# design 1

==> design_1/sizes.png <==
Bar = 50 µm.
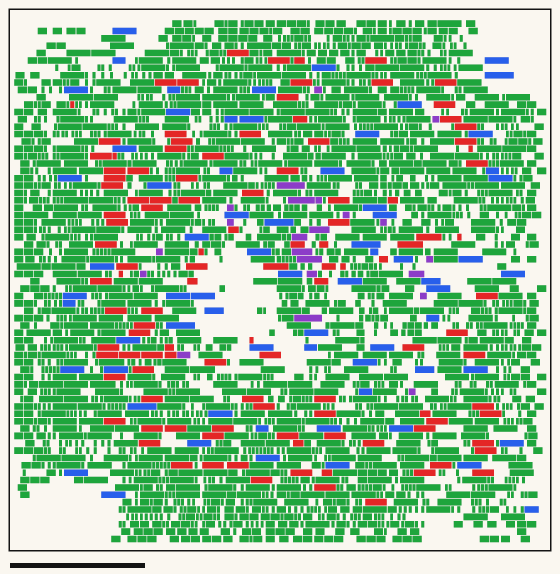
==> design_1/congestion.png <==
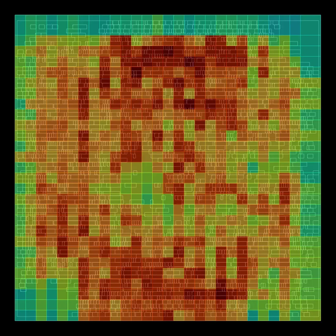
==> src/rtl/led_pkg.sv <==
// led_pkg: default WS2812 timing at 48 MHz and the frame sequencer state type
package led_pkg;

    localparam int N_LEDS_DEF       = 18;
    localparam int BITS_PER_LED_DEF = 24;
    localparam int TBIT_CYC_DEF     = 60;
    localparam int T0H_CYC_DEF      = 19;
    localparam int T1H_CYC_DEF      = 38;
    localparam int TRST_CYC_DEF     = 14400;
    localparam int FRAME_BITS       = N_LEDS_DEF * BITS_PER_LED_DEF;

    typedef enum logic [1:0] {
        IDLE,
        HIGH,
        LOW,
        LATCH
    } led_state_t;

endpackage

==> src/rtl/sync_fall_detect.sv <==
// sync_fall_detect: two-flop synchronizer with a registered one-cycle falling-edge pulse
module sync_fall_detect (
    input  logic clk,
    input  logic rst_n,
    input  logic din,
    output logic fall
);
    logic sync1, sync2;

    // synchronizer idles high so reset release never looks like a falling edge
    always_ff @(posedge clk or negedge rst_n) begin
        if (!rst_n) begin
            sync1 <= 1'b1;
            sync2 <= 1'b1;
            fall  <= 1'b0;
        end else begin
            sync1 <= din;
            sync2 <= sync1;
            fall  <= sync2 & ~sync1;
        end
    end

endmodule

==> src/rtl/led_frame_ctrl.sv <==
// led_frame_ctrl: serializes a captured SPI frame onto a WS2812-style data line
module led_frame_ctrl
    import led_pkg::*;
#(
    parameter int N_LEDS       = N_LEDS_DEF,
    parameter int BITS_PER_LED = BITS_PER_LED_DEF,
    parameter int TBIT_CYC     = TBIT_CYC_DEF,
    parameter int T0H_CYC      = T0H_CYC_DEF,
    parameter int T1H_CYC      = T1H_CYC_DEF,
    parameter int TRST_CYC     = TRST_CYC_DEF
) (
    input  logic                           clk,
    input  logic                           rst_n,
    input  logic                           load,
    input  logic [N_LEDS*BITS_PER_LED-1:0] frame_in,
    output logic                           led_dout,
    output logic                           busy,
    output logic                           frame_done
);
    localparam int FB   = N_LEDS * BITS_PER_LED;
    localparam int IW   = (FB > 1) ? $clog2(FB) : 1;
    localparam int CMAX = (TBIT_CYC > TRST_CYC) ? TBIT_CYC : TRST_CYC;
    localparam int CW   = (CMAX > 1) ? $clog2(CMAX) : 1;

    localparam logic [CW-1:0] T0H_END  = CW'(T0H_CYC - 1);
    localparam logic [CW-1:0] T1H_END  = CW'(T1H_CYC - 1);
    localparam logic [CW-1:0] T0L_END  = CW'(TBIT_CYC - T0H_CYC - 1);
    localparam logic [CW-1:0] T1L_END  = CW'(TBIT_CYC - T1H_CYC - 1);
    localparam logic [CW-1:0] TRST_END = CW'(TRST_CYC - 1);

    if (!(T0H_CYC >= 1 && T0H_CYC < T1H_CYC && T1H_CYC < TBIT_CYC)) begin : g_bad_timing
        $error("led_frame_ctrl: timing requires 1 <= T0H_CYC < T1H_CYC < TBIT_CYC");
    end

    led_state_t    state, state_n;
    logic [IW-1:0] idx, idx_n;
    logic [CW-1:0] cnt, cnt_n;
    logic [FB-1:0] shadow;
    logic          pending, pend_n;
    logic          start_req, cap, done_n, bit_one;
    logic [CW-1:0] hi_end, lo_end;

    sync_fall_detect u_load_sync (
        .clk   (clk),
        .rst_n (rst_n),
        .din   (load),
        .fall  (start_req)
    );

    assign bit_one = shadow[idx];
    assign hi_end  = bit_one ? T1H_END : T0H_END;
    assign lo_end  = bit_one ? T1L_END : T0L_END;

    // next-state: high phase, low phase per bit, then the latch gap; requests while busy collapse into pending
    always_comb begin
        state_n = state;
        idx_n   = idx;
        cnt_n   = cnt + CW'(1);
        pend_n  = pending | start_req;
        cap     = 1'b0;
        done_n  = 1'b0;
        case (state)
            IDLE: begin
                cnt_n = '0;
                if (start_req || pending) begin
                    cap     = 1'b1;
                    pend_n  = 1'b0;
                    idx_n   = IW'(FB - 1);
                    state_n = HIGH;
                end
            end
            HIGH: if (cnt == hi_end) begin
                cnt_n   = '0;
                state_n = LOW;
            end
            LOW: if (cnt == lo_end) begin
                cnt_n = '0;
                if (idx == '0) state_n = LATCH;
                else begin
                    idx_n   = idx - IW'(1);
                    state_n = HIGH;
                end
            end
            LATCH: if (cnt == TRST_END) begin
                cnt_n   = '0;
                done_n  = 1'b1;
                state_n = IDLE;
            end
        endcase
    end

    // state, counters, shadow frame and glitch-free registered outputs
    always_ff @(posedge clk or negedge rst_n) begin
        if (!rst_n) begin
            state      <= IDLE;
            idx        <= '0;
            cnt        <= '0;
            pending    <= 1'b0;
            shadow     <= '0;
            led_dout   <= 1'b0;
            busy       <= 1'b0;
            frame_done <= 1'b0;
        end else begin
            state      <= state_n;
            idx        <= idx_n;
            cnt        <= cnt_n;
            pending    <= pend_n;
            if (cap) shadow <= frame_in;
            led_dout   <= (state_n == HIGH);
            busy       <= (state_n != IDLE) || done_n;
            frame_done <= done_n;
        end
    end

endmodule
==> config.mk <==
export PLATFORM = sky130hd
export DESIGN_NAME = led_frame_ctrl
export DESIGN_NICKNAME = d
export VERILOG_FILES = /design/src/rtl/led_pkg.sv /design/src/rtl/sync_fall_detect.sv /design/src/rtl/led_frame_ctrl.sv
export SDC_FILE = /design/constraint.sdc
export NUM_CORES = 1
export LEC_CHECK = 0
export CORE_UTILIZATION = 55
export DETAILED_ROUTE_END_ITERATION = 10
export HOLD_SLACK_MARGIN = 0.02
export PLACE_DENSITY = 0.89
export SYNTH_ARGS = -nofsm -noshare
export SYNTH_HDL_FRONTEND = slang
export SYNTH_SLANG_ARGS = --single-unit
==> constraint.sdc <==
create_clock -name clk -period 8.49 [get_ports clk]
set_input_delay 0.849 -clock clk [delete_from_list [all_inputs] [get_ports clk]]
set_output_delay 0.849 -clock clk [all_outputs]
set_load 0.005 [all_outputs]
==> results_dict.tcl <==
# implementation run metrics
set metrics [dict create \
    synth_warnings 0 \
    reg2reg_to "idx[5]$_DFFE_PN0P_" \
    edf_count 0 \
    power.switching_mw 3.262 \
    warnings 36 \
    ys.flops 464 \
    antenna_cells 0 \
    top_cell_area_share_pct 53.88 \
    syn_avg_cell_area_um2 9.277 \
    ir_drop_uv 218.0 \
    postSynthSeqShare_pct 54.13 \
    dr.max_layer_used "met4" \
    critPathLaunch "idx[0]$_DFFE_PN0P_" \
    ys_sh_adder_pct 0.1166 \
    cts_tree "yes" \
    cts_buffers 47 \
    sh_comb_area_pct 33.19 \
    maxCapViolations 0 \
    status "completed" \
    die_area_mm2 0.03981 \
    pwr-share-seq_pct 43.1 \
    drt-total-wl_um 64780 \
    place_area_mm2 0.02598 \
    ys_async_sr_fraction_pct 100.0 \
    dr.pass1.iters 6 \
    slew-limit-headroom_pct 4.815 \
    area_growth_syn_to_layout_pct 28.34 \
    drc 0 \
    drt-met1-wl_um 24460 \
    use_met2_pct 54.06 \
    crit_cells 11 \
    final_common_cell "nand2_1" \
    num_vias 18259 \
    seqCellArea_mm2 0.01162 \
]
Notes on design_1/sizes.png above:
| colour | size | cells | share |
|---|---|---|---|
| purple | _3 and _4 cells | 22 | 0.81% |
| red | _2 cells | 113 | 4.2% |
| green | _0 and _1 cells | 2501 | 92% |
| blue | _6 and larger | 68 | 2.5% |

Notes on design_1/congestion.png above:
GR Layer Usage met3: 4.540%
Core Util, Final: 72.43%
wire length per cell: 20.15 µm
met1 GRT Util: 42.42%

-- cell usage after synthesis, types with 7 or more instances --
cell type / count
nor2_1: 34
a22oi_1: 22
buf_6: 7
inv_1: 10
nand2_1: 1333
mux4_2: 87
clkbuf_1: 104
and2_1: 7
a211oi_1: 7
dfrtp_1: 462
a21oi_1: 11
xnor2_1: 7
buf_2: 15
nand4_1: 8
nor3_1: 12
nand3_1: 19
mux2i_1: 47
buf_1: 9
xor2_1: 7

# design 2

<file path="src/rtl/program_ram_pkg.sv">
// Shared constants and state encoding for the program/data memory and its CPU-side users.
package program_ram_pkg;

  localparam int unsigned DEPTH   = 64;
  localparam int unsigned ADDR_W  = 6;
  localparam int unsigned DATA_W  = 14;
  localparam int unsigned WDATA_W = 8;

  typedef enum logic {
    LOAD = 1'b0,
    RUN  = 1'b1
  } ram_state_e;

endpackage

</file>
<file path="src/rtl/prog_loader.sv">
// LOAD/RUN sequencer: accepts loader words into the array, then hands the memory to the CPU.
// With RAM_INIT_EN defined, reset lands directly in RUN with a full word count.
module prog_loader
  import program_ram_pkg::ram_state_e;
  import program_ram_pkg::LOAD;
  import program_ram_pkg::RUN;
#(
  parameter int unsigned DEPTH  = program_ram_pkg::DEPTH,
  parameter int unsigned ADDR_W = program_ram_pkg::ADDR_W,
  parameter int unsigned DATA_W = program_ram_pkg::DATA_W
) (
  input  logic              clk,
  input  logic              rst,
  input  logic              load_valid,
  input  logic [DATA_W-1:0] load_data,
  input  logic              load_last,
  input  logic              cpu_rd,
  input  logic              cpu_wr,
  output logic              load_ready,
  output logic              cpu_hold,
  output logic [ADDR_W:0]   load_count,
  output logic              access_err,
  output logic              run,
  output logic              mem_we,
  output logic [ADDR_W-1:0] mem_addr,
  output logic [DATA_W-1:0] mem_wdata
);

  localparam logic [ADDR_W:0] LAST_CNT = (ADDR_W + 1)'(DEPTH - 1);
`ifdef RAM_INIT_EN
  localparam ram_state_e      RST_STATE = RUN;
  localparam logic [ADDR_W:0] RST_CNT   = (ADDR_W + 1)'(DEPTH);
`else
  localparam ram_state_e      RST_STATE = LOAD;
  localparam logic [ADDR_W:0] RST_CNT   = '0;
`endif

  ram_state_e      state_q, state_d;
  logic [ADDR_W:0] count_q, count_d;
  logic            err_q, err_d;

  always_comb begin
    state_d = state_q;
    count_d = count_q;
    err_d   = err_q;
    mem_we  = 1'b0;
    if (state_q == LOAD) begin
      if (cpu_rd || cpu_wr) err_d = 1'b1;
      if (load_valid) begin
        mem_we  = 1'b1;
        count_d = count_q + 1'b1;
        // The word filling the last slot ends loading even without loadLast.
        if (load_last || (count_q == LAST_CNT)) state_d = RUN;
      end
    end
  end

  always_ff @(posedge clk) begin
    if (rst) begin
      state_q <= RST_STATE;
      count_q <= RST_CNT;
      err_q   <= 1'b0;
    end else begin
      state_q <= state_d;
      count_q <= count_d;
      err_q   <= err_d;
    end
  end

  assign run        = (state_q == RUN);
  assign load_ready = (state_q == LOAD);
  assign cpu_hold   = (state_q == LOAD);
  assign load_count = count_q;
  assign access_err = err_q;
  assign mem_addr   = count_q[ADDR_W-1:0];
  assign mem_wdata  = load_data;

endmodule

</file>
<file path="src/rtl/program_ram.sv">
// 64x14 program/data memory: loader fill after reset, then zero-latency CPU fetch/LDR/STR.
// Define RAM_INIT_EN to preload from INIT_IMAGE and skip the loader phase.
module program_ram #(
  parameter int unsigned DEPTH     = program_ram_pkg::DEPTH,
  parameter int unsigned ADDR_W    = program_ram_pkg::ADDR_W,
  parameter int unsigned DATA_W    = program_ram_pkg::DATA_W,
  parameter int unsigned WDATA_W   = program_ram_pkg::WDATA_W,
  parameter string       INIT_FILE = "program.mem",
  parameter logic [DEPTH*DATA_W-1:0] INIT_IMAGE = '0
) (
  input  logic               clk,
  input  logic               rst,
  input  logic               readRAM,
  input  logic               writeRAM,
  input  logic [ADDR_W-1:0]  address,
  input  logic [WDATA_W-1:0] ramWriteData,
  output logic [DATA_W-1:0]  RAMdata,
  input  logic               loadValid,
  input  logic [DATA_W-1:0]  loadData,
  input  logic               loadLast,
  output logic               loadReady,
  output logic               cpuHold,
  output logic [ADDR_W:0]    loadCount,
  output logic               accessErr
);

  logic [DATA_W-1:0] mem [DEPTH];

`ifdef RAM_INIT_EN
  initial begin
    for (int unsigned i = 0; i < DEPTH; i++) begin
      mem[i] = INIT_IMAGE[i*DATA_W +: DATA_W];
    end
  end
`endif

  logic              run;
  logic              ld_we;
  logic [ADDR_W-1:0] ld_addr;
  logic [DATA_W-1:0] ld_wdata;
  logic [DATA_W-1:0] rd_word;
  logic [DATA_W-1:0] wr_ext;
  logic [DATA_W-1:0] hold_q, hold_d;

  prog_loader #(
    .DEPTH  (DEPTH),
    .ADDR_W (ADDR_W),
    .DATA_W (DATA_W)
  ) u_loader (
    .clk        (clk),
    .rst        (rst),
    .load_valid (loadValid),
    .load_data  (loadData),
    .load_last  (loadLast),
    .cpu_rd     (readRAM),
    .cpu_wr     (writeRAM),
    .load_ready (loadReady),
    .cpu_hold   (cpuHold),
    .load_count (loadCount),
    .access_err (accessErr),
    .run        (run),
    .mem_we     (ld_we),
    .mem_addr   (ld_addr),
    .mem_wdata  (ld_wdata)
  );

  assign rd_word = mem[address];
  assign wr_ext  = {{(DATA_W - WDATA_W){1'b0}}, ramWriteData};

  // Array is not reset; loader and CPU writes never overlap because they are gated by state.
  always_ff @(posedge clk) begin
    if (ld_we) begin
      mem[ld_addr] <= ld_wdata;
    end else if (run && writeRAM) begin
      mem[address] <= wr_ext;
    end
  end

  always_comb begin
    hold_d = hold_q;
    if (run && readRAM) hold_d = rd_word;
  end

  always_ff @(posedge clk) begin
    if (rst) hold_q <= '0;
    else     hold_q <= hold_d;
  end

  // Live read during the strobe, held fetch afterwards; read-before-write on a combined strobe.
  assign RAMdata = (run && readRAM) ? rd_word : hold_q;

endmodule

</file>
<file path="config.mk">
export PLATFORM = sky130hd
export DESIGN_NAME = program_ram
export DESIGN_NICKNAME = d
export VERILOG_FILES = /design/src/rtl/program_ram_pkg.sv /design/src/rtl/prog_loader.sv /design/src/rtl/program_ram.sv
export SDC_FILE = /design/constraint.sdc
export NUM_CORES = 1
export LEC_CHECK = 0
export CAP_MARGIN = 25
export CORE_ASPECT_RATIO = 1.2
export CORE_MARGIN = 3
export CORE_UTILIZATION = 62
export DETAILED_ROUTE_END_ITERATION = 8
export PLACE_DENSITY = 0.77
export SETUP_SLACK_MARGIN = 0.4
export SLEW_MARGIN = 0
export SYNTH_ARGS = -nofsm -noshare
export SYNTH_HDL_FRONTEND = slang
export SYNTH_SLANG_ARGS = --single-unit
</file>
<file path="constraint.sdc">
create_clock -name clk -period 3.4 [get_ports clk]
set_input_delay 0.68 -clock clk [delete_from_list [all_inputs] [get_ports clk]]
set_output_delay 0.68 -clock clk [all_outputs]
set_load 0.05 [all_outputs]
</file>
==> design_2/congestion.png <==
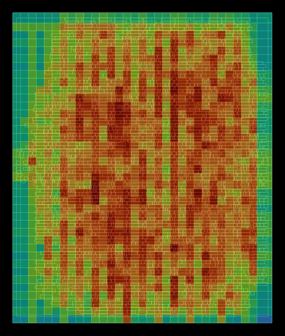
GR Layer Usage met3: 5.840%
met2 Usage GRT: 50.40%

==> design_2/placement_by_type.png <==
Bar = 50 µm.
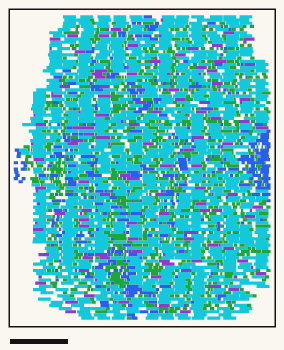
| colour | class | cells | share of their area |
|---|---|---|---|
| green | combinational and other logic | 1084 | 21% |
| blue | remaining buffers and delay cells | 362 | 10% |
| purple | clock drivers and dummy loads | 152 | 6.3% |
| cyan | sequential cells | 919 | 63% |

registers in the layout, indices dropped and copies added, names as in the netlist:
signal,cells
u_loader.load_count,7
hold_q,14
u_loader.run,1
mem,896
u_loader.access_err,1
layout make-up:
type                    instances  area, µm²
flip-flops and latches        919      27370
well taps                     735      919.6
repair buffers                362       4429
clock buffers                 100       2226
multi-input cells            1079       9171
inverters                       5      18.77
clock inverters                52      525.5
fillers                      2830      12880
metal layers:
metal  track usage [%]  share of wire [%]  vias up
met2             50.40                 49     1549
met1             42.12                 36    10981
met4             11.93                4.6        2
met5                 0              0.013        -
li1                  -                  -     9071
met3             5.840                 11      305
==> results_dict.tcl <==
# implementation run metrics
set metrics [dict create \
    grt_setup_unrepaired "yes" \
    clkPwrFrac_pct 39.7 \
    cp-endpoint "RAMdata[0]" \
    swShare_pct 21.46 \
    finalHoldViolations 0 \
    final_antenna_net_count 0 \
    max_stage_delay_ns 0.31 \
    slew-limit-headroom_pct 51.92 \
    crit_required_ns 2.72 \
    cts-root-buf "clkbuf_16" \
    status "finished, violations left" \
    power.switching_mw 5.124 \
    setup_violations 1 \
    final_common_cell "edfxtp_1" \
    fin_ws_ns -0.002848 \
    core-area_mm2 0.05754 \
    initial_utilization_pct 63.13 \
    failed_checks "setup timing" \
    place_area_mm2 0.04052 \
    routed_via_density 6.737 \
    holdWs_ns 0.5489 \
    arrival_ns 2.72 \
    p_per_area_mw_per_mm2 534.7 \
    synth-area-yosys_mm2 0.03632 \
    grtUsageTotal_pct 31.00 \
    die_w_um 226.9 \
]

# design 3

==> design_3/congestion.png <==
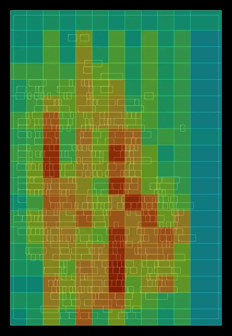
<file path="src/rtl/snd_fifo_uart_tx_pkg.sv">
// Shared constants for the send-FIFO UART drain path: word FSM states,
// default baud divisor and 8N1 frame constants.
package snd_fifo_uart_tx_pkg;

  typedef enum logic [2:0] {
    STA_IDLE,
    STA_POP,
    STA_LATCH,
    STA_LOAD,
    STA_WAIT
  } sta_e;

  // 100 MHz system clock / 115200 baud
  localparam int unsigned DEF_CLKS_PER_BIT = 868;

  localparam logic        UART_START_BIT  = 1'b0;
  localparam logic        UART_STOP_BIT   = 1'b1;
  localparam int unsigned UART_FRAME_BITS = 10;

endpackage

</file>
<file path="src/rtl/snd_fifo_uart_tx_uart_tx_byte.sv">
// 8N1 byte serialiser: registered start, LSB-first data, one-cycle done
// pulse on the final cycle of the stop bit.
module uart_tx_byte
  import snd_fifo_uart_tx_pkg::*;
#(
  parameter int unsigned CLKS_PER_BIT = DEF_CLKS_PER_BIT
) (
  input  logic       Clk,
  input  logic       Rst,
  input  logic       start,
  input  logic [7:0] data,
  output logic       tx,
  output logic       ready,
  output logic       done
);

  localparam int unsigned      CNT_W         = $clog2(CLKS_PER_BIT);
  localparam logic [CNT_W-1:0] CYC_LAST      = CNT_W'(CLKS_PER_BIT - 1);
  localparam logic [3:0]       BIT_STOP      = 4'(UART_FRAME_BITS - 1);
  localparam logic [3:0]       BIT_LAST_DATA = 4'(UART_FRAME_BITS - 2);

  logic             busy_q, busy_d;
  logic             tx_q, tx_d;
  logic [7:0]       byte_q, byte_d;
  logic [3:0]       bit_q, bit_d;
  logic [CNT_W-1:0] cyc_q, cyc_d;

  always_ff @(posedge Clk) begin
    if (Rst) begin
      busy_q <= 1'b0;
      tx_q   <= UART_STOP_BIT;
      byte_q <= '0;
      bit_q  <= '0;
      cyc_q  <= '0;
    end else begin
      busy_q <= busy_d;
      tx_q   <= tx_d;
      byte_q <= byte_d;
      bit_q  <= bit_d;
      cyc_q  <= cyc_d;
    end
  end

  // bit_q: 0 = start, 1..8 = data[0..7], 9 = stop
  always_comb begin
    busy_d = busy_q;
    tx_d   = tx_q;
    byte_d = byte_q;
    bit_d  = bit_q;
    cyc_d  = cyc_q;
    done   = 1'b0;
    if (!busy_q) begin
      if (start) begin
        busy_d = 1'b1;
        byte_d = data;
        bit_d  = '0;
        cyc_d  = '0;
        tx_d   = UART_START_BIT;
      end
    end else if (cyc_q == CYC_LAST) begin
      cyc_d = '0;
      if (bit_q == BIT_STOP) begin
        done   = 1'b1;
        busy_d = 1'b0;
        bit_d  = '0;
        tx_d   = UART_STOP_BIT;
      end else begin
        bit_d = bit_q + 4'd1;
        tx_d  = (bit_q == BIT_LAST_DATA) ? UART_STOP_BIT : byte_q[bit_q[2:0]];
      end
    end else begin
      cyc_d = cyc_q + CNT_W'(1);
    end
  end

  assign tx    = tx_q;
  assign ready = !busy_q;

endmodule

</file>
<file path="src/rtl/snd_fifo_uart_tx.sv">
// Send-FIFO drain: pops 32-bit words and transmits them MSB byte first
// over an 8N1 UART line.
module snd_fifo_uart_tx
  import snd_fifo_uart_tx_pkg::*;
#(
  parameter int unsigned CLKS_PER_BIT = DEF_CLKS_PER_BIT,
  parameter int unsigned TCQ          = 1
) (
  input  logic        Clk,
  input  logic        Rst,
  input  logic        In_enable,
  input  logic [31:0] In_snd_dout,
  input  logic        In_snd_empty,
  output logic        Out_snd_rd_en,
  output logic        Out_tx,
  output logic        Out_busy,
  output logic        Out_word_done
);

  // TCQ remains a parameter so existing instantiations elaborate; no delay is modelled.
  if (TCQ > 0) begin : g_tcq
  end

  sta_e        sta_q, sta_d;
  logic [31:0] word_q, word_d;
  logic [1:0]  idx_q, idx_d;
  logic        word_done_q, word_done_d;

  logic        byte_start;
  logic [7:0]  byte_sel;
  logic        tx_ready;
  logic        tx_done;

  always_ff @(posedge Clk) begin
    if (Rst) begin
      sta_q       <= STA_IDLE;
      word_q      <= '0;
      idx_q       <= '0;
      word_done_q <= 1'b0;
    end else begin
      sta_q       <= sta_d;
      word_q      <= word_d;
      idx_q       <= idx_d;
      word_done_q <= word_done_d;
    end
  end

  always_comb begin
    sta_d         = sta_q;
    word_d        = word_q;
    idx_d         = idx_q;
    word_done_d   = 1'b0;
    byte_start    = 1'b0;
    Out_snd_rd_en = 1'b0;
    case (sta_q)
      STA_IDLE: begin
        if (In_enable && !In_snd_empty) sta_d = STA_POP;
      end
      STA_POP: begin
        Out_snd_rd_en = 1'b1;
        sta_d         = STA_LATCH;
      end
      STA_LATCH: begin
        word_d = In_snd_dout;
        idx_d  = '0;
        sta_d  = STA_LOAD;
      end
      STA_LOAD: begin
        if (tx_ready) begin
          byte_start = 1'b1;
          sta_d      = STA_WAIT;
        end
      end
      STA_WAIT: begin
        if (tx_done) begin
          if (idx_q == 2'd3) begin
            word_done_d = 1'b1;
            sta_d       = STA_IDLE;
          end else begin
            idx_d = idx_q + 2'd1;
            sta_d = STA_LOAD;
          end
        end
      end
      default: sta_d = STA_IDLE;
    endcase
  end

  always_comb begin
    byte_sel = '0;
    case (idx_q)
      2'd0: byte_sel = word_q[31:24];
      2'd1: byte_sel = word_q[23:16];
      2'd2: byte_sel = word_q[15:8];
      2'd3: byte_sel = word_q[7:0];
      default: byte_sel = '0;
    endcase
  end

  uart_tx_byte #(
    .CLKS_PER_BIT(CLKS_PER_BIT)
  ) u_tx (
    .Clk  (Clk),
    .Rst  (Rst),
    .start(byte_start),
    .data (byte_sel),
    .tx   (Out_tx),
    .ready(tx_ready),
    .done (tx_done)
  );

  // word_done_q lands on the first IDLE cycle, the same cycle Out_busy drops
  assign Out_busy      = (sta_q != STA_IDLE);
  assign Out_word_done = word_done_q;

endmodule
</file>
<file path="config.mk">
export PLATFORM = sky130hd
export DESIGN_NAME = snd_fifo_uart_tx
export DESIGN_NICKNAME = d
export VERILOG_FILES = /design/src/rtl/snd_fifo_uart_tx_pkg.sv /design/src/rtl/snd_fifo_uart_tx_uart_tx_byte.sv /design/src/rtl/snd_fifo_uart_tx.sv
export SDC_FILE = /design/constraint.sdc
export NUM_CORES = 1
export LEC_CHECK = 0
export CAP_MARGIN = 20
export CORE_ASPECT_RATIO = 1.5
export CORE_UTILIZATION = 25
export DETAILED_ROUTE_END_ITERATION = 6
export SYNTH_ARGS = -nofsm -noshare
export SYNTH_HDL_FRONTEND = slang
export SYNTH_SLANG_ARGS = --single-unit
</file>
<file path="constraint.sdc">
create_clock -name Clk -period 5.3 [get_ports Clk]
set_clock_uncertainty 0.2 [all_clocks]
set_input_delay 1.06 -clock Clk [delete_from_list [all_inputs] [get_ports Clk]]
set_output_delay 1.06 -clock Clk [all_outputs]
set_load 0.05 [all_outputs]
</file>
==> results_dict.tcl <==
# implementation run metrics
set metrics [dict create \
    cts_buffer_depth 2 \
    tns_ns 0 \
    layout-drive-gt1-share_pct 6.533 \
    clkLatencyLatePin_ns 0.34 \
    ir_drop_uv 212.3 \
    ys_sh_aoi_pct 20.78 \
    power_leader "the clock network" \
    drt-met1-wl_um 2971 \
    clkPwrFrac_pct 48.6 \
    initial_utilization_pct 25.70 \
    pwr-share-seq_pct 42.6 \
    path_buffers 1 \
    crit_required_ns 4.04 \
    port_buffers 39 \
    cts_tree "yes" \
    synth_dominant_cell_count "nand2_1" \
    hold_buffers 0 \
    status "completed" \
    crit_cells 2 \
    largest_cell_class "logic gates" \
    logic_area_mm2 0.001478 \
    seqCellArea_mm2 0.001241 \
    fillCellCount 1219 \
    dr.pass1.iters 6 \
    power.switching_mw 0.2785 \
    top_cell_area_share_pct 43.68 \
    max_stage_delay_ns 0.79 \
    cp_slowest_cell "clkdlybuf4s50_1" \
    logic_gates 271 \
    core-area_mm2 0.01106 \
]
## Picture notes: design_3/congestion.png
GR Layer Usage met3: 3.556%
gr busiest metal: met2
met1 GRT Util: 14.85%
Total GRT Usage: 13.52%

[worst paths after layout]
path | endpoint | slack (ns) | startpoint
max | Out_busy | 2.09 | sta_q[2]$_SDFFE_PP0P_
min | u_tx.byte_q[7]$_SDFFE_PP0P_ | 0.25 | u_tx.byte_q[7]$_SDFFE_PP0P_
max reg2reg | u_tx.cyc_q[5]$_SDFFE_PP0P_ | 2.97 | u_tx.busy_q$_SDFF_PP0_
min reg2reg | u_tx.byte_q[7]$_SDFFE_PP0P_ | 0.25 | u_tx.byte_q[7]$_SDFFE_PP0P_

# design 4

==> design_4/sizes.png <==
Bar = 50 µm.
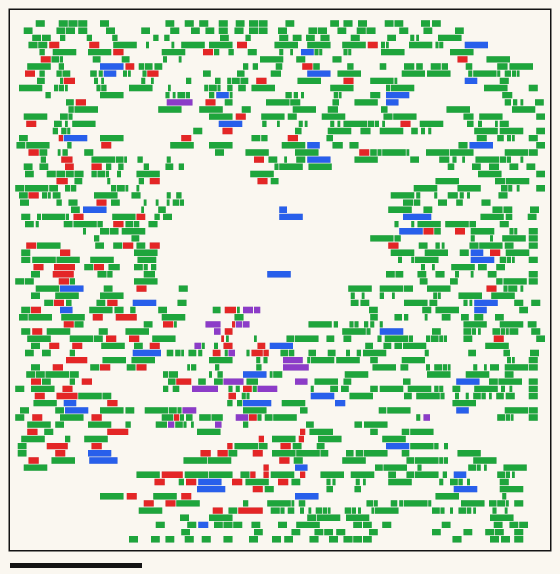
==> design_4/layer_met1.png <==
Bar = 50 µm. Supply wires on this layer in grey.
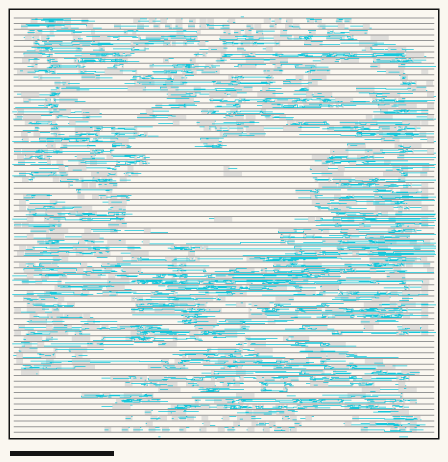
**config.mk**
```make
export PLATFORM = sky130hd
export DESIGN_NAME = p_mem
export DESIGN_NICKNAME = d
export VERILOG_FILES = /design/src/rtl/p_mem_pkg.sv /design/src/rtl/p_mem_lane_asm.sv /design/src/rtl/p_mem.sv
export SDC_FILE = /design/constraint.sdc
export NUM_CORES = 1
export LEC_CHECK = 0
export CORE_MARGIN = 1.5
export CORE_UTILIZATION = 25
export CTS_CLUSTER_SIZE = 25
export DETAILED_ROUTE_END_ITERATION = 12
export PLACE_DENSITY = 0.43
export REMOVE_ABC_BUFFERS = 1
export SLEW_MARGIN = 20
export SYNTH_ARGS = -nofsm -noshare
export SYNTH_HDL_FRONTEND = slang
export SYNTH_SLANG_ARGS = --single-unit
```
**constraint.sdc**
```tcl
create_clock -name clk_in -period 24.4 [get_ports clk_in]
set_clock_uncertainty 0.2 [all_clocks]
set_input_delay 7.32 -clock clk_in [delete_from_list [all_inputs] [get_ports clk_in]]
set_output_delay 7.32 -clock clk_in [all_outputs]
set_load 0.005 [all_outputs]
```
**src/rtl/p_mem_pkg.sv**
```systemverilog
// Shared codes for the MEM stage: instruction classes, load/store opcodes and FSM states.
// Consumers import p_mem_pkg::*.
package p_mem_pkg;

  localparam int DATA_W = 32;

  localparam logic [2:0] IC_EMP = 3'd0;
  localparam logic [2:0] IC_ALU = 3'd1;
  localparam logic [2:0] IC_LAS = 3'd2;
  localparam logic [2:0] IC_BRA = 3'd3;

  localparam logic [4:0] INS_LB  = 5'd0;
  localparam logic [4:0] INS_LH  = 5'd1;
  localparam logic [4:0] INS_LW  = 5'd2;
  localparam logic [4:0] INS_LBU = 5'd3;
  localparam logic [4:0] INS_LHU = 5'd4;
  localparam logic [4:0] INS_SB  = 5'd5;
  localparam logic [4:0] INS_SH  = 5'd6;
  localparam logic [4:0] INS_SW  = 5'd7;

  typedef enum logic [1:0] {
    ST_IDLE      = 2'd0,
    ST_ACCESS    = 2'd1,
    ST_WAIT_LAST = 2'd2,
    ST_DONE      = 2'd3
  } state_t;

  // Index of the final byte of an access (access width minus one).
  function automatic logic [1:0] last_byte(input logic [4:0] op);
    case (op)
      INS_LB, INS_LBU, INS_SB: last_byte = 2'd0;
      INS_LH, INS_LHU, INS_SH: last_byte = 2'd1;
      default:                 last_byte = 2'd3;
    endcase
  endfunction

  function automatic logic is_store(input logic [4:0] op);
    is_store = (op == INS_SB) || (op == INS_SH) || (op == INS_SW);
  endfunction

endpackage

```
**src/rtl/p_mem_lane_asm.sv**
```systemverilog
// Load byte-lane capture and sign/zero extension for the MEM stage.
// A byte returned during the first frozen cycle is parked so it survives an enable stall.
module p_mem_lane_asm
  import p_mem_pkg::*;
(
  input  logic        clk,
  input  logic        rst,
  input  logic        rdy,
  input  logic        clr,
  input  logic        cap,
  input  logic [1:0]  sel,
  input  logic [7:0]  din,
  input  logic [4:0]  opcode,
  output logic [31:0] result
);

  logic [3:0][7:0] lanes;
  logic [7:0]      hold;
  logic            rdy_q;

  function automatic logic [31:0] extend(input logic [31:0] raw, input logic [4:0] op);
    logic signed [7:0]  b;
    logic signed [15:0] h;
    b = raw[7:0];
    h = raw[15:0];
    case (op)
      INS_LB:  extend = 32'(b);
      INS_LBU: extend = {24'd0, raw[7:0]};
      INS_LH:  extend = 32'(h);
      INS_LHU: extend = {16'd0, raw[15:0]};
      default: extend = raw;
    endcase
  endfunction

  always_ff @(posedge clk or posedge rst) begin
    if (rst) begin
      lanes <= '0;
      hold  <= '0;
      rdy_q <= 1'b1;
    end else begin
      rdy_q <= rdy;
      if (!rdy && rdy_q)
        hold <= din;
      if (rdy) begin
        if (clr)
          lanes <= '0;
        else if (cap)
          lanes[sel] <= rdy_q ? din : hold;
      end
    end
  end

  assign result = extend(lanes, opcode);

endmodule

```
**src/rtl/p_mem.sv**
```systemverilog
// MEM stage: byte-serial load/store engine over an 8-bit RAM plus ALU write-back pass-through.
// Optional MEM_MISALIGN_TRAP_EN traps misaligned halfword/word accesses instead of issuing them.
module p_mem
  import p_mem_pkg::*;
(
  input  logic        clk_in,
  input  logic        rst_in,
  input  logic        rdy_in,
  input  logic [2:0]  inst_catagory,
  input  logic [4:0]  local_opcode,
  input  logic        we,
  input  logic [31:0] w_addr,
  input  logic [31:0] w_data,
  input  logic [31:0] mem_addr,
  input  logic [31:0] store_data,
  input  logic [7:0]  ram_din,
  output logic [31:0] ram_a,
  output logic [7:0]  ram_dout,
  output logic        ram_wr,
  output logic        out_we,
  output logic [31:0] out_w_addr,
  output logic [31:0] out_w_data,
  output logic        busy_out
`ifdef MEM_MISALIGN_TRAP_EN
  ,
  output logic        misalign_err
`endif
);

  state_t      state, state_nxt;
  logic [1:0]  k;
  logic [4:0]  op_q;
  logic [31:0] addr_q, data_q, waddr_q;
  logic        we_q, mis_q;
  logic [1:0]  last;
  logic        store, accept, mis_acc;
  logic        cap;
  logic [1:0]  sel;
  logic [31:0] asm_data;

  assign last   = last_byte(op_q);
  assign store  = is_store(op_q);
  assign accept = (state == ST_IDLE) && (inst_catagory == IC_LAS);

`ifdef MEM_MISALIGN_TRAP_EN
  assign mis_acc = ((last_byte(local_opcode) == 2'd1) && mem_addr[0]) ||
                   ((last_byte(local_opcode) == 2'd3) && (mem_addr[1:0] != 2'd0));
`else
  assign mis_acc = 1'b0;
`endif

  always_comb begin
    state_nxt = state;
    busy_out  = accept || (state == ST_ACCESS) || (state == ST_WAIT_LAST);
    ram_a     = '0;
    ram_wr    = 1'b0;
    ram_dout  = '0;
    unique case (state)
      ST_IDLE:      if (accept) state_nxt = mis_acc ? ST_DONE : ST_ACCESS;
      ST_ACCESS:    if (k == last) state_nxt = store ? ST_DONE : ST_WAIT_LAST;
      ST_WAIT_LAST: state_nxt = ST_DONE;
      ST_DONE:      state_nxt = ST_IDLE;
      default:      state_nxt = ST_IDLE;
    endcase
    if (state == ST_ACCESS) begin
      ram_a = addr_q + {30'd0, k};
      if (store) begin
        ram_wr   = rdy_in;
        ram_dout = data_q[{k, 3'b000} +: 8];
      end
    end
  end

  // Control: state, byte counter and the latched request
  always_ff @(posedge clk_in or posedge rst_in) begin
    if (rst_in) begin
      state   <= ST_IDLE;
      k       <= 2'd0;
      op_q    <= '0;
      addr_q  <= '0;
      data_q  <= '0;
      waddr_q <= '0;
      we_q    <= 1'b0;
      mis_q   <= 1'b0;
    end else if (rdy_in) begin
      state <= state_nxt;
      if (state == ST_ACCESS)
        k <= (k == last) ? 2'd0 : k + 2'd1;
      else
        k <= 2'd0;
      if (accept) begin
        op_q    <= local_opcode;
        addr_q  <= mem_addr;
        data_q  <= store_data;
        waddr_q <= w_addr;
        we_q    <= we;
        mis_q   <= mis_acc;
      end
    end
  end

  // Lane k-1 is captured while byte k is issued; WAIT_LAST picks up the final lane.
  assign cap = ((state == ST_ACCESS) && (k != 2'd0) && !store) || (state == ST_WAIT_LAST);
  assign sel = (state == ST_WAIT_LAST) ? last : k - 2'd1;

  p_mem_lane_asm u_lane_asm (
    .clk    (clk_in),
    .rst    (rst_in),
    .rdy    (rdy_in),
    .clr    (accept),
    .cap    (cap),
    .sel    (sel),
    .din    (ram_din),
    .opcode (op_q),
    .result (asm_data)
  );

  // Write-back register to the MEM/WB latch
  always_ff @(posedge clk_in or posedge rst_in) begin
    if (rst_in) begin
      out_we     <= 1'b0;
      out_w_addr <= '0;
      out_w_data <= '0;
    end else if (rdy_in) begin
      if (state == ST_IDLE) begin
        if ((inst_catagory == IC_EMP) || (inst_catagory == IC_LAS)) begin
          out_we     <= 1'b0;
          out_w_addr <= '0;
          out_w_data <= '0;
        end else begin
          out_we     <= we;
          out_w_addr <= w_addr;
          out_w_data <= w_data;
        end
      end else if (state == ST_DONE) begin
        out_we     <= we_q && !store && !mis_q;
        out_w_addr <= waddr_q;
        out_w_data <= asm_data;
      end
    end
  end

`ifdef MEM_MISALIGN_TRAP_EN
  always_ff @(posedge clk_in or posedge rst_in) begin
    if (rst_in)
      misalign_err <= 1'b0;
    else if (rdy_in)
      misalign_err <= accept && mis_acc;
  end
`endif

endmodule

```
==> results_dict.tcl <==
# implementation run metrics
set metrics [dict create \
    power_frac_comb_pct 38.2 \
    drt-total-wl_um 30720 \
    topCellsByArea "dfrtp_1, mux2_2, o21ai_0, nand2_1, a22oi_1" \
    pwr-share-seq_pct 35.6 \
    cp_top_family "buffers and inverters" \
    holdPathStages 2 \
    arrival_ns 9.01 \
    core-area_mm2 0.04001 \
    crit_type "primary input to output pin" \
    final_antenna_net_count 0 \
    dr.pass1.iters 4 \
    cp-endpoint "ram_wr" \
    synth_warnings 0 \
    r2r_slack_ns 20.77 \
    ys.flops 212 \
    nonClkBufAreaFrac_pct 18.39 \
    grt_setup_unrepaired "no" \
    wl_per_cell_um 18.53 \
    seqCellArea_mm2 0.005306 \
    dp_hpwl_um 20910 \
    crit_path_end_kind "output pin" \
    p_per_area_mw_per_mm2 121.1 \
    syn_inst 877 \
    syn-cell-area_mm2 0.01021 \
    top_cell_area_share_pct 51.73 \
    ir_drop_uv 55.15 \
    drv_slew 0 \
    status "completed" \
    cts_sinks 212 \
    swShare_pct 33.36 \
    fin_ws_ns 7.870 \
    power.total_mw 1.726 \
    top_area_cell "dfrtp_1" \
]
About design_4/sizes.png:
| colour | size | cells | share |
|---|---|---|---|
| red | _2 cells | 125 | 11% |
| green | _0 and _1 cells | 938 | 83% |
| purple | _3 and _4 cells | 20 | 1.8% |
| blue | _6 and larger | 48 | 4.2% |

About design_4/layer_met1.png:
share of all routed wire: 46%
wire length on this layer: 14200 µm
main direction: horizontal
longest straight run: 75.9 µm

## routing by layer
layer | track usage (%) | vias to the layer above | wire (µm)
met1 | 20.13 | 3684 | 14230
met3 | 5.170 | 36 | 2774
met4 | 2.737 | 2 | 422
li1 | - | 3649 | -
met2 | 21.53 | 205 | 13290
met5 | 0 | - | 9
## per-stage QoR
step	instance area [µm²]	hold slack, ns
after floorplan	9916	0.2586
after global placement	13210	0.2597
after detailed placement	13210	0.2692
after CTS	14240	0.2825
after global routing	14250	0.2905
final	14250	0.2728

# design 5

==> design_5/placement_by_type.png <==
Bar = 100 µm.
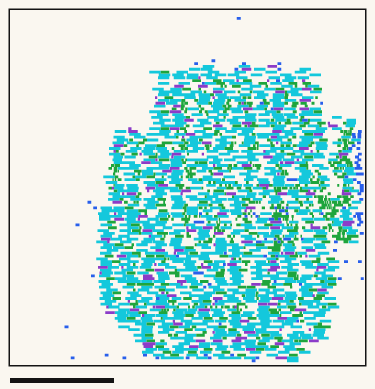
==> design_5/logic_types.png <==
Bar = 100 µm.
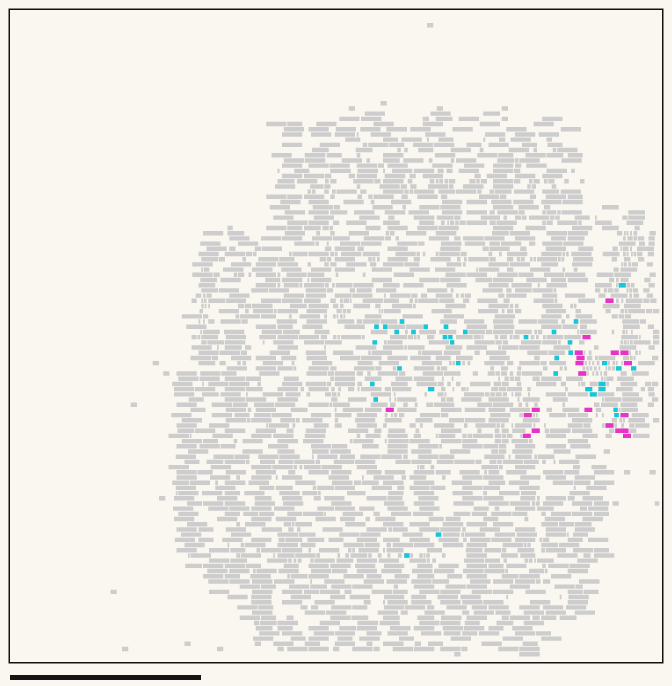
### src/rtl/por_ledger_tx.sv
// rtl/por_ledger_tx.sv - PoR hash capture FIFO and 8-byte ledger frame serializer
// Tags each PoR strobe with seq/veto, queues it, and streams it as an A5-headed frame.
module por_ledger_tx #(
    parameter int DEPTH = 16,
    parameter int SEQ_W = 16
) (
    input  logic                   clk_650mhz,
    input  logic                   rst_n,
    input  logic [31:0]            por_hash_in,
    input  logic                   por_valid_in,
    input  logic                   veto_in,
    output logic [7:0]             tx_data,
    output logic                   tx_valid,
    input  logic                   tx_ready,
    output logic                   tx_last,
    output logic [$clog2(DEPTH):0] fifo_level,
    output logic [15:0]            overflow_cnt,
    output logic                   busy
);
    localparam int AW    = $clog2(DEPTH);
    localparam int LW    = AW + 1;
    localparam int REC_W = SEQ_W + 33;

    typedef enum logic {IDLE = 1'b0, SEND = 1'b1} state_t;

    state_t           state_q, state_d;
    logic [2:0]       idx_q, idx_d;
    logic [REC_W-1:0] frame_q, frame_d;
    logic [7:0]       tx_data_q, tx_data_d;
    logic             tx_last_q, tx_last_d;
    logic [LW-1:0]    level_q, level_d;
    logic [AW-1:0]    wr_ptr_q, rd_ptr_q;
    logic [SEQ_W-1:0] seq_q;
    logic [15:0]      ovf_q;
    logic [REC_W-1:0] mem [DEPTH];

    logic full, empty, wr_en, drop, hs, last_hs, pop;

    function automatic logic [7:0] frame_byte(input logic [REC_W-1:0] rec, input logic [2:0] i);
        logic [15:0] seq16;
        logic [7:0]  b;
        seq16 = '0;
        seq16[SEQ_W-1:0] = rec[REC_W-1:33];
        case (i)
            3'd0:    b = 8'hA5;
            3'd1:    b = {7'b0, rec[32]};
            3'd2:    b = seq16[15:8];
            3'd3:    b = seq16[7:0];
            3'd4:    b = rec[31:24];
            3'd5:    b = rec[23:16];
            3'd6:    b = rec[15:8];
            default: b = rec[7:0];
        endcase
        return b;
    endfunction

    // Drop is decided on the level before any same-cycle pop.
    assign full    = (level_q == LW'(DEPTH));
    assign empty   = (level_q == '0);
    assign wr_en   = por_valid_in && !full;
    assign drop    = por_valid_in && full;
    assign hs      = (state_q == SEND) && tx_ready;
    assign last_hs = hs && (idx_q == 3'd7);
    assign pop     = !empty && ((state_q == IDLE) || last_hs);

    always_comb begin
        state_d   = state_q;
        idx_d     = idx_q;
        frame_d   = frame_q;
        tx_data_d = tx_data_q;
        tx_last_d = tx_last_q;
        if (pop) begin
            state_d   = SEND;
            idx_d     = 3'd0;
            frame_d   = mem[rd_ptr_q];
            tx_data_d = 8'hA5;
            tx_last_d = 1'b0;
        end else if (last_hs) begin
            state_d   = IDLE;
            tx_data_d = 8'h00;
            tx_last_d = 1'b0;
        end else if (hs) begin
            idx_d     = idx_q + 3'd1;
            tx_data_d = frame_byte(frame_q, idx_q + 3'd1);
            tx_last_d = (idx_q == 3'd6);
        end
    end

    always_comb begin
        level_d = level_q;
        if (wr_en && !pop) begin
            level_d = level_q + 1'b1;
        end else if (pop && !wr_en) begin
            level_d = level_q - 1'b1;
        end
    end

    always_ff @(posedge clk_650mhz or negedge rst_n) begin
        if (!rst_n) begin
            state_q   <= IDLE;
            idx_q     <= 3'd0;
            frame_q   <= '0;
            tx_data_q <= 8'h00;
            tx_last_q <= 1'b0;
            level_q   <= '0;
            wr_ptr_q  <= '0;
            rd_ptr_q  <= '0;
            seq_q     <= '0;
            ovf_q     <= 16'h0000;
        end else begin
            state_q   <= state_d;
            idx_q     <= idx_d;
            frame_q   <= frame_d;
            tx_data_q <= tx_data_d;
            tx_last_q <= tx_last_d;
            level_q   <= level_d;
            if (wr_en) begin
                wr_ptr_q <= wr_ptr_q + 1'b1;
            end
            if (pop) begin
                rd_ptr_q <= rd_ptr_q + 1'b1;
            end
            if (por_valid_in) begin
                seq_q <= seq_q + 1'b1;
            end
            if (drop && (ovf_q != 16'hFFFF)) begin
                ovf_q <= ovf_q + 16'd1;
            end
        end
    end

    // Storage needs no reset: pointers and level define which entries are live.
    always_ff @(posedge clk_650mhz) begin
        if (wr_en) begin
            mem[wr_ptr_q] <= {seq_q, veto_in, por_hash_in};
        end
    end

    assign tx_data      = tx_data_q;
    assign tx_valid     = (state_q == SEND);
    assign tx_last      = tx_last_q;
    assign busy         = (state_q == SEND);
    assign fifo_level   = level_q;
    assign overflow_cnt = ovf_q;

endmodule

### config.mk
export PLATFORM = sky130hd
export DESIGN_NAME = por_ledger_tx
export DESIGN_NICKNAME = d
export VERILOG_FILES = /design/src/rtl/por_ledger_tx.sv
export SDC_FILE = /design/constraint.sdc
export NUM_CORES = 1
export LEC_CHECK = 0
export CAP_MARGIN = 20
export CORE_UTILIZATION = 30
export CTS_BUF_LIST = sky130_fd_sc_hd__clkbuf_16
export DETAILED_ROUTE_END_ITERATION = 10
export GPL_ROUTABILITY_DRIVEN = 0
export SYNTH_ARGS = -nofsm -noshare
export SYNTH_HDL_FRONTEND = slang
export SYNTH_SLANG_ARGS = --single-unit
### constraint.sdc
create_clock -name clk_650mhz -period 8.8 [get_ports clk_650mhz]
set_input_delay 2.2 -clock clk_650mhz [delete_from_list [all_inputs] [get_ports clk_650mhz]]
set_output_delay 2.2 -clock clk_650mhz [all_outputs]
set_load 0.005 [all_outputs]
==> results_dict.tcl <==
# implementation run metrics
set metrics [dict create \
    status "completed" \
    grt-ovfl-total 0 \
    cp_slowest_cell "nor2_4" \
    pg_comb_mw 2.36 \
    grt_setup_unrepaired "no" \
    route.met3.wl_um 4944 \
    dp_hpwl_um 45300 \
    ys_sh_aoi_pct 5.038 \
    ctsHtreeMaxLevel 3 \
    largest_register_ffs 784 \
    holdPathStages 2 \
    sh_comb_area_pct 19.73 \
    dr.max_layer_used "met5" \
    p_leak_nw 12.97 \
    hold_buffers 0 \
    synth-xor-area-share_pct 1.015 \
    skew_ns 0.02305 \
    dr.pass1.iters 5 \
    fillCellCount 10614 \
    cts_buffer_depth 3 \
    fin_ws_ns 3.564 \
    topCellsByArea "edfxtp_1, mux4_2, dfrtp_1, mux2i_1, o22ai_1" \
    r2r_slack_ns 5.19 \
    synth_warnings 0 \
    drt-met1-wl_um 34290 \
    min_period_over_period_pct 59.50 \
    reg2reg_from "rd_ptr_q[3]$_DFFE_PN0P_" \
]
## Picture notes: design_5/placement_by_type.png
| colour | class | cells | share of their area |
|---|---|---|---|
| cyan | sequential cells | 891 | 69% |
| blue | remaining buffers and delay cells | 106 | 2.7% |
| green | combinational and other logic | 769 | 21% |
| purple | clock drivers and dummy loads | 168 | 7.6% |

## Picture notes: design_5/logic_types.png
| colour | family | cells | most used |
|---|---|---|---|
| cyan | non-inverting ao/oa cells | 36 | a21o_1 |
| magenta | fa/ha/maj cells | 19 | ha_1 |

## cell usage in the layout (no fill, tap or decap), drive strengths merged, types with 11 or more instances in the layout
cell type / n
a21o: 25
inv: 46
edfxtp: 784
mux2: 37
nand2: 42
mux2i: 93
nor2: 23
nand3: 14
nor2b: 25
clkbuf: 91
o22ai: 98
clkdlybuf4s50: 67
o31ai: 23
clkinv: 35
xor2: 12
dfrtp: 107
ha: 18
mux4: 150
o21ai: 16
nor3: 11
buf: 39
xnor2: 28
a21oi: 86

# design 6

<file path="config.mk">
export PLATFORM = sky130hd
export DESIGN_NAME = tea_output_collector
export DESIGN_NICKNAME = d
export VERILOG_FILES = /design/src/rtl/tea_output_collector.sv
export SDC_FILE = /design/constraint.sdc
export NUM_CORES = 1
export LEC_CHECK = 0
export CAP_MARGIN = 20
export CELL_PAD_IN_SITES_DETAIL_PLACEMENT = 1
export CELL_PAD_IN_SITES_GLOBAL_PLACEMENT = 1
export CORE_MARGIN = 8
export CORE_UTILIZATION = 30
export DETAILED_ROUTE_END_ITERATION = 10
export PLACE_DENSITY = 0.46
export SLEW_MARGIN = 10
export SYNTH_ARGS = -nofsm -noshare
export SYNTH_HDL_FRONTEND = slang
export SYNTH_SLANG_ARGS = --single-unit
</file>
<file path="constraint.sdc">
create_clock -name clk -period 14.5 [get_ports clk]
set_input_delay 2.175 -clock clk [delete_from_list [all_inputs] [get_ports clk]]
set_output_delay 2.175 -clock clk [all_outputs]
set_load 0.02 [all_outputs]
</file>
<file path="src/rtl/tea_output_collector.sv">
// rtl/tea_output_collector.sv - drops TEA scheduler warm-up blocks, buffers plaintext, serializes to 32-bit words
//
// Ports:
//   clk        system clock, rising edge
//   rst        asynchronous active-low reset
//   ena        scheduler enable; one block sampled per enabled cycle
//   inBlock64  scheduler plaintext block
//   flush      synchronous clear of buffered data and overflow flag
//   out_ready  consumer accepts outWord32
//   out_valid  outWord32 holds a valid word
//   outWord32  high half of head block first, then low half
//   out_last   outWord32 is the low half of the block
//   warm       warm-up finished, sampled blocks are stored
//   level      blocks held, including the one being serialized
//   overflow   sticky: a post-warm-up block was dropped on a full FIFO
module tea_output_collector #(
    parameter int WARMUP = 32,
    parameter int DEPTH  = 8
) (
    input  logic                       clk,
    input  logic                       rst,
    input  logic                       ena,
    input  logic [63:0]                inBlock64,
    input  logic                       flush,
    input  logic                       out_ready,
    output logic                       out_valid,
    output logic [31:0]                outWord32,
    output logic                       out_last,
    output logic                       warm,
    output logic [$clog2(DEPTH):0]     level,
    output logic                       overflow
);

    localparam int AW = $clog2(DEPTH);
    localparam int CW = (WARMUP > 0) ? $clog2(WARMUP + 1) : 1;

    logic [CW-1:0] warm_cnt;
    logic [AW-1:0] head;
    logic [AW-1:0] tail;
    logic          word_lo;
    logic [63:0]   mem [DEPTH];

    logic full;
    logic handshake;
    logic pop;
    logic push_req;
    logic push;

    assign warm      = (warm_cnt == CW'(WARMUP));
    assign full      = (level == (AW + 1)'(DEPTH));
    assign out_valid = (level != '0);
    assign handshake = out_valid & out_ready;
    // A block leaves the FIFO only when its low half is accepted.
    assign pop       = handshake & word_lo;
    assign push_req  = ena & warm & ~flush;
    // Popping on the same edge frees a slot, so a full FIFO can still take the block.
    assign push      = push_req & (~full | pop);

    always_comb begin
        outWord32 = 32'h0;
        out_last  = 1'b0;
        if (out_valid) begin
            outWord32 = word_lo ? mem[head][31:0] : mem[head][63:32];
            out_last  = word_lo;
        end
    end

    always_ff @(posedge clk or negedge rst) begin
        if (!rst) begin
            warm_cnt <= '0;
            head     <= '0;
            tail     <= '0;
            level    <= '0;
            word_lo  <= 1'b0;
            overflow <= 1'b0;
        end else begin
            // Warm-up progress is independent of flush.
            if (ena && !warm) begin
                warm_cnt <= warm_cnt + CW'(1);
            end
            if (flush) begin
                head     <= '0;
                tail     <= '0;
                level    <= '0;
                word_lo  <= 1'b0;
                overflow <= 1'b0;
            end else begin
                if (push) begin
                    tail <= tail + AW'(1);
                end
                if (handshake) begin
                    if (word_lo) begin
                        head    <= head + AW'(1);
                        word_lo <= 1'b0;
                    end else begin
                        word_lo <= 1'b1;
                    end
                end
                case ({push, pop})
                    2'b10:   level <= level + (AW + 1)'(1);
                    2'b01:   level <= level - (AW + 1)'(1);
                    default: level <= level;
                endcase
                if (push_req && full && !pop) begin
                    overflow <= 1'b1;
                end
            end
        end
    end

    // Storage needs no reset; only entries between head and tail are ever read.
    always_ff @(posedge clk) begin
        if (push) begin
            mem[tail] <= inBlock64;
        end
    end

endmodule

</file>
==> design_6/sizes.png <==
Bar = 100 µm.
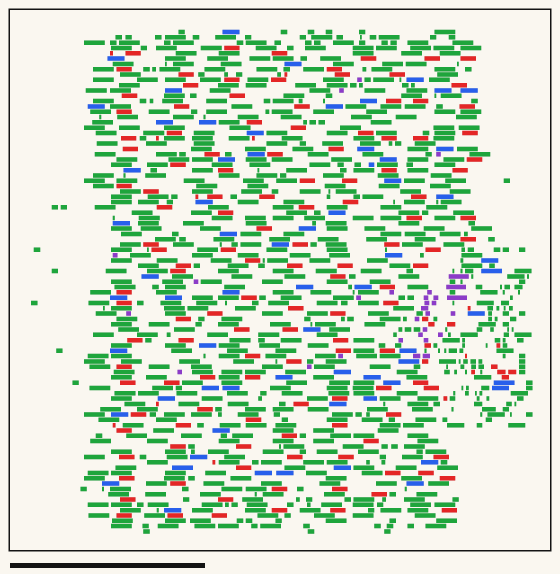
| colour | size | cells | share |
|---|---|---|---|
| red | _2 cells | 150 | 14% |
| purple | _3 and _4 cells | 30 | 2.8% |
| green | _0 and _1 cells | 840 | 77% |
| blue | _6 and larger | 65 | 6.0% |

==> design_6/congestion.png <==
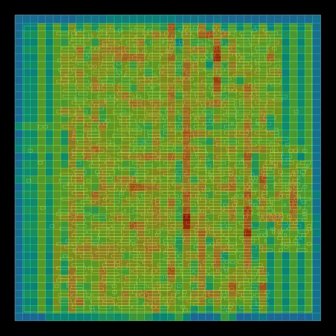
GR Layer Usage met3: 2.982%
met2 Usage GRT: 20.55%
wire length per cell: 26.18 µm

-- final cells by class --
cell class	count	area (µm²)	area share, %
timing repair buffer	131	1254	5.146
sequential	530	15840	65.00
multi-input combinational	315	4369	17.93
inverter	4	15.01	0.06162
antenna	3	7.507	0.03081
clock inverter	32	261.5	1.073
clock buffer	73	1529	6.275
tap	873	1092	4.483
-- kinds of logic after synthesis --
logic type	Yosys count	share of synthesized area, %
and+or+nand+nor	58	1.395
AOI/OAI and AO/OA	45	1.481
muxes	194	17.41
adders and majority gates	7	0.4671
buffers and inverters	47	1.033
DFF	530	77.74
xor gates and xnor gates	11	0.4733
==> results_dict.tcl <==
# implementation run metrics
set metrics [dict create \
    status "completed" \
    row_count 95 \
    power.switching_mw 0.6454 \
    max_stage_delay_ns 0.83 \
    p_seq_mw 1.70 \
    die_w_um 276.5 \
    skew_ns 0.02518 \
    cts-root-buf "clkbuf_16" \
    warnings 27 \
    use_met1_pct 18.92 \
    hold_end "warm_cnt[4]$_DFFE_PN0P_" \
    grt_setup_unrepaired "no" \
    reg2reg_from "warm_cnt[2]$_DFFE_PN0P_" \
    path_common_cell "buf_4" \
    routed_via_density 4.810 \
    largest_registers "mem x512, warm_cnt x6, level x4" \
    die_h_um 276.5 \
    synthFlopType "edfxtp_1" \
    synth_cell_types 42 \
    swShare_pct 20.29 \
    critPathLaunch "head[1]$_DFFE_PN0P_" \
]

# design 7

==> design_7/sizes.png <==
Bar = 10 µm.
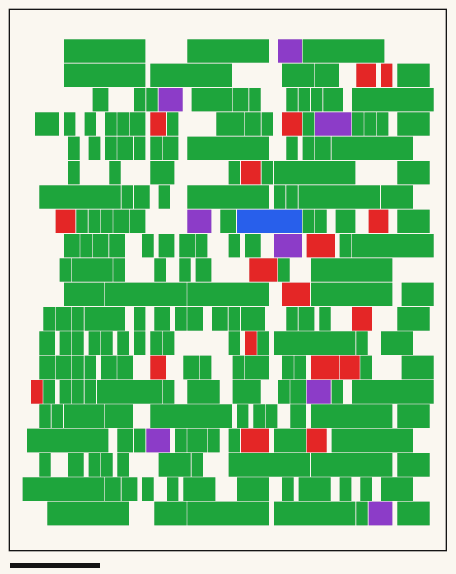
==> design_7/flops_by_reg.png <==
Bar = 10 µm. Other sequential cells in the stronger grey, the rest of the logic in the fainter grey.
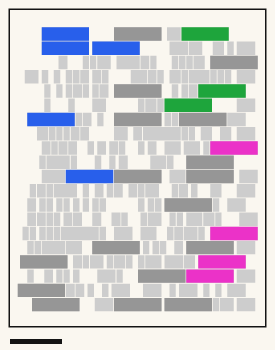
===== config.mk =====
export PLATFORM = sky130hd
export DESIGN_NAME = division_unit
export DESIGN_NICKNAME = d
export VERILOG_FILES = /design/src/rtl/division_unit_pkg.sv /design/src/rtl/division_datapath.sv /design/src/rtl/division_unit.sv
export SDC_FILE = /design/constraint.sdc
export NUM_CORES = 1
export LEC_CHECK = 0
export ABC_AREA = 1
export CAP_MARGIN = 40
export CORE_ASPECT_RATIO = 1.25
export CORE_UTILIZATION = 58
export DETAILED_ROUTE_END_ITERATION = 16
export HOLD_SLACK_MARGIN = 0.05
export PLACE_DENSITY = 0.84
export SYNTH_ARGS = -nofsm -noshare
export SYNTH_HDL_FRONTEND = slang
export SYNTH_SLANG_ARGS = --single-unit

===== constraint.sdc =====
create_clock -name Clock -period 3.3 [get_ports Clock]
set_clock_uncertainty 0.1 [all_clocks]
set_input_delay 0.66 -clock Clock [delete_from_list [all_inputs] [get_ports Clock]]
set_output_delay 0.66 -clock Clock [all_outputs]
set_load 0.02 [all_outputs]

===== src/rtl/division_unit_pkg.sv =====
// Shared definitions for the restoring divider: FSM encodings, control-vector widths, constants.
// The signed variant is selected with the DIVIDER_SIGNED_EN macro in the sub-files.
package division_unit_pkg;

  // Field widths shared with the multiplier controller.
  localparam int CTRL_STATE_W  = 3;
  localparam int CTRL_STROBE_W = 4;

  typedef enum logic [CTRL_STATE_W-1:0] {
    IDLE   = 3'd0,
    LOAD   = 3'd1,
    SHIFT  = 3'd2,
    TEST   = 3'd3,
    FINISH = 3'd4
  } div_state_e;

  localparam int STROBE_LOAD   = 0;
  localparam int STROBE_SHIFT  = 1;
  localparam int STROBE_TEST   = 2;
  localparam int STROBE_FINISH = 3;

  // Sliced down to WIDTH by the datapath.
  localparam logic [15:0] DIV0_QUOTIENT = 16'hFFFF;

endpackage


===== src/rtl/division_datapath.sv =====
// Restoring-divider datapath: R/Q/D registers, compare/subtract and result registers.
// With DIVIDER_SIGNED_EN defined, operands are two's complement and signs are fixed up on Finish entry.
module division_datapath
  import division_unit_pkg::*;
#(
  parameter int WIDTH = 4
) (
  input  logic             Clock,
  input  logic             Reset,
  input  logic             load_i,
  input  logic             shift_i,
  input  logic             test_i,
  input  logic             finish_i,
  input  logic [WIDTH-1:0] dividend_i,
  input  logic [WIDTH-1:0] divisor_i,
  output logic             div_zero_o,
  output logic [WIDTH-1:0] quotient_o,
  output logic [WIDTH-1:0] remainder_o,
  output logic             div_by_zero_o
);

  logic [WIDTH:0]   r_q;
  logic [WIDTH-1:0] q_q;
  logic [WIDTH-1:0] d_q;

  logic [WIDTH-1:0] dividend_mag;
  logic [WIDTH-1:0] divisor_mag;
  logic             r_ge;
  logic [WIDTH:0]   r_test;
  logic [WIDTH-1:0] q_test;
  logic [WIDTH-1:0] q_fix;
  logic [WIDTH-1:0] r_fix;

  assign div_zero_o = (divisor_i == '0);

  assign r_ge   = (r_q >= {1'b0, d_q});
  // Restore by keeping the old R when the trial subtraction would go negative.
  assign r_test = r_ge ? (r_q - {1'b0, d_q}) : r_q;
  assign q_test = {q_q[WIDTH-1:1], r_ge};

`ifdef DIVIDER_SIGNED_EN
  logic neg_q_q;
  logic neg_r_q;

  assign dividend_mag = dividend_i[WIDTH-1] ? -dividend_i : dividend_i;
  assign divisor_mag  = divisor_i[WIDTH-1]  ? -divisor_i  : divisor_i;
  // Most-negative / -1 yields a magnitude that negates back onto itself.
  assign q_fix = neg_q_q ? -q_test : q_test;
  assign r_fix = neg_r_q ? -r_test[WIDTH-1:0] : r_test[WIDTH-1:0];

  always_ff @(posedge Clock or negedge Reset) begin
    if (!Reset) begin
      neg_q_q <= 1'b0;
      neg_r_q <= 1'b0;
    end else if (load_i) begin
      neg_q_q <= dividend_i[WIDTH-1] ^ divisor_i[WIDTH-1];
      neg_r_q <= dividend_i[WIDTH-1];
    end
  end
`else
  assign dividend_mag = dividend_i;
  assign divisor_mag  = divisor_i;
  assign q_fix        = q_test;
  assign r_fix        = r_test[WIDTH-1:0];
`endif

  always_ff @(posedge Clock or negedge Reset) begin
    if (!Reset) begin
      r_q           <= '0;
      q_q           <= '0;
      d_q           <= '0;
      quotient_o    <= '0;
      remainder_o   <= '0;
      div_by_zero_o <= 1'b0;
    end else if (load_i) begin
      r_q <= '0;
      q_q <= dividend_mag;
      d_q <= divisor_mag;
      // A zero divisor skips the iterations, so results are written straight from the inputs.
      if (div_zero_o) begin
        quotient_o    <= DIV0_QUOTIENT[WIDTH-1:0];
        remainder_o   <= dividend_i;
        div_by_zero_o <= 1'b1;
      end
    end else if (shift_i) begin
      {r_q, q_q} <= {r_q[WIDTH-1:0], q_q, 1'b0};
    end else if (test_i) begin
      r_q <= r_test;
      q_q <= q_test;
      if (finish_i) begin
        quotient_o    <= q_fix;
        remainder_o   <= r_fix;
        div_by_zero_o <= 1'b0;
      end
    end
  end

endmodule


===== src/rtl/division_unit.sv =====
// Sequential restoring divider top: Idle/Load/Shift/Test/Finish controller around division_datapath.
// Define DIVIDER_SIGNED_EN for two's-complement operands; default build is unsigned.
module division_unit
  import division_unit_pkg::*;
#(
  parameter int WIDTH = 4
) (
  input  logic             Clock,
  input  logic             Reset,
  input  logic             Start,
  input  logic [WIDTH-1:0] Dividend,
  input  logic [WIDTH-1:0] Divisor,
  output logic [WIDTH-1:0] Quotient,
  output logic [WIDTH-1:0] Remainder,
  output logic             Busy,
  output logic             Done,
  output logic             DivByZero
);

  localparam int CNT_W = $clog2(WIDTH);

  div_state_e               state_q;
  logic [CNT_W-1:0]         count_q;
  logic                     last_iter;
  logic                     div_zero;
  logic [CTRL_STROBE_W-1:0] strobe;

  assign last_iter = (count_q == CNT_W'(WIDTH - 1));

  assign strobe[STROBE_LOAD]   = (state_q == LOAD);
  assign strobe[STROBE_SHIFT]  = (state_q == SHIFT);
  assign strobe[STROBE_TEST]   = (state_q == TEST);
  assign strobe[STROBE_FINISH] = (state_q == TEST) && last_iter;

  always_ff @(posedge Clock or negedge Reset) begin
    if (!Reset) begin
      state_q <= IDLE;
      count_q <= '0;
      Busy    <= 1'b0;
      Done    <= 1'b0;
    end else begin
      Done <= 1'b0;
      unique case (state_q)
        IDLE: begin
          if (Start) begin
            state_q <= LOAD;
            Busy    <= 1'b1;
          end
        end
        LOAD: begin
          count_q <= '0;
          if (div_zero) begin
            state_q <= FINISH;
            Done    <= 1'b1;
          end else begin
            state_q <= SHIFT;
          end
        end
        SHIFT: state_q <= TEST;
        TEST: begin
          count_q <= count_q + CNT_W'(1);
          if (last_iter) begin
            state_q <= FINISH;
            Done    <= 1'b1;
          end else begin
            state_q <= SHIFT;
          end
        end
        FINISH: begin
          state_q <= IDLE;
          Busy    <= 1'b0;
        end
        default: begin
          state_q <= IDLE;
          Busy    <= 1'b0;
        end
      endcase
    end
  end

  division_datapath #(.WIDTH(WIDTH)) u_datapath (
    .Clock         (Clock),
    .Reset         (Reset),
    .load_i        (strobe[STROBE_LOAD]),
    .shift_i       (strobe[STROBE_SHIFT]),
    .test_i        (strobe[STROBE_TEST]),
    .finish_i      (strobe[STROBE_FINISH]),
    .dividend_i    (Dividend),
    .divisor_i     (Divisor),
    .div_zero_o    (div_zero),
    .quotient_o    (Quotient),
    .remainder_o   (Remainder),
    .div_by_zero_o (DivByZero)
  );

endmodule


==> results_dict.tcl <==
# implementation run metrics
set metrics [dict create \
    status "completed" \
    clkPwrFrac_pct 9.7 \
    clk_pin_slew_ns 0.10 \
    synth-xor-area-share_pct 0.5547 \
    r2r_slack_ns 1.27 \
    fin_ws_ns 1.213 \
    initial_utilization_pct 63.10 \
    simple_gate_area_share_pct 28.05 \
    dp_hpwl_um 2638 \
    area_growth_syn_to_layout_pct 19.41 \
    fin_nets 243 \
    synth_warnings 0 \
    maxCapViolations 0 \
    lay_top_cells "nand2_1, dfrtp_1, inv_1" \
    busiest_layer "met2" \
    met2_length_um 1796 \
    layout-drive-gt1-share_pct 11.89 \
    final_antenna_net_count 0 \
    reg2reg_to "u_datapath.r_q[3]$_DFFE_PN0P_" \
    cts_buffers 5 \
    grt_setup_unrepaired "no" \
    synth_cell_types 28 \
    die_h_um 60.34 \
    grt-ovfl-total 0 \
    ys_sh_adder_pct 5.230 \
    p_clk_mw 0.211 \
    holdWs_ns 0.4003 \
    placedCellCount 252 \
    power.total_mw 2.166 \
    critPathLaunch "u_datapath.remainder_o[2]$_DFFE_PN0P_" \
    topCellsByArea "dfrtp_1, nand2_1, inv_1, nand3_1, ha_1" \
    clkLatencyLatePin_ns 0.34 \
    drc 0 \
    antenna_cells 0 \
    drv_slew 0 \
    pwr-share-seq_pct 29.4 \
    holdPathStages 2 \
]
About design_7/sizes.png:
| colour | size | cells | share |
|---|---|---|---|
| red | _2 cells | 18 | 7.9% |
| green | _0 and _1 cells | 200 | 88% |
| blue | _6 and larger | 1 | 0.44% |
| purple | _3 and _4 cells | 8 | 3.5% |

About design_7/flops_by_reg.png:
| colour | netlist name | flops |
|---|---|---|
| green | state_q | 3 |
| blue | u_datapath.r_q | 5 |
| magenta | u_datapath.quotient_o | 4 |
not coloured: 17

==> worst min-delay path, cell delays in order, from the launching register on <==
cell and delay [ns]:
dfrtp_1 0.36, nand2_1 0.06, nand2_1 0.06
==> cell type report <==
class	count	area, µm²	area share [%]
multi-input cells	136	729.5	38.69
flip-flops and latches	29	725.7	38.49
repair buffers	22	217.7	11.55
inverters	32	120.1	6.370
clock buffers	6	41.29	2.190
well taps	33	41.29	2.190
clock inverters	2	10.01	0.5309

# design 8

==> design_8/congestion.png <==
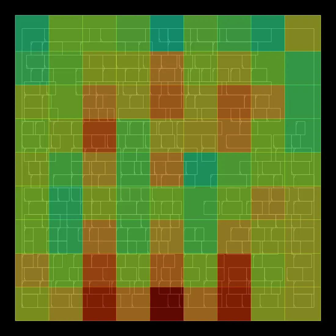
==> design_8/flops_by_reg.png <==
Bar = 20 µm. Other sequential cells in the stronger grey, the rest of the logic in the fainter grey.
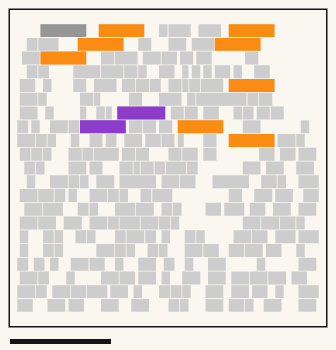
===== config.mk =====
export PLATFORM = sky130hd
export DESIGN_NAME = wb_arb2
export DESIGN_NICKNAME = d
export VERILOG_FILES = /design/src/rtl/wb_arb2_pkg.sv /design/src/rtl/wb_arb2_watchdog.sv /design/src/rtl/wb_arb2.sv
export SDC_FILE = /design/constraint.sdc
export NUM_CORES = 1
export LEC_CHECK = 0
export CORE_UTILIZATION = 29
export CTS_BUF_LIST = sky130_fd_sc_hd__clkbuf_4 sky130_fd_sc_hd__clkbuf_8
export CTS_CLUSTER_SIZE = 30
export DETAILED_ROUTE_END_ITERATION = 16
export GPL_ROUTABILITY_DRIVEN = 0
export PLACE_DENSITY = 0.81
export SLEW_MARGIN = 0
export SYNTH_ARGS = -nofsm -noshare
export SYNTH_HDL_FRONTEND = slang
export SYNTH_SLANG_ARGS = --single-unit
export TNS_END_PERCENT = 20

===== constraint.sdc =====
create_clock -name wb_clk -period 2 [get_ports wb_clk]
set_input_delay 0.3 -clock wb_clk [delete_from_list [all_inputs] [get_ports wb_clk]]
set_output_delay 0.3 -clock wb_clk [all_outputs]
set_load 0.02 [all_outputs]

===== src/rtl/wb_arb2_pkg.sv =====
// Shared encodings for the two-master Wishbone arbiter.
package wb_arb2_pkg;

    typedef enum logic [1:0] {
        ST_IDLE = 2'd0,
        ST_GNT0 = 2'd1,
        ST_GNT1 = 2'd2
    } state_t;

    localparam logic [1:0] GNT_NONE = 2'b00;
    localparam logic [1:0] GNT_M0   = 2'b01;
    localparam logic [1:0] GNT_M1   = 2'b10;

endpackage


===== src/rtl/wb_arb2_watchdog.sv =====
// Strobe watchdog: counts unacknowledged strobe cycles and pulses expire
// for one cycle when the count reaches its all-ones terminal value.
module wb_watchdog #(
    parameter int TMO_BITS = 8
) (
    input  logic clk,
    input  logic rst_n,
    input  logic run,
    input  logic clr,
    output logic expire
);

    localparam logic [TMO_BITS-1:0] CNT_MAX = '1;

    logic [TMO_BITS-1:0] cnt;

    // run already excludes a same-cycle ack, so an ack at terminal count wins
    assign expire = run & ~clr & (cnt == CNT_MAX);

    // Count stalled strobe cycles; restart on clear, idle strobe, or expiry
    always_ff @(posedge clk or negedge rst_n) begin
        if (!rst_n)
            cnt <= '0;
        else if (clr || !run || expire)
            cnt <= '0;
        else
            cnt <= cnt + 1'b1;
    end

endmodule


===== src/rtl/wb_arb2.sv =====
// Two-master round-robin Wishbone arbiter for one shared 16-bit register slave.
// Grant is held for the whole bus cycle; a watchdog errors out a dead strobe.
module wb_arb2
    import wb_arb2_pkg::*;
#(
    parameter int ADRBITS  = 1,
    parameter int TMO_BITS = 8
) (
    input  logic               wb_clk,
    input  logic               wb_rst_n,
    input  logic               m0_cyc,
    input  logic               m0_stb,
    input  logic               m0_we,
    input  logic [ADRBITS-1:0] m0_adr,
    input  logic [15:0]        m0_dat_i,
    output logic [15:0]        m0_dat_o,
    output logic               m0_ack,
    output logic               m0_err,
    input  logic               m1_cyc,
    input  logic               m1_stb,
    input  logic               m1_we,
    input  logic [ADRBITS-1:0] m1_adr,
    input  logic [15:0]        m1_dat_i,
    output logic [15:0]        m1_dat_o,
    output logic               m1_ack,
    output logic               m1_err,
    output logic               s_cyc,
    output logic               s_stb,
    output logic               s_we,
    output logic [ADRBITS-1:0] s_adr,
    output logic [15:0]        s_dat_o,
    input  logic [15:0]        s_dat_i,
    input  logic               s_ack,
    output logic [1:0]         gnt
);

    state_t state, state_nxt;
    logic   ptr, ptr_nxt;   // 0: favour m0 on contention, 1: favour m1
    logic   g0, g1;
    logic   wd_run, wd_clr, wd_exp;

    // State and round-robin pointer registers
    always_ff @(posedge wb_clk or negedge wb_rst_n) begin
        if (!wb_rst_n) begin
            state <= ST_IDLE;
            ptr   <= 1'b0;
        end else begin
            state <= state_nxt;
            ptr   <= ptr_nxt;
        end
    end

    // Grant decision from IDLE only, so every handover passes through IDLE
    always_comb begin
        state_nxt = state;
        ptr_nxt   = ptr;
        case (state)
            ST_IDLE: begin
                if (m0_cyc && (!m1_cyc || !ptr)) begin
                    state_nxt = ST_GNT0;
                    ptr_nxt   = 1'b1;
                end else if (m1_cyc) begin
                    state_nxt = ST_GNT1;
                    ptr_nxt   = 1'b0;
                end
            end
            ST_GNT0: if (!m0_cyc) state_nxt = ST_IDLE;
            ST_GNT1: if (!m1_cyc) state_nxt = ST_IDLE;
            default: state_nxt = ST_IDLE;
        endcase
    end

    assign gnt = (state == ST_GNT0) ? GNT_M0 :
                 (state == ST_GNT1) ? GNT_M1 : GNT_NONE;
    assign g0  = gnt[0];
    assign g1  = gnt[1];

    // Slave-side mux: AND-OR so everything reads zero while idle
    assign s_cyc   = (m0_cyc & g0) | (m1_cyc & g1);
    assign s_stb   = (m0_stb & g0) | (m1_stb & g1);
    assign s_we    = (m0_we  & g0) | (m1_we  & g1);
    assign s_adr   = ({ADRBITS{g0}} & m0_adr)   | ({ADRBITS{g1}} & m1_adr);
    assign s_dat_o = ({16{g0}}      & m0_dat_i) | ({16{g1}}      & m1_dat_i);

    // Master-side returns; gating by the master's own stb drops late acks
    assign m0_dat_o = g0 ? s_dat_i : 16'h0000;
    assign m1_dat_o = g1 ? s_dat_i : 16'h0000;
    assign m0_ack   = s_ack & g0 & m0_stb;
    assign m1_ack   = s_ack & g1 & m1_stb;
    assign m0_err   = wd_exp & g0 & m0_stb;
    assign m1_err   = wd_exp & g1 & m1_stb;

    assign wd_run = s_stb & ~s_ack;
    assign wd_clr = (state_nxt != state);

    wb_watchdog #(.TMO_BITS(TMO_BITS)) u_wd (
        .clk    (wb_clk),
        .rst_n  (wb_rst_n),
        .run    (wd_run),
        .clr    (wd_clr),
        .expire (wd_exp)
    );

endmodule

==> results_dict.tcl <==
# implementation run metrics
set metrics [dict create \
    status "finished, violations left" \
    failed_checks "setup timing" \
    fin_ws_ns -0.03277 \
    dr.pass1.iters 4 \
    dr.max_layer_used "met4" \
    cp_slowest_cell "clkdlybuf4s50_1" \
    cts_tree "yes" \
    clk_pin_slew_ns 0.07 \
    setup_violations 2 \
    syn-cell-area_mm2 0.001064 \
    ys.flops 11 \
    num_vias 1450 \
    port_buffers 116 \
    die_w_um 62.56 \
    p_clk_mw 0.164 \
    antenna_found_initial 0 \
    synth_cell_types 35 \
    lay_top_cells "clkdlybuf4s50_1, clkbuf_2, and2_1" \
]
Notes on design_8/congestion.png above:
met2 Usage GRT: 39.67%
met1 GRT Util: 23.02%
gr busiest metal: met2

Notes on design_8/flops_by_reg.png above:
| colour | netlist name | flops |
|---|---|---|
| orange | u_wd.cnt | 8 |
| purple | state | 2 |

## logic make-up after synthesis
| group | share of synthesized area, % |
|---|---|
| simple gates | 41.65 |
| flops | 25.88 |
| xor+xnor | 2.471 |
| fa+ha+maj | 1.176 |
| buf+inv | 5.294 |
| compound gates | 23.53 |
## cell type report
cell class | count | area [µm²] | area share, %
timing repair buffer | 140 | 1171 | 51.04
multi-input combinational | 97 | 752.0 | 32.77
sequential | 11 | 276.5 | 12.05
tap | 46 | 57.56 | 2.508
clock buffer | 4 | 30.03 | 1.309
inverter | 2 | 7.507 | 0.3272

# design 9

**src/rtl/psi_t_rx_pkg.sv**
```systemverilog
// psi_t_rx_pkg: shared types and constants for the psi_t receive path.
// Holds the FSM state encoding, the data width and a reference constant.
package psi_t_rx_pkg;
  localparam int DW = 64;
  localparam logic [DW-1:0] FP_NEG_SIXTH = 64'hBFC5555555555555;
  typedef enum logic [1:0] {IDLE, ACTIVE, DRAIN} state_t;
endpackage

```
**src/rtl/psi_t_rx_fifo.sv**
```systemverilog
// psi_t_rx_fifo: synchronous FIFO with count, full/empty and registered almost_full.
// Ports: clk, rst_n (async active-low), wr/din (write), rd/dout (pop, head word),
//        count (entries held), full, empty, almost_full (free <= AFULL_MARGIN).
module psi_t_rx_fifo
  import psi_t_rx_pkg::*;
#(
  parameter int DEPTH        = 16,
  parameter int AFULL_MARGIN = 4
) (
  input  logic                       clk,
  input  logic                       rst_n,
  input  logic                       wr,
  input  logic [DW-1:0]              din,
  input  logic                       rd,
  output logic [DW-1:0]              dout,
  output logic [$clog2(DEPTH):0]     count,
  output logic                       full,
  output logic                       empty,
  output logic                       almost_full
);
  localparam int AW = $clog2(DEPTH);
  logic [DW-1:0] mem [DEPTH];
  logic [AW:0] wp, rp, cnt_nxt;
  // Extra pointer MSB distinguishes full from empty when the indices match.
  assign empty = wp == rp;
  assign full = (wp[AW] != rp[AW]) && (wp[AW-1:0] == rp[AW-1:0]);
  assign count = wp - rp;
  assign cnt_nxt = count + (AW+1)'(wr) - (AW+1)'(rd);
  // Head is read straight from storage flops, so it appears the cycle after the write.
  assign dout = mem[rp[AW-1:0]];
  always_ff @(posedge clk or negedge rst_n)
    if (!rst_n) begin
      wp <= '0;
      rp <= '0;
      almost_full <= 1'b0;
      for (int i = 0; i < DEPTH; i++) mem[i] <= '0;
    end else begin
      if (wr) begin
        mem[wp[AW-1:0]] <= din;
        wp <= wp + (AW+1)'(1);
      end
      if (rd) rp <= rp + (AW+1)'(1);
      almost_full <= (DEPTH - int'(cnt_nxt)) <= AFULL_MARGIN;
    end
endmodule

```
**src/rtl/psi_t_rx.sv**
```systemverilog
// psi_t_rx: buffers psi_t result words and streams them out in frames.
// Ports: clk, rst_n (async active-low); psi_t/psi_t_vld producer input (no backpressure);
//        flush closes the current frame early; clr_ovf clears the sticky overflow;
//        m_tdata/m_tvalid/m_tready/m_tlast downstream stream; almost_full to the issuer;
//        overflow is set when an input beat is dropped.
// Optional: define PSI_T_RX_STATS_EN to add saturating beat_cnt/drop_cnt outputs.
module psi_t_rx
  import psi_t_rx_pkg::*;
#(
  parameter int DEPTH        = 16,
  parameter int FRAME_LEN    = 8,
  parameter int AFULL_MARGIN = 4
) (
  input  logic          clk,
  input  logic          rst_n,
  input  logic [DW-1:0] psi_t,
  input  logic          psi_t_vld,
  input  logic          flush,
  input  logic          clr_ovf,
  output logic [DW-1:0] m_tdata,
  output logic          m_tvalid,
  input  logic          m_tready,
  output logic          m_tlast,
  output logic          almost_full,
  output logic          overflow
`ifdef PSI_T_RX_STATS_EN
  ,
  output logic [31:0]   beat_cnt,
  output logic [31:0]   drop_cnt
`endif
);
  localparam int AW = $clog2(DEPTH);
  localparam int FW = (FRAME_LEN > 1) ? $clog2(FRAME_LEN) : 1;
  localparam logic [FW-1:0] LAST = FW'(FRAME_LEN - 1);
  state_t state, state_nxt;
  logic [AW:0] count, rem, cnt_after, drain_left;
  logic [FW-1:0] fcnt, fcnt_nxt;
  logic full, empty, pop, accept, drop, last_pop, drain_end, flush_go;
  psi_t_rx_fifo #(.DEPTH(DEPTH), .AFULL_MARGIN(AFULL_MARGIN)) u_fifo (
    .clk(clk),
    .rst_n(rst_n),
    .wr(accept),
    .din(psi_t),
    .rd(pop),
    .dout(m_tdata),
    .count(count),
    .full(full),
    .empty(empty),
    .almost_full(almost_full)
  );
  assign m_tvalid = !empty;
  assign pop = m_tvalid && m_tready;
  // A full FIFO still takes a beat when the head leaves in the same cycle.
  assign accept = psi_t_vld && (!full || pop);
  assign drop = psi_t_vld && full && !pop;
  assign last_pop = pop && m_tlast;
  assign fcnt_nxt = last_pop ? '0 : pop ? fcnt + FW'(1) : fcnt;
  assign rem = count - (AW+1)'(pop);
  assign cnt_after = count + (AW+1)'(accept) - (AW+1)'(pop);
  // drain_left == 0 means every pre-flush entry is gone: the next beat closes the frame.
  assign drain_end = (state == DRAIN) && (drain_left <= (AW+1)'(1));
  // A flush only matters if something of the current frame is still pending.
  assign flush_go = (state == ACTIVE) && flush && (rem != '0 || fcnt_nxt != '0);
  always_ff @(posedge clk or negedge rst_n)
    if (!rst_n) state <= IDLE;
    else state <= state_nxt;
  always_comb begin
    state_nxt = state;
    case (state)
      IDLE:    state_nxt = accept ? ACTIVE : IDLE;
      ACTIVE:  state_nxt = flush_go ? DRAIN : (last_pop && cnt_after == '0) ? IDLE : ACTIVE;
      DRAIN:   state_nxt = (last_pop && drain_end) ? ((cnt_after != '0) ? ACTIVE : IDLE) : DRAIN;
      default: state_nxt = IDLE;
    endcase
  end
  always_comb m_tlast = m_tvalid && (fcnt == LAST || drain_end);
  always_ff @(posedge clk or negedge rst_n)
    if (!rst_n) begin
      fcnt <= '0;
      drain_left <= '0;
      overflow <= 1'b0;
    end else begin
      fcnt <= fcnt_nxt;
      if (flush_go) drain_left <= rem;
      else if (state == DRAIN && pop && drain_left != '0) drain_left <= drain_left - (AW+1)'(1);
      overflow <= drop ? 1'b1 : clr_ovf ? 1'b0 : overflow;
    end
`ifdef PSI_T_RX_STATS_EN
  always_ff @(posedge clk or negedge rst_n)
    if (!rst_n) begin
      beat_cnt <= '0;
      drop_cnt <= '0;
    end else begin
      if (accept && ~&beat_cnt) beat_cnt <= beat_cnt + 32'd1;
      if (drop && ~&drop_cnt) drop_cnt <= drop_cnt + 32'd1;
    end
`endif
endmodule

```
**config.mk**
```make
export PLATFORM = sky130hd
export DESIGN_NAME = psi_t_rx
export DESIGN_NICKNAME = d
export VERILOG_FILES = /design/src/rtl/psi_t_rx_pkg.sv /design/src/rtl/psi_t_rx_fifo.sv /design/src/rtl/psi_t_rx.sv
export SDC_FILE = /design/constraint.sdc
export NUM_CORES = 1
export LEC_CHECK = 0
export CAP_MARGIN = 30
export CELL_PAD_IN_SITES_DETAIL_PLACEMENT = 1
export CELL_PAD_IN_SITES_GLOBAL_PLACEMENT = 1
export CORE_MARGIN = 2
export CORE_UTILIZATION = 50
export CTS_CLUSTER_SIZE = 10
export DETAILED_ROUTE_END_ITERATION = 10
export PLACE_DENSITY_LB_ADDON = 0.1
export SYNTH_ARGS = -nofsm -noshare
export SYNTH_HDL_FRONTEND = slang
export SYNTH_HIERARCHICAL = 1
export SYNTH_SLANG_ARGS = --single-unit
```
**constraint.sdc**
```tcl
create_clock -name clk -period 10.59 [get_ports clk]
set_clock_uncertainty 0.1 [all_clocks]
set_input_delay 2.118 -clock clk [delete_from_list [all_inputs] [get_ports clk]]
set_output_delay 2.118 -clock clk [all_outputs]
set_load 0.02 [all_outputs]
```
==> results_dict.tcl <==
# implementation run metrics
set metrics [dict create \
    reg2regPathDepth 13 \
    grt_max_degree 181 \
    antenna_found_initial 7 \
    cp_top_family "buffers and inverters" \
    cp_slowest_cell "dfrtp_4" \
    largest_cell_class "sequential cells" \
    maxCapViolations 0 \
    worst_setup_path_start_kind "register" \
    crit_required_ns 8.37 \
    met2_length_um 64280 \
    drt-total-wl_um 127900 \
    clkLatencyLatePin_ns 0.69 \
    finalHoldViolations 0 \
    initial_utilization_pct 50.55 \
    port_buffers 137 \
    warnings 56 \
    synth_warnings 6 \
    layout_min_cycle_time_ns 6.771 \
    dp_hpwl_um 70860 \
    hold_buffers 0 \
    reg2reg_to "u_fifo/mem[404]$_DFFE_PN0P_" \
    seqCellArea_mm2 0.02619 \
    synthMuxAreaShare_pct 36.03 \
    area_growth_syn_to_layout_pct 11.51 \
    status "completed" \
    antenna_cells 7 \
    min_from "u_fifo/mem[842]$_DFFE_PN0P_" \
    topCellsByArea "dfrtp_1, mux2_2, mux4_2, nand2_1, buf_2" \
    grt_setup_unrepaired "no" \
    synthFlopType "dfrtp_1" \
    ys_sh_aoi_pct 1.330 \
    swShare_pct 34.21 \
    internal_power_mw 12.22 \
    syn_avg_cell_area_um2 15.17 \
    nonClkBufAreaFrac_pct 3.909 \
]
==> flip-flops by register name, summed over array words and instances (netlist names) <==
signal / cells
drain_left: 5
fcnt: 3
overflow: 1
state: 2
u_fifo/almost_full: 1
u_fifo/mem: 1024
u_fifo/rp: 5
u_fifo/wp: 5
==> power groups by stage <==
stage | clock network [mW] | logic [mW] | registers [mW]
3_3_place_gp | 0 | 7.67 | 6.88
2_1_floorplan | 0 | 5.96 | 6.53
4_1_cts | 3.66 | 8.09 | 7.02
3_5_place_dp | 0 | 8.03 | 7.08
5_1_grt | 3.82 | 8.59 | 7.26
6_report | 3.55 | 7.99 | 7.03
==> design_9/placement_by_type.png <==
Bar = 100 µm.
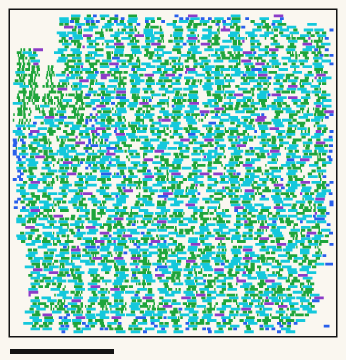
| colour | class | cells | share of their area |
|---|---|---|---|
| purple | clock drivers and dummy loads | 155 | 6.1% |
| green | combinational and other logic | 1860 | 40% |
| blue | remaining buffers and delay cells | 195 | 4.0% |
| cyan | sequential cells | 1046 | 50% |


# design 10

## config.mk

```make
export PLATFORM = sky130hd
export DESIGN_NAME = spu_sm_max_ctrl_flat
export DESIGN_NICKNAME = d
export VERILOG_FILES = /design/src/rtl/spu_sm_pkg.sv /design/src/rtl/spu_sm_max_ctrl_if.sv /design/src/rtl/spu_sm_rd_pipe.sv /design/src/rtl/spu_sm_max_ctrl.sv /design/src/flat_wrapper.sv
export SDC_FILE = /design/constraint.sdc
export NUM_CORES = 1
export LEC_CHECK = 0
export CORE_MARGIN = 8
export CORE_UTILIZATION = 35
export CTS_BUF_LIST = sky130_fd_sc_hd__clkbuf_4 sky130_fd_sc_hd__clkbuf_8 sky130_fd_sc_hd__clkbuf_16
export DETAILED_ROUTE_END_ITERATION = 8
export GPL_TIMING_DRIVEN = 0
export PLACE_DENSITY = 0.71
export SLEW_MARGIN = 10
export SYNTH_ARGS = -nofsm -noshare
export SYNTH_HDL_FRONTEND = slang
export SYNTH_SLANG_ARGS = --single-unit
```

## constraint.sdc

```tcl
create_clock -name core_clk -period 3.2 [get_ports core_clk]
set_input_delay 0.8 -clock core_clk [delete_from_list [all_inputs] [get_ports core_clk]]
set_output_delay 0.8 -clock core_clk [all_outputs]
set_load 0.02 [all_outputs]
```

## src/rtl/spu_sm_pkg.sv

```systemverilog
// Shared types and constants for the softmax row-max (xmax) control slice.
//   SM_LANES / SM_DW : lanes per score-buffer beat and bits per lane
//   SM_NEG_FLOOR     : neutral pad value for masked lanes (-127)
//   sm_state_e       : row sequencer state encoding
package spu_sm_pkg;

  localparam int unsigned SM_LANES = 8;
  localparam int unsigned SM_DW    = 8;

  localparam logic signed [SM_DW-1:0] SM_NEG_FLOOR = 8'sh81;

  typedef enum logic [1:0] {
    IDLE  = 2'd0,
    FETCH = 2'd1,
    DRAIN = 2'd2,
    DONE  = 2'd3
  } sm_state_e;

endpackage

```

## src/rtl/spu_sm_max_ctrl_if.sv

```systemverilog
// Command/result handshake between the SPU softmax sequencer and the row-max
// controller.
//   cmd_valid/cmd_ready : row command handshake (cmd_base, cmd_len payload)
//   res_valid/res_ready : row result handshake (res_max payload, signed)
//   master modport      : sequencer side
//   slave modport       : controller side
interface spu_sm_max_ctrl_if #(
  parameter int unsigned ADDR_W = 10,
  parameter int unsigned LEN_W  = 12
);

  logic              cmd_valid;
  logic              cmd_ready;
  logic [ADDR_W-1:0] cmd_base;
  logic [LEN_W-1:0]  cmd_len;
  logic              res_valid;
  logic              res_ready;
  logic [7:0]        res_max;

  modport master (
    output cmd_valid, cmd_base, cmd_len, res_ready,
    input  cmd_ready, res_valid, res_max
  );

  modport slave (
    input  cmd_valid, cmd_base, cmd_len, res_ready,
    output cmd_ready, res_valid, res_max
  );

endinterface

```

## src/rtl/spu_sm_rd_pipe.sv

```systemverilog
// RD_LAT-deep shift register tracking {valid, last} for each granted buffer
// read, so the tag reaches its output in the same cycle as the read data.
//   core_clk, rst_n       : clock, async active-low clear
//   push_valid, push_last : tag of a read issued this cycle
//   out_valid, out_last   : tag aligned with the returning rd_data
//   empty                 : no read in flight in any stage
module spu_sm_rd_pipe #(
  parameter int unsigned RD_LAT = 2
) (
  input  logic core_clk,
  input  logic rst_n,
  input  logic push_valid,
  input  logic push_last,
  output logic out_valid,
  output logic out_last,
  output logic empty
);

  logic [RD_LAT-1:0] valid_q, valid_d;
  logic [RD_LAT-1:0] last_q,  last_d;

  // Shift toward the MSB; the oldest stage falls off the top.
  always_comb begin
    valid_d = RD_LAT'({valid_q, push_valid});
    last_d  = RD_LAT'({last_q, push_valid & push_last});
  end

  always_ff @(posedge core_clk or negedge rst_n) begin
    if (!rst_n) begin
      valid_q <= '0;
      last_q  <= '0;
    end else begin
      valid_q <= valid_d;
      last_q  <= last_d;
    end
  end

  assign out_valid = valid_q[RD_LAT-1];
  assign out_last  = last_q[RD_LAT-1];
  assign empty     = ~|valid_q;

endmodule

```

## src/rtl/spu_sm_max_ctrl.sv

```systemverilog
// Row sequencer for the 8-lane softmax row-max stage. Per command it clears
// the xmax accumulator, reads ceil(len/8) beats from the score buffer, pads
// the tail lanes of the last beat with -127 and returns the row maximum.
//   core_clk, rst_n     : clock, async active-low reset
//   seq_if (slave)      : cmd_* row command in, res_* row maximum out
//   rd_en/rd_gnt        : beat read request / grant (issue = rd_en & rd_gnt)
//   rd_addr, rd_data    : beat address out, beat data in (RD_LAT later)
//   sm_data             : beat to xmax with masked lanes forced to 8'h81
//   comp_en, comp_rst   : xmax accumulate / clear strobes
//   max_comp            : xmax accumulator value
//   perf_cycles         : command-to-result cycle count, present only when
//                         SPU_SM_MAX_CTRL_PERF_EN is defined
// comp_rst and sm_data are combinational: comp_rst must clear xmax in the
// accept cycle so a zero-length row can report -127 two cycles later, and
// sm_data must qualify rd_data in the cycle it returns.
module spu_sm_max_ctrl
  import spu_sm_pkg::*;
#(
  parameter int unsigned ADDR_W = 10,
  parameter int unsigned LEN_W  = 12,
  parameter int unsigned RD_LAT = 2
) (
  input  logic                      core_clk,
  input  logic                      rst_n,
  spu_sm_max_ctrl_if.slave          seq_if,
  output logic                      rd_en,
  input  logic                      rd_gnt,
  output logic [ADDR_W-1:0]         rd_addr,
  input  logic [SM_LANES*SM_DW-1:0] rd_data,
  output logic [SM_LANES*SM_DW-1:0] sm_data,
  output logic                      comp_en,
  output logic                      comp_rst,
  input  logic [SM_DW-1:0]          max_comp
`ifdef SPU_SM_MAX_CTRL_PERF_EN
  ,
  output logic [15:0]               perf_cycles
`endif
);

  localparam int unsigned BEAT_W = LEN_W - 2;

  sm_state_e             state_q, state_d;
  logic                  cmd_ready_q, cmd_ready_d;
  logic                  rd_en_q, rd_en_d;
  logic [ADDR_W-1:0]     rd_addr_q, rd_addr_d;
  logic [BEAT_W-1:0]     beat_idx_q, beat_idx_d;
  logic [BEAT_W-1:0]     nbeats_q, nbeats_d;
  logic [SM_LANES-1:0]   last_mask_q, last_mask_d;
  logic                  res_valid_q, res_valid_d;
  logic [SM_DW-1:0]      res_max_q, res_max_d;

  logic                  accept_c;
  logic                  issue_c;
  logic                  last_beat_c;
  logic                  res_hs_c;
  logic [LEN_W:0]        len_rnd_c;
  logic [BEAT_W-1:0]     nbeats_c;
  logic [3:0]            lane_cnt_c;
  logic [SM_LANES-1:0]   last_mask_c;
  logic                  pipe_valid;
  logic                  pipe_last;
  logic                  pipe_empty;

  assign accept_c    = (state_q == IDLE) & cmd_ready_q & seq_if.cmd_valid;
  assign issue_c     = rd_en_q & rd_gnt;
  assign last_beat_c = (beat_idx_q == (nbeats_q - BEAT_W'(1)));
  assign res_hs_c    = res_valid_q & seq_if.res_ready;

  // Command decode: beat count and valid-lane mask of the final beat.
  always_comb begin
    len_rnd_c  = {1'b0, seq_if.cmd_len} + (LEN_W+1)'(7);
    nbeats_c   = BEAT_W'(len_rnd_c >> 3);
    lane_cnt_c = (seq_if.cmd_len[2:0] == 3'd0) ? 4'd8 : {1'b0, seq_if.cmd_len[2:0]};
    for (int unsigned i = 0; i < SM_LANES; i++) begin
      last_mask_c[i] = (4'(i) < lane_cnt_c);
    end
  end

  // Row sequencer next-state and registered outputs.
  always_comb begin
    state_d     = state_q;
    cmd_ready_d = cmd_ready_q;
    rd_en_d     = rd_en_q;
    rd_addr_d   = rd_addr_q;
    beat_idx_d  = beat_idx_q;
    nbeats_d    = nbeats_q;
    last_mask_d = last_mask_q;
    res_valid_d = res_valid_q;
    res_max_d   = res_max_q;

    unique case (state_q)
      IDLE: begin
        cmd_ready_d = 1'b1;
        if (accept_c) begin
          cmd_ready_d = 1'b0;
          rd_addr_d   = seq_if.cmd_base;
          beat_idx_d  = '0;
          nbeats_d    = nbeats_c;
          last_mask_d = last_mask_c;
          if (seq_if.cmd_len == '0) begin
            state_d = DRAIN;
          end else begin
            state_d = FETCH;
            rd_en_d = 1'b1;
          end
        end
      end
      FETCH: begin
        // Address only moves on a grant; it wraps modulo 2^ADDR_W.
        if (issue_c) begin
          beat_idx_d = beat_idx_q + BEAT_W'(1);
          rd_addr_d  = rd_addr_q + ADDR_W'(1);
          if (last_beat_c) begin
            rd_en_d = 1'b0;
            state_d = DRAIN;
          end
        end
      end
      DRAIN: begin
        // First empty cycle: the final comp_en has been folded into max_comp.
        if (pipe_empty) begin
          res_max_d   = max_comp;
          res_valid_d = 1'b1;
          state_d     = DONE;
        end
      end
      DONE: begin
        if (res_hs_c) begin
          res_valid_d = 1'b0;
          cmd_ready_d = 1'b1;
          state_d     = IDLE;
        end
      end
      default: state_d = IDLE;
    endcase
  end

  always_ff @(posedge core_clk or negedge rst_n) begin
    if (!rst_n) begin
      state_q     <= IDLE;
      cmd_ready_q <= 1'b0;
      rd_en_q     <= 1'b0;
      rd_addr_q   <= '0;
      beat_idx_q  <= '0;
      nbeats_q    <= '0;
      last_mask_q <= '0;
      res_valid_q <= 1'b0;
      res_max_q   <= SM_NEG_FLOOR;
    end else begin
      state_q     <= state_d;
      cmd_ready_q <= cmd_ready_d;
      rd_en_q     <= rd_en_d;
      rd_addr_q   <= rd_addr_d;
      beat_idx_q  <= beat_idx_d;
      nbeats_q    <= nbeats_d;
      last_mask_q <= last_mask_d;
      res_valid_q <= res_valid_d;
      res_max_q   <= res_max_d;
    end
  end

  spu_sm_rd_pipe #(
    .RD_LAT (RD_LAT)
  ) u_rd_pipe (
    .core_clk   (core_clk),
    .rst_n      (rst_n),
    .push_valid (issue_c),
    .push_last  (last_beat_c),
    .out_valid  (pipe_valid),
    .out_last   (pipe_last),
    .empty      (pipe_empty)
  );

  // Lanes beyond the row end, and idle cycles, present the neutral value.
  always_comb begin
    sm_data = rd_data;
    for (int unsigned i = 0; i < SM_LANES; i++) begin
      if (!pipe_valid || (pipe_last && !last_mask_q[i])) begin
        sm_data[i*SM_DW +: SM_DW] = SM_NEG_FLOOR;
      end
    end
  end

  assign rd_en            = rd_en_q;
  assign rd_addr          = rd_addr_q;
  assign comp_en          = pipe_valid;
  assign comp_rst         = accept_c;
  assign seq_if.cmd_ready = cmd_ready_q;
  assign seq_if.res_valid = res_valid_q;
  assign seq_if.res_max   = res_max_q;

`ifdef SPU_SM_MAX_CTRL_PERF_EN
  logic [15:0] perf_q, perf_d;
  logic        perf_run_q, perf_run_d;

  // Saturating command-to-result cycle counter; holds after the handshake.
  always_comb begin
    perf_d     = perf_q;
    perf_run_d = perf_run_q;
    if (accept_c) begin
      perf_d     = '0;
      perf_run_d = 1'b1;
    end else if (perf_run_q) begin
      if (perf_q != 16'hFFFF) begin
        perf_d = perf_q + 16'd1;
      end
      if (res_hs_c) begin
        perf_run_d = 1'b0;
      end
    end
  end

  always_ff @(posedge core_clk or negedge rst_n) begin
    if (!rst_n) begin
      perf_q     <= '0;
      perf_run_q <= 1'b0;
    end else begin
      perf_q     <= perf_d;
      perf_run_q <= perf_run_d;
    end
  end

  assign perf_cycles = perf_q;
`endif

endmodule

```

## src/flat_wrapper.sv

```systemverilog
// flat-port wrapper written by rule: the top's interface ports become plain ports
module spu_sm_max_ctrl_flat import spu_sm_pkg::*;
#(
  parameter int unsigned ADDR_W = 10,
  parameter int unsigned LEN_W  = 12,
  parameter int unsigned RD_LAT = 2
)
  (core_clk, rst_n, rd_en, rd_gnt, rd_addr, rd_data, sm_data, comp_en, comp_rst, max_comp, seq_if_cmd_valid, seq_if_cmd_base, seq_if_cmd_len, seq_if_res_ready, seq_if_cmd_ready, seq_if_res_valid, seq_if_res_max);
  spu_sm_max_ctrl_if #(.ADDR_W(ADDR_W), .LEN_W(LEN_W)) seq_if_i ();
  input  logic core_clk;
  input  logic rst_n;
  output logic rd_en;
  input  logic rd_gnt;
  output logic [ADDR_W-1:0] rd_addr;
  input  logic [SM_LANES*SM_DW-1:0] rd_data;
  output logic [SM_LANES*SM_DW-1:0] sm_data;
  output logic comp_en;
  output logic comp_rst;
  input  logic [SM_DW-1:0] max_comp;
  input wire logic [$bits(seq_if_i.cmd_valid)-1:0] seq_if_cmd_valid;
  input wire logic [$bits(seq_if_i.cmd_base)-1:0] seq_if_cmd_base;
  input wire logic [$bits(seq_if_i.cmd_len)-1:0] seq_if_cmd_len;
  input wire logic [$bits(seq_if_i.res_ready)-1:0] seq_if_res_ready;
  output wire logic [$bits(seq_if_i.cmd_ready)-1:0] seq_if_cmd_ready;
  output wire logic [$bits(seq_if_i.res_valid)-1:0] seq_if_res_valid;
  output wire logic [$bits(seq_if_i.res_max)-1:0] seq_if_res_max;
  assign seq_if_i.cmd_valid = seq_if_cmd_valid;
  assign seq_if_i.cmd_base = seq_if_cmd_base;
  assign seq_if_i.cmd_len = seq_if_cmd_len;
  assign seq_if_i.res_ready = seq_if_res_ready;
  assign seq_if_cmd_ready = seq_if_i.cmd_ready;
  assign seq_if_res_valid = seq_if_i.res_valid;
  assign seq_if_res_max = seq_if_i.res_max;
  spu_sm_max_ctrl #(.ADDR_W(ADDR_W), .LEN_W(LEN_W), .RD_LAT(RD_LAT)) u_core (.core_clk(core_clk), .rst_n(rst_n), .seq_if(seq_if_i), .rd_en(rd_en), .rd_gnt(rd_gnt), .rd_addr(rd_addr), .rd_data(rd_data), .sm_data(sm_data), .comp_en(comp_en), .comp_rst(comp_rst), .max_comp(max_comp));
endmodule
```

==> design_10/logic_types.png <==
Bar = 20 µm.
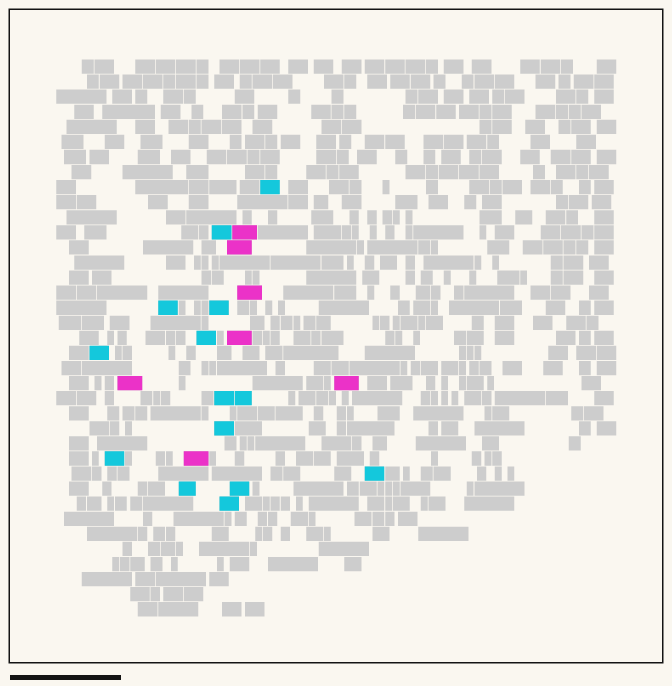
| colour | family | cells |
|---|---|---|
| magenta | fa/ha/maj cells | 7 |
| cyan | non-inverting ao/oa cells | 14 |

==> design_10/sizes.png <==
Bar = 20 µm.
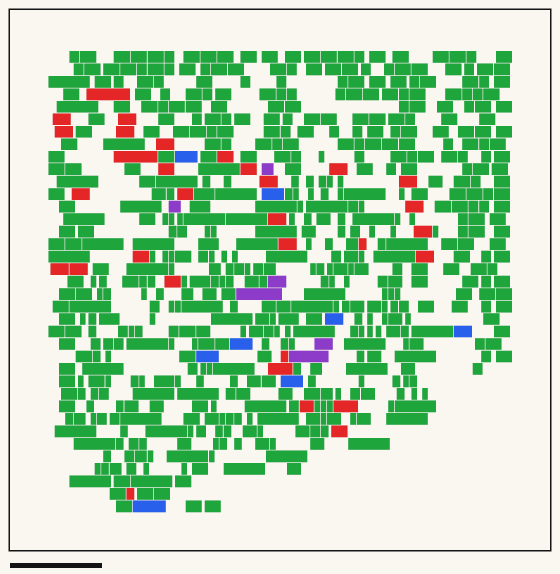
| colour | size | cells | share |
|---|---|---|---|
| green | _0 and _1 cells | 554 | 92% |
| blue | _6 and larger | 8 | 1.3% |
| red | _2 cells | 31 | 5.2% |
| purple | _3 and _4 cells | 6 | 1.0% |

## placed cells by master, fill, tap and decap left out, types with 3 or more instances in the layout
cell             instances
xnor2_1                 13
a21bo_2                  3
nor2_1                  22
o21ai_0                 30
nand3_1                 12
clkdlybuf4s50_1        180
nand4_1                  5
mux2_2                   8
nor3_1                   7
clkbuf_8                 5
dfrtp_1                 53
inv_1                   22
a21oi_1                 13
and3_1                   9
mux2i_1                  3
ha_1                     7
o211ai_1                 4
nand2b_1                18
a31oi_1                  6
a32o_1                   3
a21boi_2                 8
and2_1                  49
clkbuf_1                16
xor2_1                  14
nand2_1                 35
==> results_dict.tcl <==
# implementation run metrics
set metrics [dict create \
    sh_seq_area_pct 23.97 \
    skew_ns 0.01429 \
    min_from "u_core.u_rd_pipe.last_q[0]$_DFF_PN0_" \
    postSynthSeqShare_pct 38.13 \
    syn_inst 408 \
    fin_nets 704 \
    syn_avg_cell_area_um2 8.863 \
    swShare_pct 44.29 \
    nClkBuffers 6 \
    wl_per_cell_um 16.93 \
    status "completed" \
    drt-met1-wl_um 5205 \
    ys_sh_adder_pct 2.422 \
    cts_tree "yes" \
    n_all_inverters 22 \
    crit_required_ns 2.40 \
    finalHoldViolations 0 \
    grt_max_degree 30 \
    seqCellArea_mm2 0.001379 \
    crit_path_max_fanout 10 \
    row_count 37 \
    use_met2_pct 32.05 \
    min_period_over_period_pct 95.41 \
    crit_path_end_kind "output pin" \
    worst_pin_slew_ns 0.6813 \
    cp_slowest_cell "clkdlybuf4s50_1" \
    slew-limit-headroom_pct 54.33 \
]

# design 11

==> config.mk <==
export PLATFORM = sky130hd
export DESIGN_NAME = pe_sequencer
export DESIGN_NICKNAME = d
export VERILOG_FILES = /design/src/rtl/pe_sequencer.sv
export SDC_FILE = /design/constraint.sdc
export NUM_CORES = 1
export LEC_CHECK = 0
export CORE_MARGIN = 2
export CORE_UTILIZATION = 52
export DETAILED_ROUTE_END_ITERATION = 8
export PLACE_DENSITY = 0.86
export SLEW_MARGIN = 30
export SYNTH_ARGS = -nofsm -noshare
export SYNTH_HDL_FRONTEND = slang
export SYNTH_SLANG_ARGS = --single-unit
==> constraint.sdc <==
create_clock -name clk -period 6 [get_ports clk]
set_clock_uncertainty 0.05 [all_clocks]
set_input_delay 0.9 -clock clk [delete_from_list [all_inputs] [get_ports clk]]
set_output_delay 0.9 -clock clk [all_outputs]
set_load 0.02 [all_outputs]
==> src/rtl/pe_sequencer.sv <==
// Pass sequencer for one processing element: it pushes a config word, then the filter beats,
// then runs the ifmap, ipsum and opsum streams side by side until each has reached its beat count.
module pe_sequencer #(
    parameter int DATA_SIZE  = 8,
    parameter int FILTER_NUM = 4,
    parameter int CFG_BITS   = 44,
    parameter int CNT_BIT    = 16
) (
    input  logic                              clk,
    input  logic                              rst,
    input  logic                              start,
    input  logic [CFG_BITS-1:0]               cfg_word,
    input  logic [CNT_BIT-1:0]                filter_cnt,
    input  logic [CNT_BIT-1:0]                ifmap_cnt,
    input  logic [CNT_BIT-1:0]                ipsum_cnt,
    input  logic [CNT_BIT-1:0]                opsum_cnt,
    input  logic [FILTER_NUM*DATA_SIZE:0]     src_filter,
    output logic                              src_filter_ready,
    input  logic [DATA_SIZE:0]                src_ifmap,
    output logic                              src_ifmap_ready,
    input  logic [DATA_SIZE:0]                src_ipsum,
    output logic                              src_ipsum_ready,
    output logic [CFG_BITS:0]                 pe_config,
    output logic                              pe_enable,
    output logic [FILTER_NUM*DATA_SIZE:0]     pe_filter,
    input  logic                              pe_filter_ready,
    output logic [DATA_SIZE:0]                pe_ifmap,
    input  logic                              pe_ifmap_ready,
    output logic [DATA_SIZE:0]                pe_ipsum,
    input  logic                              pe_ipsum_ready,
    input  logic [DATA_SIZE:0]                pe_opsum,
    output logic                              pe_opsum_ready,
    output logic [DATA_SIZE:0]                dst_opsum,
    input  logic                              dst_opsum_ready,
    output logic                              busy,
    output logic                              done
);

    localparam int FW = FILTER_NUM * DATA_SIZE;
    localparam logic [CNT_BIT-1:0] CNT_ONE = CNT_BIT'(1);

    typedef enum logic [2:0] {IDLE, CONFIG, FILTER, COMPUTE, DONE} state_t;

    state_t               state_q, state_d;
    logic [CFG_BITS-1:0]  cfg_q, cfg_d;
    logic [CNT_BIT-1:0]   filter_tgt_q, filter_tgt_d, ifmap_tgt_q, ifmap_tgt_d;
    logic [CNT_BIT-1:0]   ipsum_tgt_q, ipsum_tgt_d, opsum_tgt_q, opsum_tgt_d;
    logic [CNT_BIT-1:0]   filter_beats_q, filter_beats_d, ifmap_beats_q, ifmap_beats_d;
    logic [CNT_BIT-1:0]   ipsum_beats_q, ipsum_beats_d, opsum_beats_q, opsum_beats_d;

    logic open_filter, open_ifmap, open_ipsum, open_opsum;
    logic xfer_filter, xfer_ifmap, xfer_ipsum, xfer_opsum;

    // A stream is open only in its phase and only until its beat target is reached.
    assign open_filter = (state_q == FILTER)  && (filter_beats_q != filter_tgt_q);
    assign open_ifmap  = (state_q == COMPUTE) && (ifmap_beats_q  != ifmap_tgt_q);
    assign open_ipsum  = (state_q == COMPUTE) && (ipsum_beats_q  != ipsum_tgt_q);
    assign open_opsum  = (state_q == COMPUTE) && (opsum_beats_q  != opsum_tgt_q);

    assign xfer_filter = open_filter && src_filter[FW]       && pe_filter_ready;
    assign xfer_ifmap  = open_ifmap  && src_ifmap[DATA_SIZE] && pe_ifmap_ready;
    assign xfer_ipsum  = open_ipsum  && src_ipsum[DATA_SIZE] && pe_ipsum_ready;
    assign xfer_opsum  = open_opsum  && pe_opsum[DATA_SIZE]  && dst_opsum_ready;

    assign pe_filter        = {src_filter[FW] && open_filter, src_filter[FW-1:0]};
    assign src_filter_ready = pe_filter_ready && open_filter;
    assign pe_ifmap         = {src_ifmap[DATA_SIZE] && open_ifmap, src_ifmap[DATA_SIZE-1:0]};
    assign src_ifmap_ready  = pe_ifmap_ready && open_ifmap;
    assign pe_ipsum         = {src_ipsum[DATA_SIZE] && open_ipsum, src_ipsum[DATA_SIZE-1:0]};
    assign src_ipsum_ready  = pe_ipsum_ready && open_ipsum;
    assign dst_opsum        = {pe_opsum[DATA_SIZE] && open_opsum, pe_opsum[DATA_SIZE-1:0]};
    assign pe_opsum_ready   = dst_opsum_ready && open_opsum;

    assign pe_config = {state_q == CONFIG, cfg_q};
    assign pe_enable = (state_q == CONFIG) || (state_q == FILTER) || (state_q == COMPUTE);
    assign busy      = (state_q != IDLE);
    assign done      = (state_q == DONE);

    // NOTE: every variable driven here gets a default first, so no path can infer a latch.
    always_comb begin
        state_d        = state_q;
        cfg_d          = cfg_q;
        filter_tgt_d   = filter_tgt_q;
        ifmap_tgt_d    = ifmap_tgt_q;
        ipsum_tgt_d    = ipsum_tgt_q;
        opsum_tgt_d    = opsum_tgt_q;
        filter_beats_d = xfer_filter ? filter_beats_q + CNT_ONE : filter_beats_q;
        ifmap_beats_d  = xfer_ifmap  ? ifmap_beats_q  + CNT_ONE : ifmap_beats_q;
        ipsum_beats_d  = xfer_ipsum  ? ipsum_beats_q  + CNT_ONE : ipsum_beats_q;
        opsum_beats_d  = xfer_opsum  ? opsum_beats_q  + CNT_ONE : opsum_beats_q;

        unique case (state_q)
            IDLE: begin
                if (start) begin
                    cfg_d          = cfg_word;
                    filter_tgt_d   = filter_cnt;
                    ifmap_tgt_d    = ifmap_cnt;
                    ipsum_tgt_d    = ipsum_cnt;
                    opsum_tgt_d    = opsum_cnt;
                    filter_beats_d = '0;
                    ifmap_beats_d  = '0;
                    ipsum_beats_d  = '0;
                    opsum_beats_d  = '0;
                    state_d        = CONFIG;
                end
            end
            CONFIG:  state_d = (filter_tgt_q != '0) ? FILTER : COMPUTE;
            // Comparing the next-cycle count folds in a beat landing this cycle.
            FILTER: begin
                if (filter_beats_d == filter_tgt_q) state_d = COMPUTE;
            end
            COMPUTE: begin
                if ((ifmap_beats_d == ifmap_tgt_q) && (ipsum_beats_d == ipsum_tgt_q) &&
                    (opsum_beats_d == opsum_tgt_q)) state_d = DONE;
            end
            DONE:    state_d = IDLE;
            default: state_d = IDLE;
        endcase
    end

    // NOTE: sequential state uses non-blocking assignments so all registers update together.
    always_ff @(posedge clk) begin
        if (rst) begin
            state_q        <= IDLE;
            cfg_q          <= '0;
            filter_tgt_q   <= '0;
            ifmap_tgt_q    <= '0;
            ipsum_tgt_q    <= '0;
            opsum_tgt_q    <= '0;
            filter_beats_q <= '0;
            ifmap_beats_q  <= '0;
            ipsum_beats_q  <= '0;
            opsum_beats_q  <= '0;
        end else begin
            state_q        <= state_d;
            cfg_q          <= cfg_d;
            filter_tgt_q   <= filter_tgt_d;
            ifmap_tgt_q    <= ifmap_tgt_d;
            ipsum_tgt_q    <= ipsum_tgt_d;
            opsum_tgt_q    <= opsum_tgt_d;
            filter_beats_q <= filter_beats_d;
            ifmap_beats_q  <= ifmap_beats_d;
            ipsum_beats_q  <= ipsum_beats_d;
            opsum_beats_q  <= opsum_beats_d;
        end
    end

endmodule

==> design_11/sizes.png <==
Bar = 50 µm.
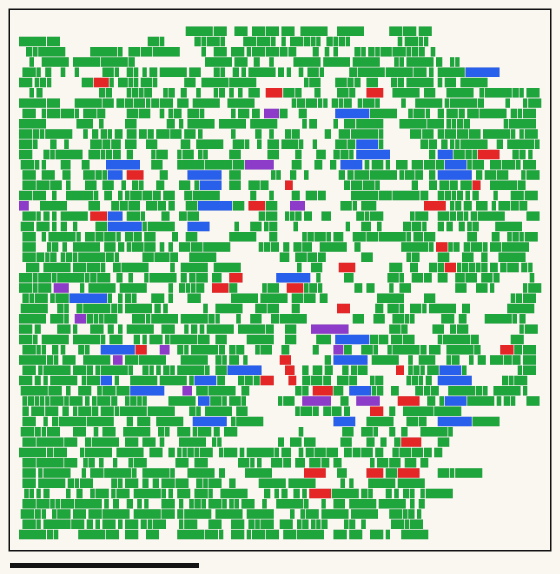
| colour | size | cells | share |
|---|---|---|---|
| purple | _3 and _4 cells | 13 | 0.95% |
| blue | _6 and larger | 33 | 2.4% |
| green | _0 and _1 cells | 1294 | 94% |
| red | _2 cells | 32 | 2.3% |

==> design_11/placement_by_type.png <==
Bar = 50 µm.
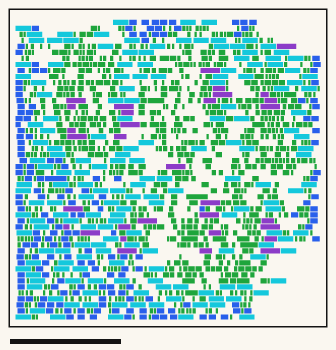
| colour | class | cells | share of their area |
|---|---|---|---|
| purple | clock drivers and dummy loads | 32 | 5.5% |
| blue | remaining buffers and delay cells | 179 | 15% |
| cyan | sequential cells | 175 | 30% |
| green | combinational and other logic | 986 | 49% |

==> design_11/flops_by_reg.png <==
Bar = 50 µm. Other sequential cells in the stronger grey, the rest of the logic in the fainter grey.
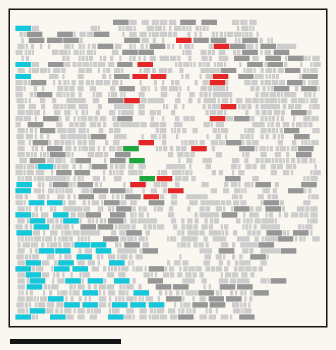
| colour | netlist name | flops |
|---|---|---|
| red | opsum_beats_q | 16 |
| cyan | cfg_q | 44 |
| green | state_q | 3 |

-- sequential cells by signal, summed over array words and instances, names as in the netlist --
register,count
opsum_beats_q,16
filter_beats_q,16
ifmap_beats_q,16
opsum_tgt_q,16
ipsum_tgt_q,16
ifmap_tgt_q,16
state_q,3
ipsum_beats_q,16
cfg_q,44
filter_tgt_q,16
-- routing by layer --
layer,vias up,share of wire [%],GRT usage [%]
met3,67,7.1,7.545
met2,383,48,50.19
met1,4304,42,36.08
met4,0,3.1,10.53
li1,4500,-,-
met5,-,0,0
==> results_dict.tcl <==
# implementation run metrics
set metrics [dict create \
    dp_hpwl_um 22050 \
    holdWs_ns 0.4050 \
    status "completed" \
    drt-total-wl_um 29840 \
    r2r_slack_ns 2.20 \
    holdPathStages 2 \
    fin_nets 1538 \
    postCtsSetupBuffers 0 \
    worst_setup_path_start_kind "register" \
    maxCapViolations 0 \
    place_ws_ns 1.891 \
    cts_sinks 175 \
    fin_ws_ns 1.980 \
    sh_seq_area_pct 29.13 \
    top_cell_area_share_pct 34.88 \
    p_leak_nw 4.356 \
    nonClkBufAreaFrac_pct 14.94 \
]

# design 12

==> design_12/congestion.png <==
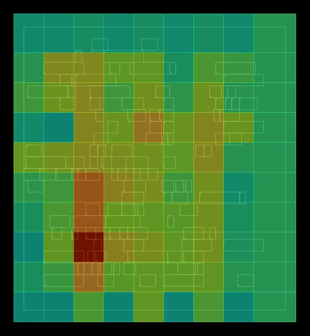
==> design_12/logic_types.png <==
Bar = 20 µm.
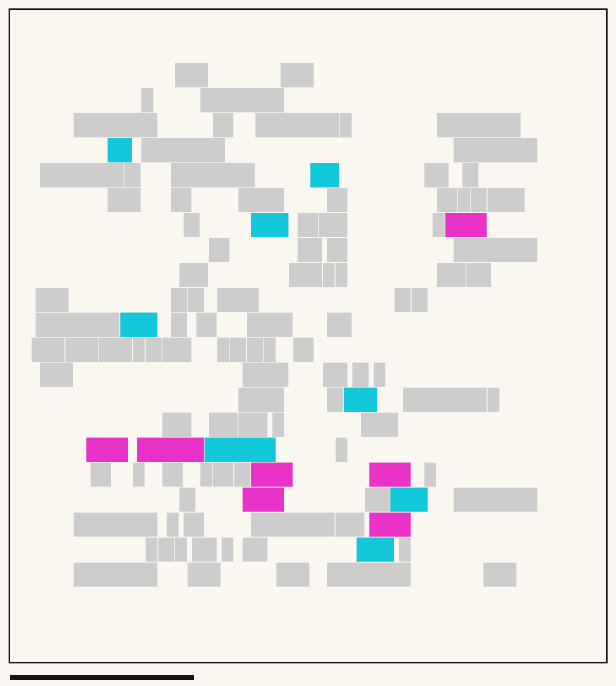
$ cat src/rtl/vend_pkg.sv
// Shared types and constants for the vending transaction controller.
package vend_pkg;

    typedef enum logic [2:0] {
        ST_IDLE,
        ST_COLLECT,
        ST_DISPENSE,
        ST_RET_ON,
        ST_RET_GAP
    } vend_state_t;

    localparam logic [1:0] COIN_NONE = 2'b00;
    localparam logic [1:0] COIN_5    = 2'b01;
    localparam logic [1:0] COIN_10   = 2'b10;
    localparam logic [1:0] COIN_BAD  = 2'b11;

    localparam int COIN_UNIT_RS = 5;

    // Credit value of a coin code, in COIN_UNIT_RS units; illegal/none count as zero.
    function automatic int coin_units(input logic [1:0] code);
        case (code)
            COIN_5:  return 1;
            COIN_10: return 2;
            default: return 0;
        endcase
    endfunction

endpackage

$ cat src/rtl/vend_pulse_timer.sv
// Loadable down-counter; done is high on the last cycle of a len-cycle interval.
module pulse_timer #(
    parameter int W = 3
) (
    input  logic         clk,
    input  logic         rst,
    input  logic         load,
    input  logic [W-1:0] len,
    output logic         done
);

    logic [W-1:0] tmr;

    // NOTE: sequential state uses non-blocking assignments so every flop samples pre-edge values.
    always_ff @(posedge clk or negedge rst) begin
        if (!rst) begin
            tmr <= '0;
        end else if (load) begin
            tmr <= len - W'(1);
        end else if (tmr != '0) begin
            tmr <= tmr - W'(1);
        end
    end

    assign done = (tmr == '0);

endmodule

$ cat src/rtl/vend_sequencer.sv
// Coin credit accumulation and dispense/return pulse sequencing FSM.
module vend_sequencer
    import vend_pkg::*;
#(
    parameter int PRICE     = 3,
    parameter int PULSE_LEN = 4,
    parameter int GAP_LEN   = 2,
    parameter int CW        = $clog2(PRICE + 2)
) (
    input  logic          clk,
    input  logic          rst,
    input  logic [1:0]    in,
    input  logic          cancel,
    output logic          dispense,
    output logic          coin_ret,
    output logic          reject,
    output logic          busy,
    output logic [CW-1:0] credit
);

    localparam int TMAX = (PULSE_LEN > GAP_LEN) ? PULSE_LEN : GAP_LEN;
    localparam int TW   = $clog2(TMAX + 1);

    vend_state_t   state, state_d;
    logic [CW-1:0] chg, chg_d, credit_d, nc;
    logic          reject_d;
    logic          tmr_load, tmr_done;
    logic [TW-1:0] tmr_len;

    pulse_timer #(.W(TW)) u_timer (
        .clk  (clk),
        .rst  (rst),
        .load (tmr_load),
        .len  (tmr_len),
        .done (tmr_done)
    );

    assign nc = credit + CW'(coin_units(in));

    // NOTE: every signal gets a default before the case so no path can infer a latch.
    always_comb begin
        state_d  = state;
        credit_d = credit;
        chg_d    = chg;
        reject_d = 1'b0;
        tmr_load = 1'b0;
        tmr_len  = TW'(PULSE_LEN);
        case (state)
            ST_IDLE, ST_COLLECT: begin
                if (state == ST_COLLECT && cancel) begin
                    // Cancel wins over a simultaneous coin, which is bounced.
                    chg_d    = credit;
                    credit_d = '0;
                    reject_d = (in != COIN_NONE);
                    state_d  = ST_RET_ON;
                    tmr_load = 1'b1;
                end else if (in == COIN_BAD) begin
                    reject_d = 1'b1;
                end else if (in != COIN_NONE) begin
                    if (nc >= CW'(PRICE)) begin
                        chg_d    = nc - CW'(PRICE);
                        credit_d = '0;
                        state_d  = ST_DISPENSE;
                        tmr_load = 1'b1;
                    end else begin
                        credit_d = nc;
                        state_d  = ST_COLLECT;
                    end
                end
            end
            ST_DISPENSE: begin
                reject_d = (in != COIN_NONE);
                if (tmr_done) begin
                    if (chg != '0) begin
                        state_d  = ST_RET_ON;
                        tmr_load = 1'b1;
                    end else begin
                        state_d = ST_IDLE;
                    end
                end
            end
            ST_RET_ON: begin
                reject_d = (in != COIN_NONE);
                if (tmr_done) begin
                    chg_d    = chg - CW'(1);
                    state_d  = ST_RET_GAP;
                    tmr_load = 1'b1;
                    tmr_len  = TW'(GAP_LEN);
                end
            end
            ST_RET_GAP: begin
                reject_d = (in != COIN_NONE);
                if (tmr_done) begin
                    if (chg != '0) begin
                        state_d  = ST_RET_ON;
                        tmr_load = 1'b1;
                    end else begin
                        state_d = ST_IDLE;
                    end
                end
            end
            default: state_d = ST_IDLE;
        endcase
    end

    // Outputs are decoded from the next state so each one leaves a flop directly.
    always_ff @(posedge clk or negedge rst) begin
        if (!rst) begin
            state    <= ST_IDLE;
            credit   <= '0;
            chg      <= '0;
            reject   <= 1'b0;
            dispense <= 1'b0;
            coin_ret <= 1'b0;
            busy     <= 1'b0;
        end else begin
            state    <= state_d;
            credit   <= credit_d;
            chg      <= chg_d;
            reject   <= reject_d;
            dispense <= (state_d == ST_DISPENSE);
            coin_ret <= (state_d == ST_RET_ON);
            busy     <= (state_d == ST_DISPENSE) || (state_d == ST_RET_ON) ||
                        (state_d == ST_RET_GAP);
        end
    end

endmodule

$ cat config.mk
export PLATFORM = sky130hd
export DESIGN_NAME = vend_sequencer
export DESIGN_NICKNAME = d
export VERILOG_FILES = /design/src/rtl/vend_pkg.sv /design/src/rtl/vend_pulse_timer.sv /design/src/rtl/vend_sequencer.sv
export SDC_FILE = /design/constraint.sdc
export NUM_CORES = 1
export LEC_CHECK = 0
export CAP_MARGIN = 5
export CORE_ASPECT_RATIO = 1.1
export CORE_MARGIN = 2
export CORE_UTILIZATION = 25
export DETAILED_ROUTE_END_ITERATION = 8
export PLACE_DENSITY_LB_ADDON = 0.05
export RECOVER_POWER = 25
export SYNTH_ARGS = -nofsm -noshare
export SYNTH_HDL_FRONTEND = slang
export SYNTH_SLANG_ARGS = --single-unit
$ cat constraint.sdc
create_clock -name clk -period 7.3 [get_ports clk]
set_input_delay 1.095 -clock clk [delete_from_list [all_inputs] [get_ports clk]]
set_output_delay 1.095 -clock clk [all_outputs]
set_load 0.01 [all_outputs]
==> results_dict.tcl <==
# implementation run metrics
set metrics [dict create \
    status "completed" \
    sh_comb_area_pct 46.67 \
    hold_end "credit[1]$_DFFE_PN0P_" \
    clkLatencyLatePin_ns 0.26 \
    p_seq_mw 0.165 \
    setup_violations 0 \
    ys_cells 105 \
    reg2reg_from "credit[0]$_DFFE_PN0P_" \
    dp_hpwl_um 1875 \
    layout-drive-gt1-share_pct 10.26 \
    die_h_um 71.03 \
    antenna_cells 0 \
    tap_cells 52 \
    postCtsSetupBuffers 0 \
    pwr-share-seq_pct 33.5 \
    area_growth_syn_to_layout_pct 21.32 \
    top_cell_area_share_pct 39.22 \
    drv_slew 0 \
    ir_drop_uv 130.1 \
    hold_buffers 0 \
    logic_area_um2 578.1 \
    power.total_mw 0.4908 \
    cts_sinks 16 \
    grt_setup_unrepaired "no" \
    finalHoldViolations 0 \
    ys_sh_aoi_pct 22.43 \
    drc 0 \
    path_common_cell "ha_1" \
    power_frac_comb_pct 49.8 \
    cp_top_family "adder cells" \
    port_buffers 11 \
    synth_nets 117 \
    max_stage_delay_ns 0.59 \
    wl_per_cell_um 14.61 \
    path_buffers 3 \
]
## Picture notes: design_12/congestion.png
Total GRT Usage: 12.12%
GR Layer Usage met3: 2.226%
met2 Usage GRT: 17.64%
met1 GRT Util: 17.20%

## Picture notes: design_12/logic_types.png
| colour | family | cells | most used |
|---|---|---|---|
| magenta | fa/ha/maj cells | 7 | ha_1 |
| cyan | non-inverting ao/oa cells | 8 | o221a_1 |

## sequential cells by signal (all words and copies together) (netlist names)
| name | count |
|---|---|
| chg | 3 |
| credit | 3 |
| state | 3 |
| u_timer.tmr | 3 |
| busy | 1 |
| coin_ret | 1 |
| dispense | 1 |
| reject | 1 |
## routing by layer
metal | wire length (µm) | part of all wire (%) | GRT usage (%)
met1 | 1246 | 50 | 17.20
met2 | 1050 | 43 | 17.64
met3 | 93 | 3.8 | 2.226
met4 | 79 | 3.2 | 5.910
met5 | 0 | 0 | 0


==> notes/layouts.md <==
Pictures saved along the way, in no particular order.

Logic cells by family.
panel A
Bar = 50 µm.
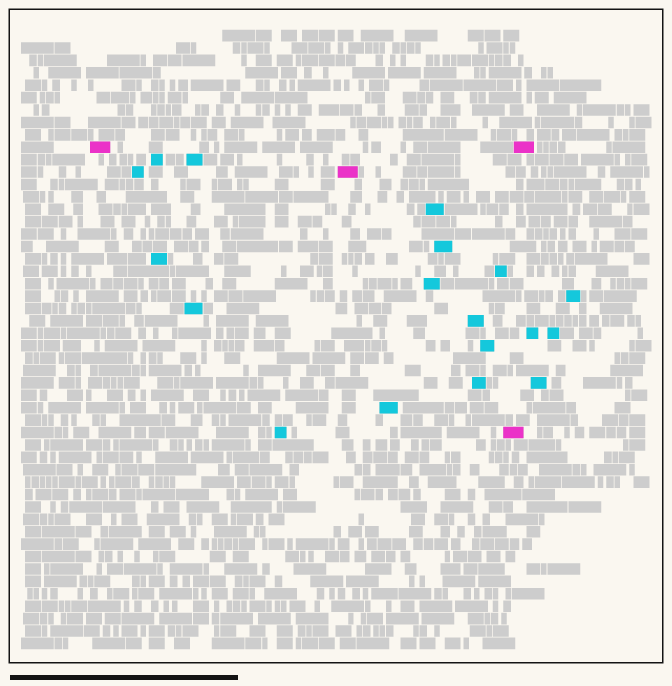
panel B
Bar = 10 µm.
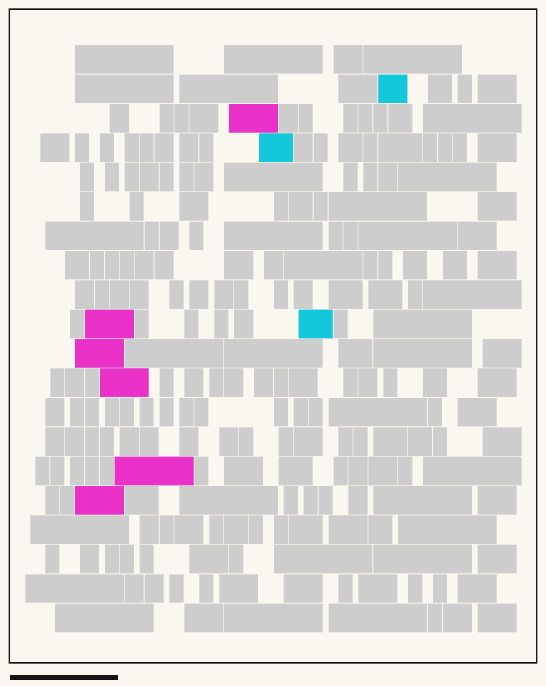
panel C
Bar = 50 µm.
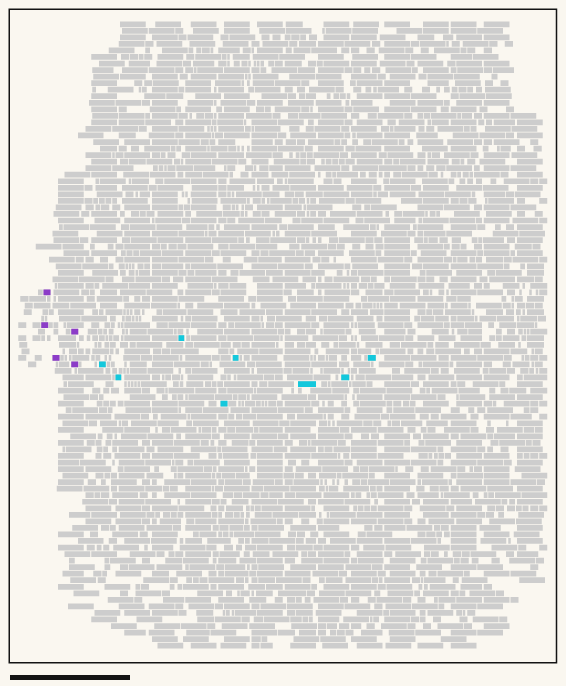
panel D
Bar = 20 µm.
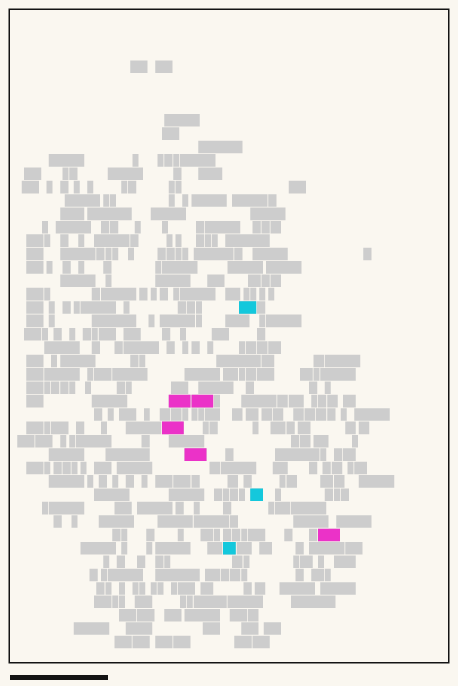
panel E
Bar = 100 µm.
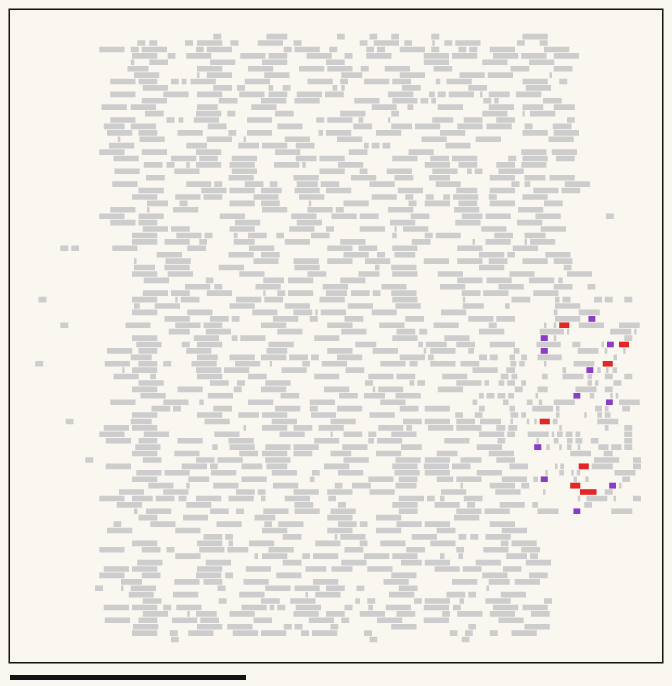
panel F
Bar = 20 µm.
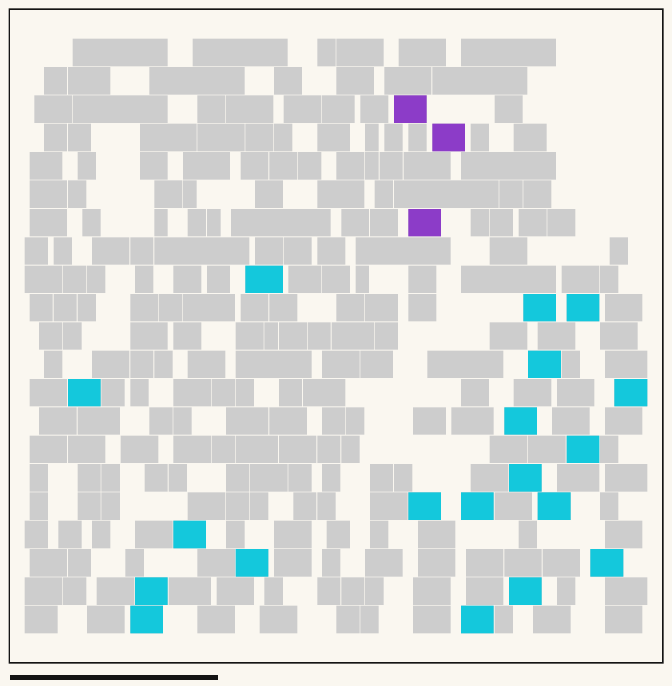
For design 3, see panel D.
For design 8, see panel F.
For design 7, see panel B.
For design 11, see panel A.
For design 2, see panel C.
For design 6, see panel E.
Of these, smallest die: panel B
Of these, most cells: panel C


==> layout pictures side by side <==
Logic cells by family.
(a)
Bar = 100 µm.
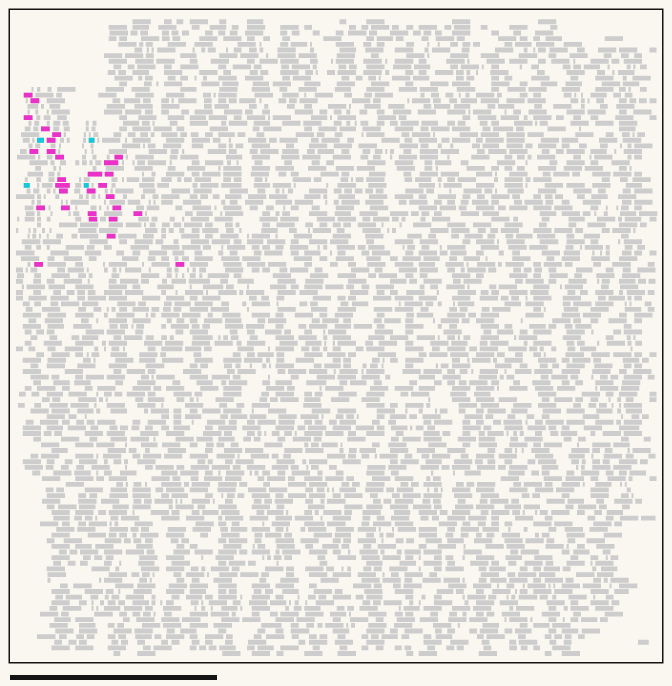
(b)
Bar = 50 µm.
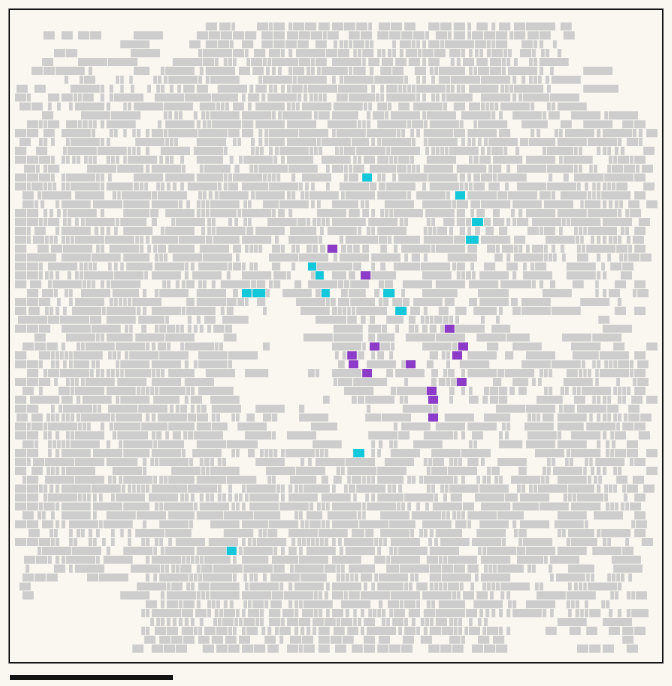
Of these, most cells: (a)
Design 1 is (b).
Design 9 is (a).

Key to (a):
| colour | family | cells | where |
|---|---|---|---|
| cyan | non-inverting ao/oa cells | 4 | north-west |
| magenta | fa/ha/maj cells | 29 | north-west |

Power is estimated from default activity; no workload was simulated.
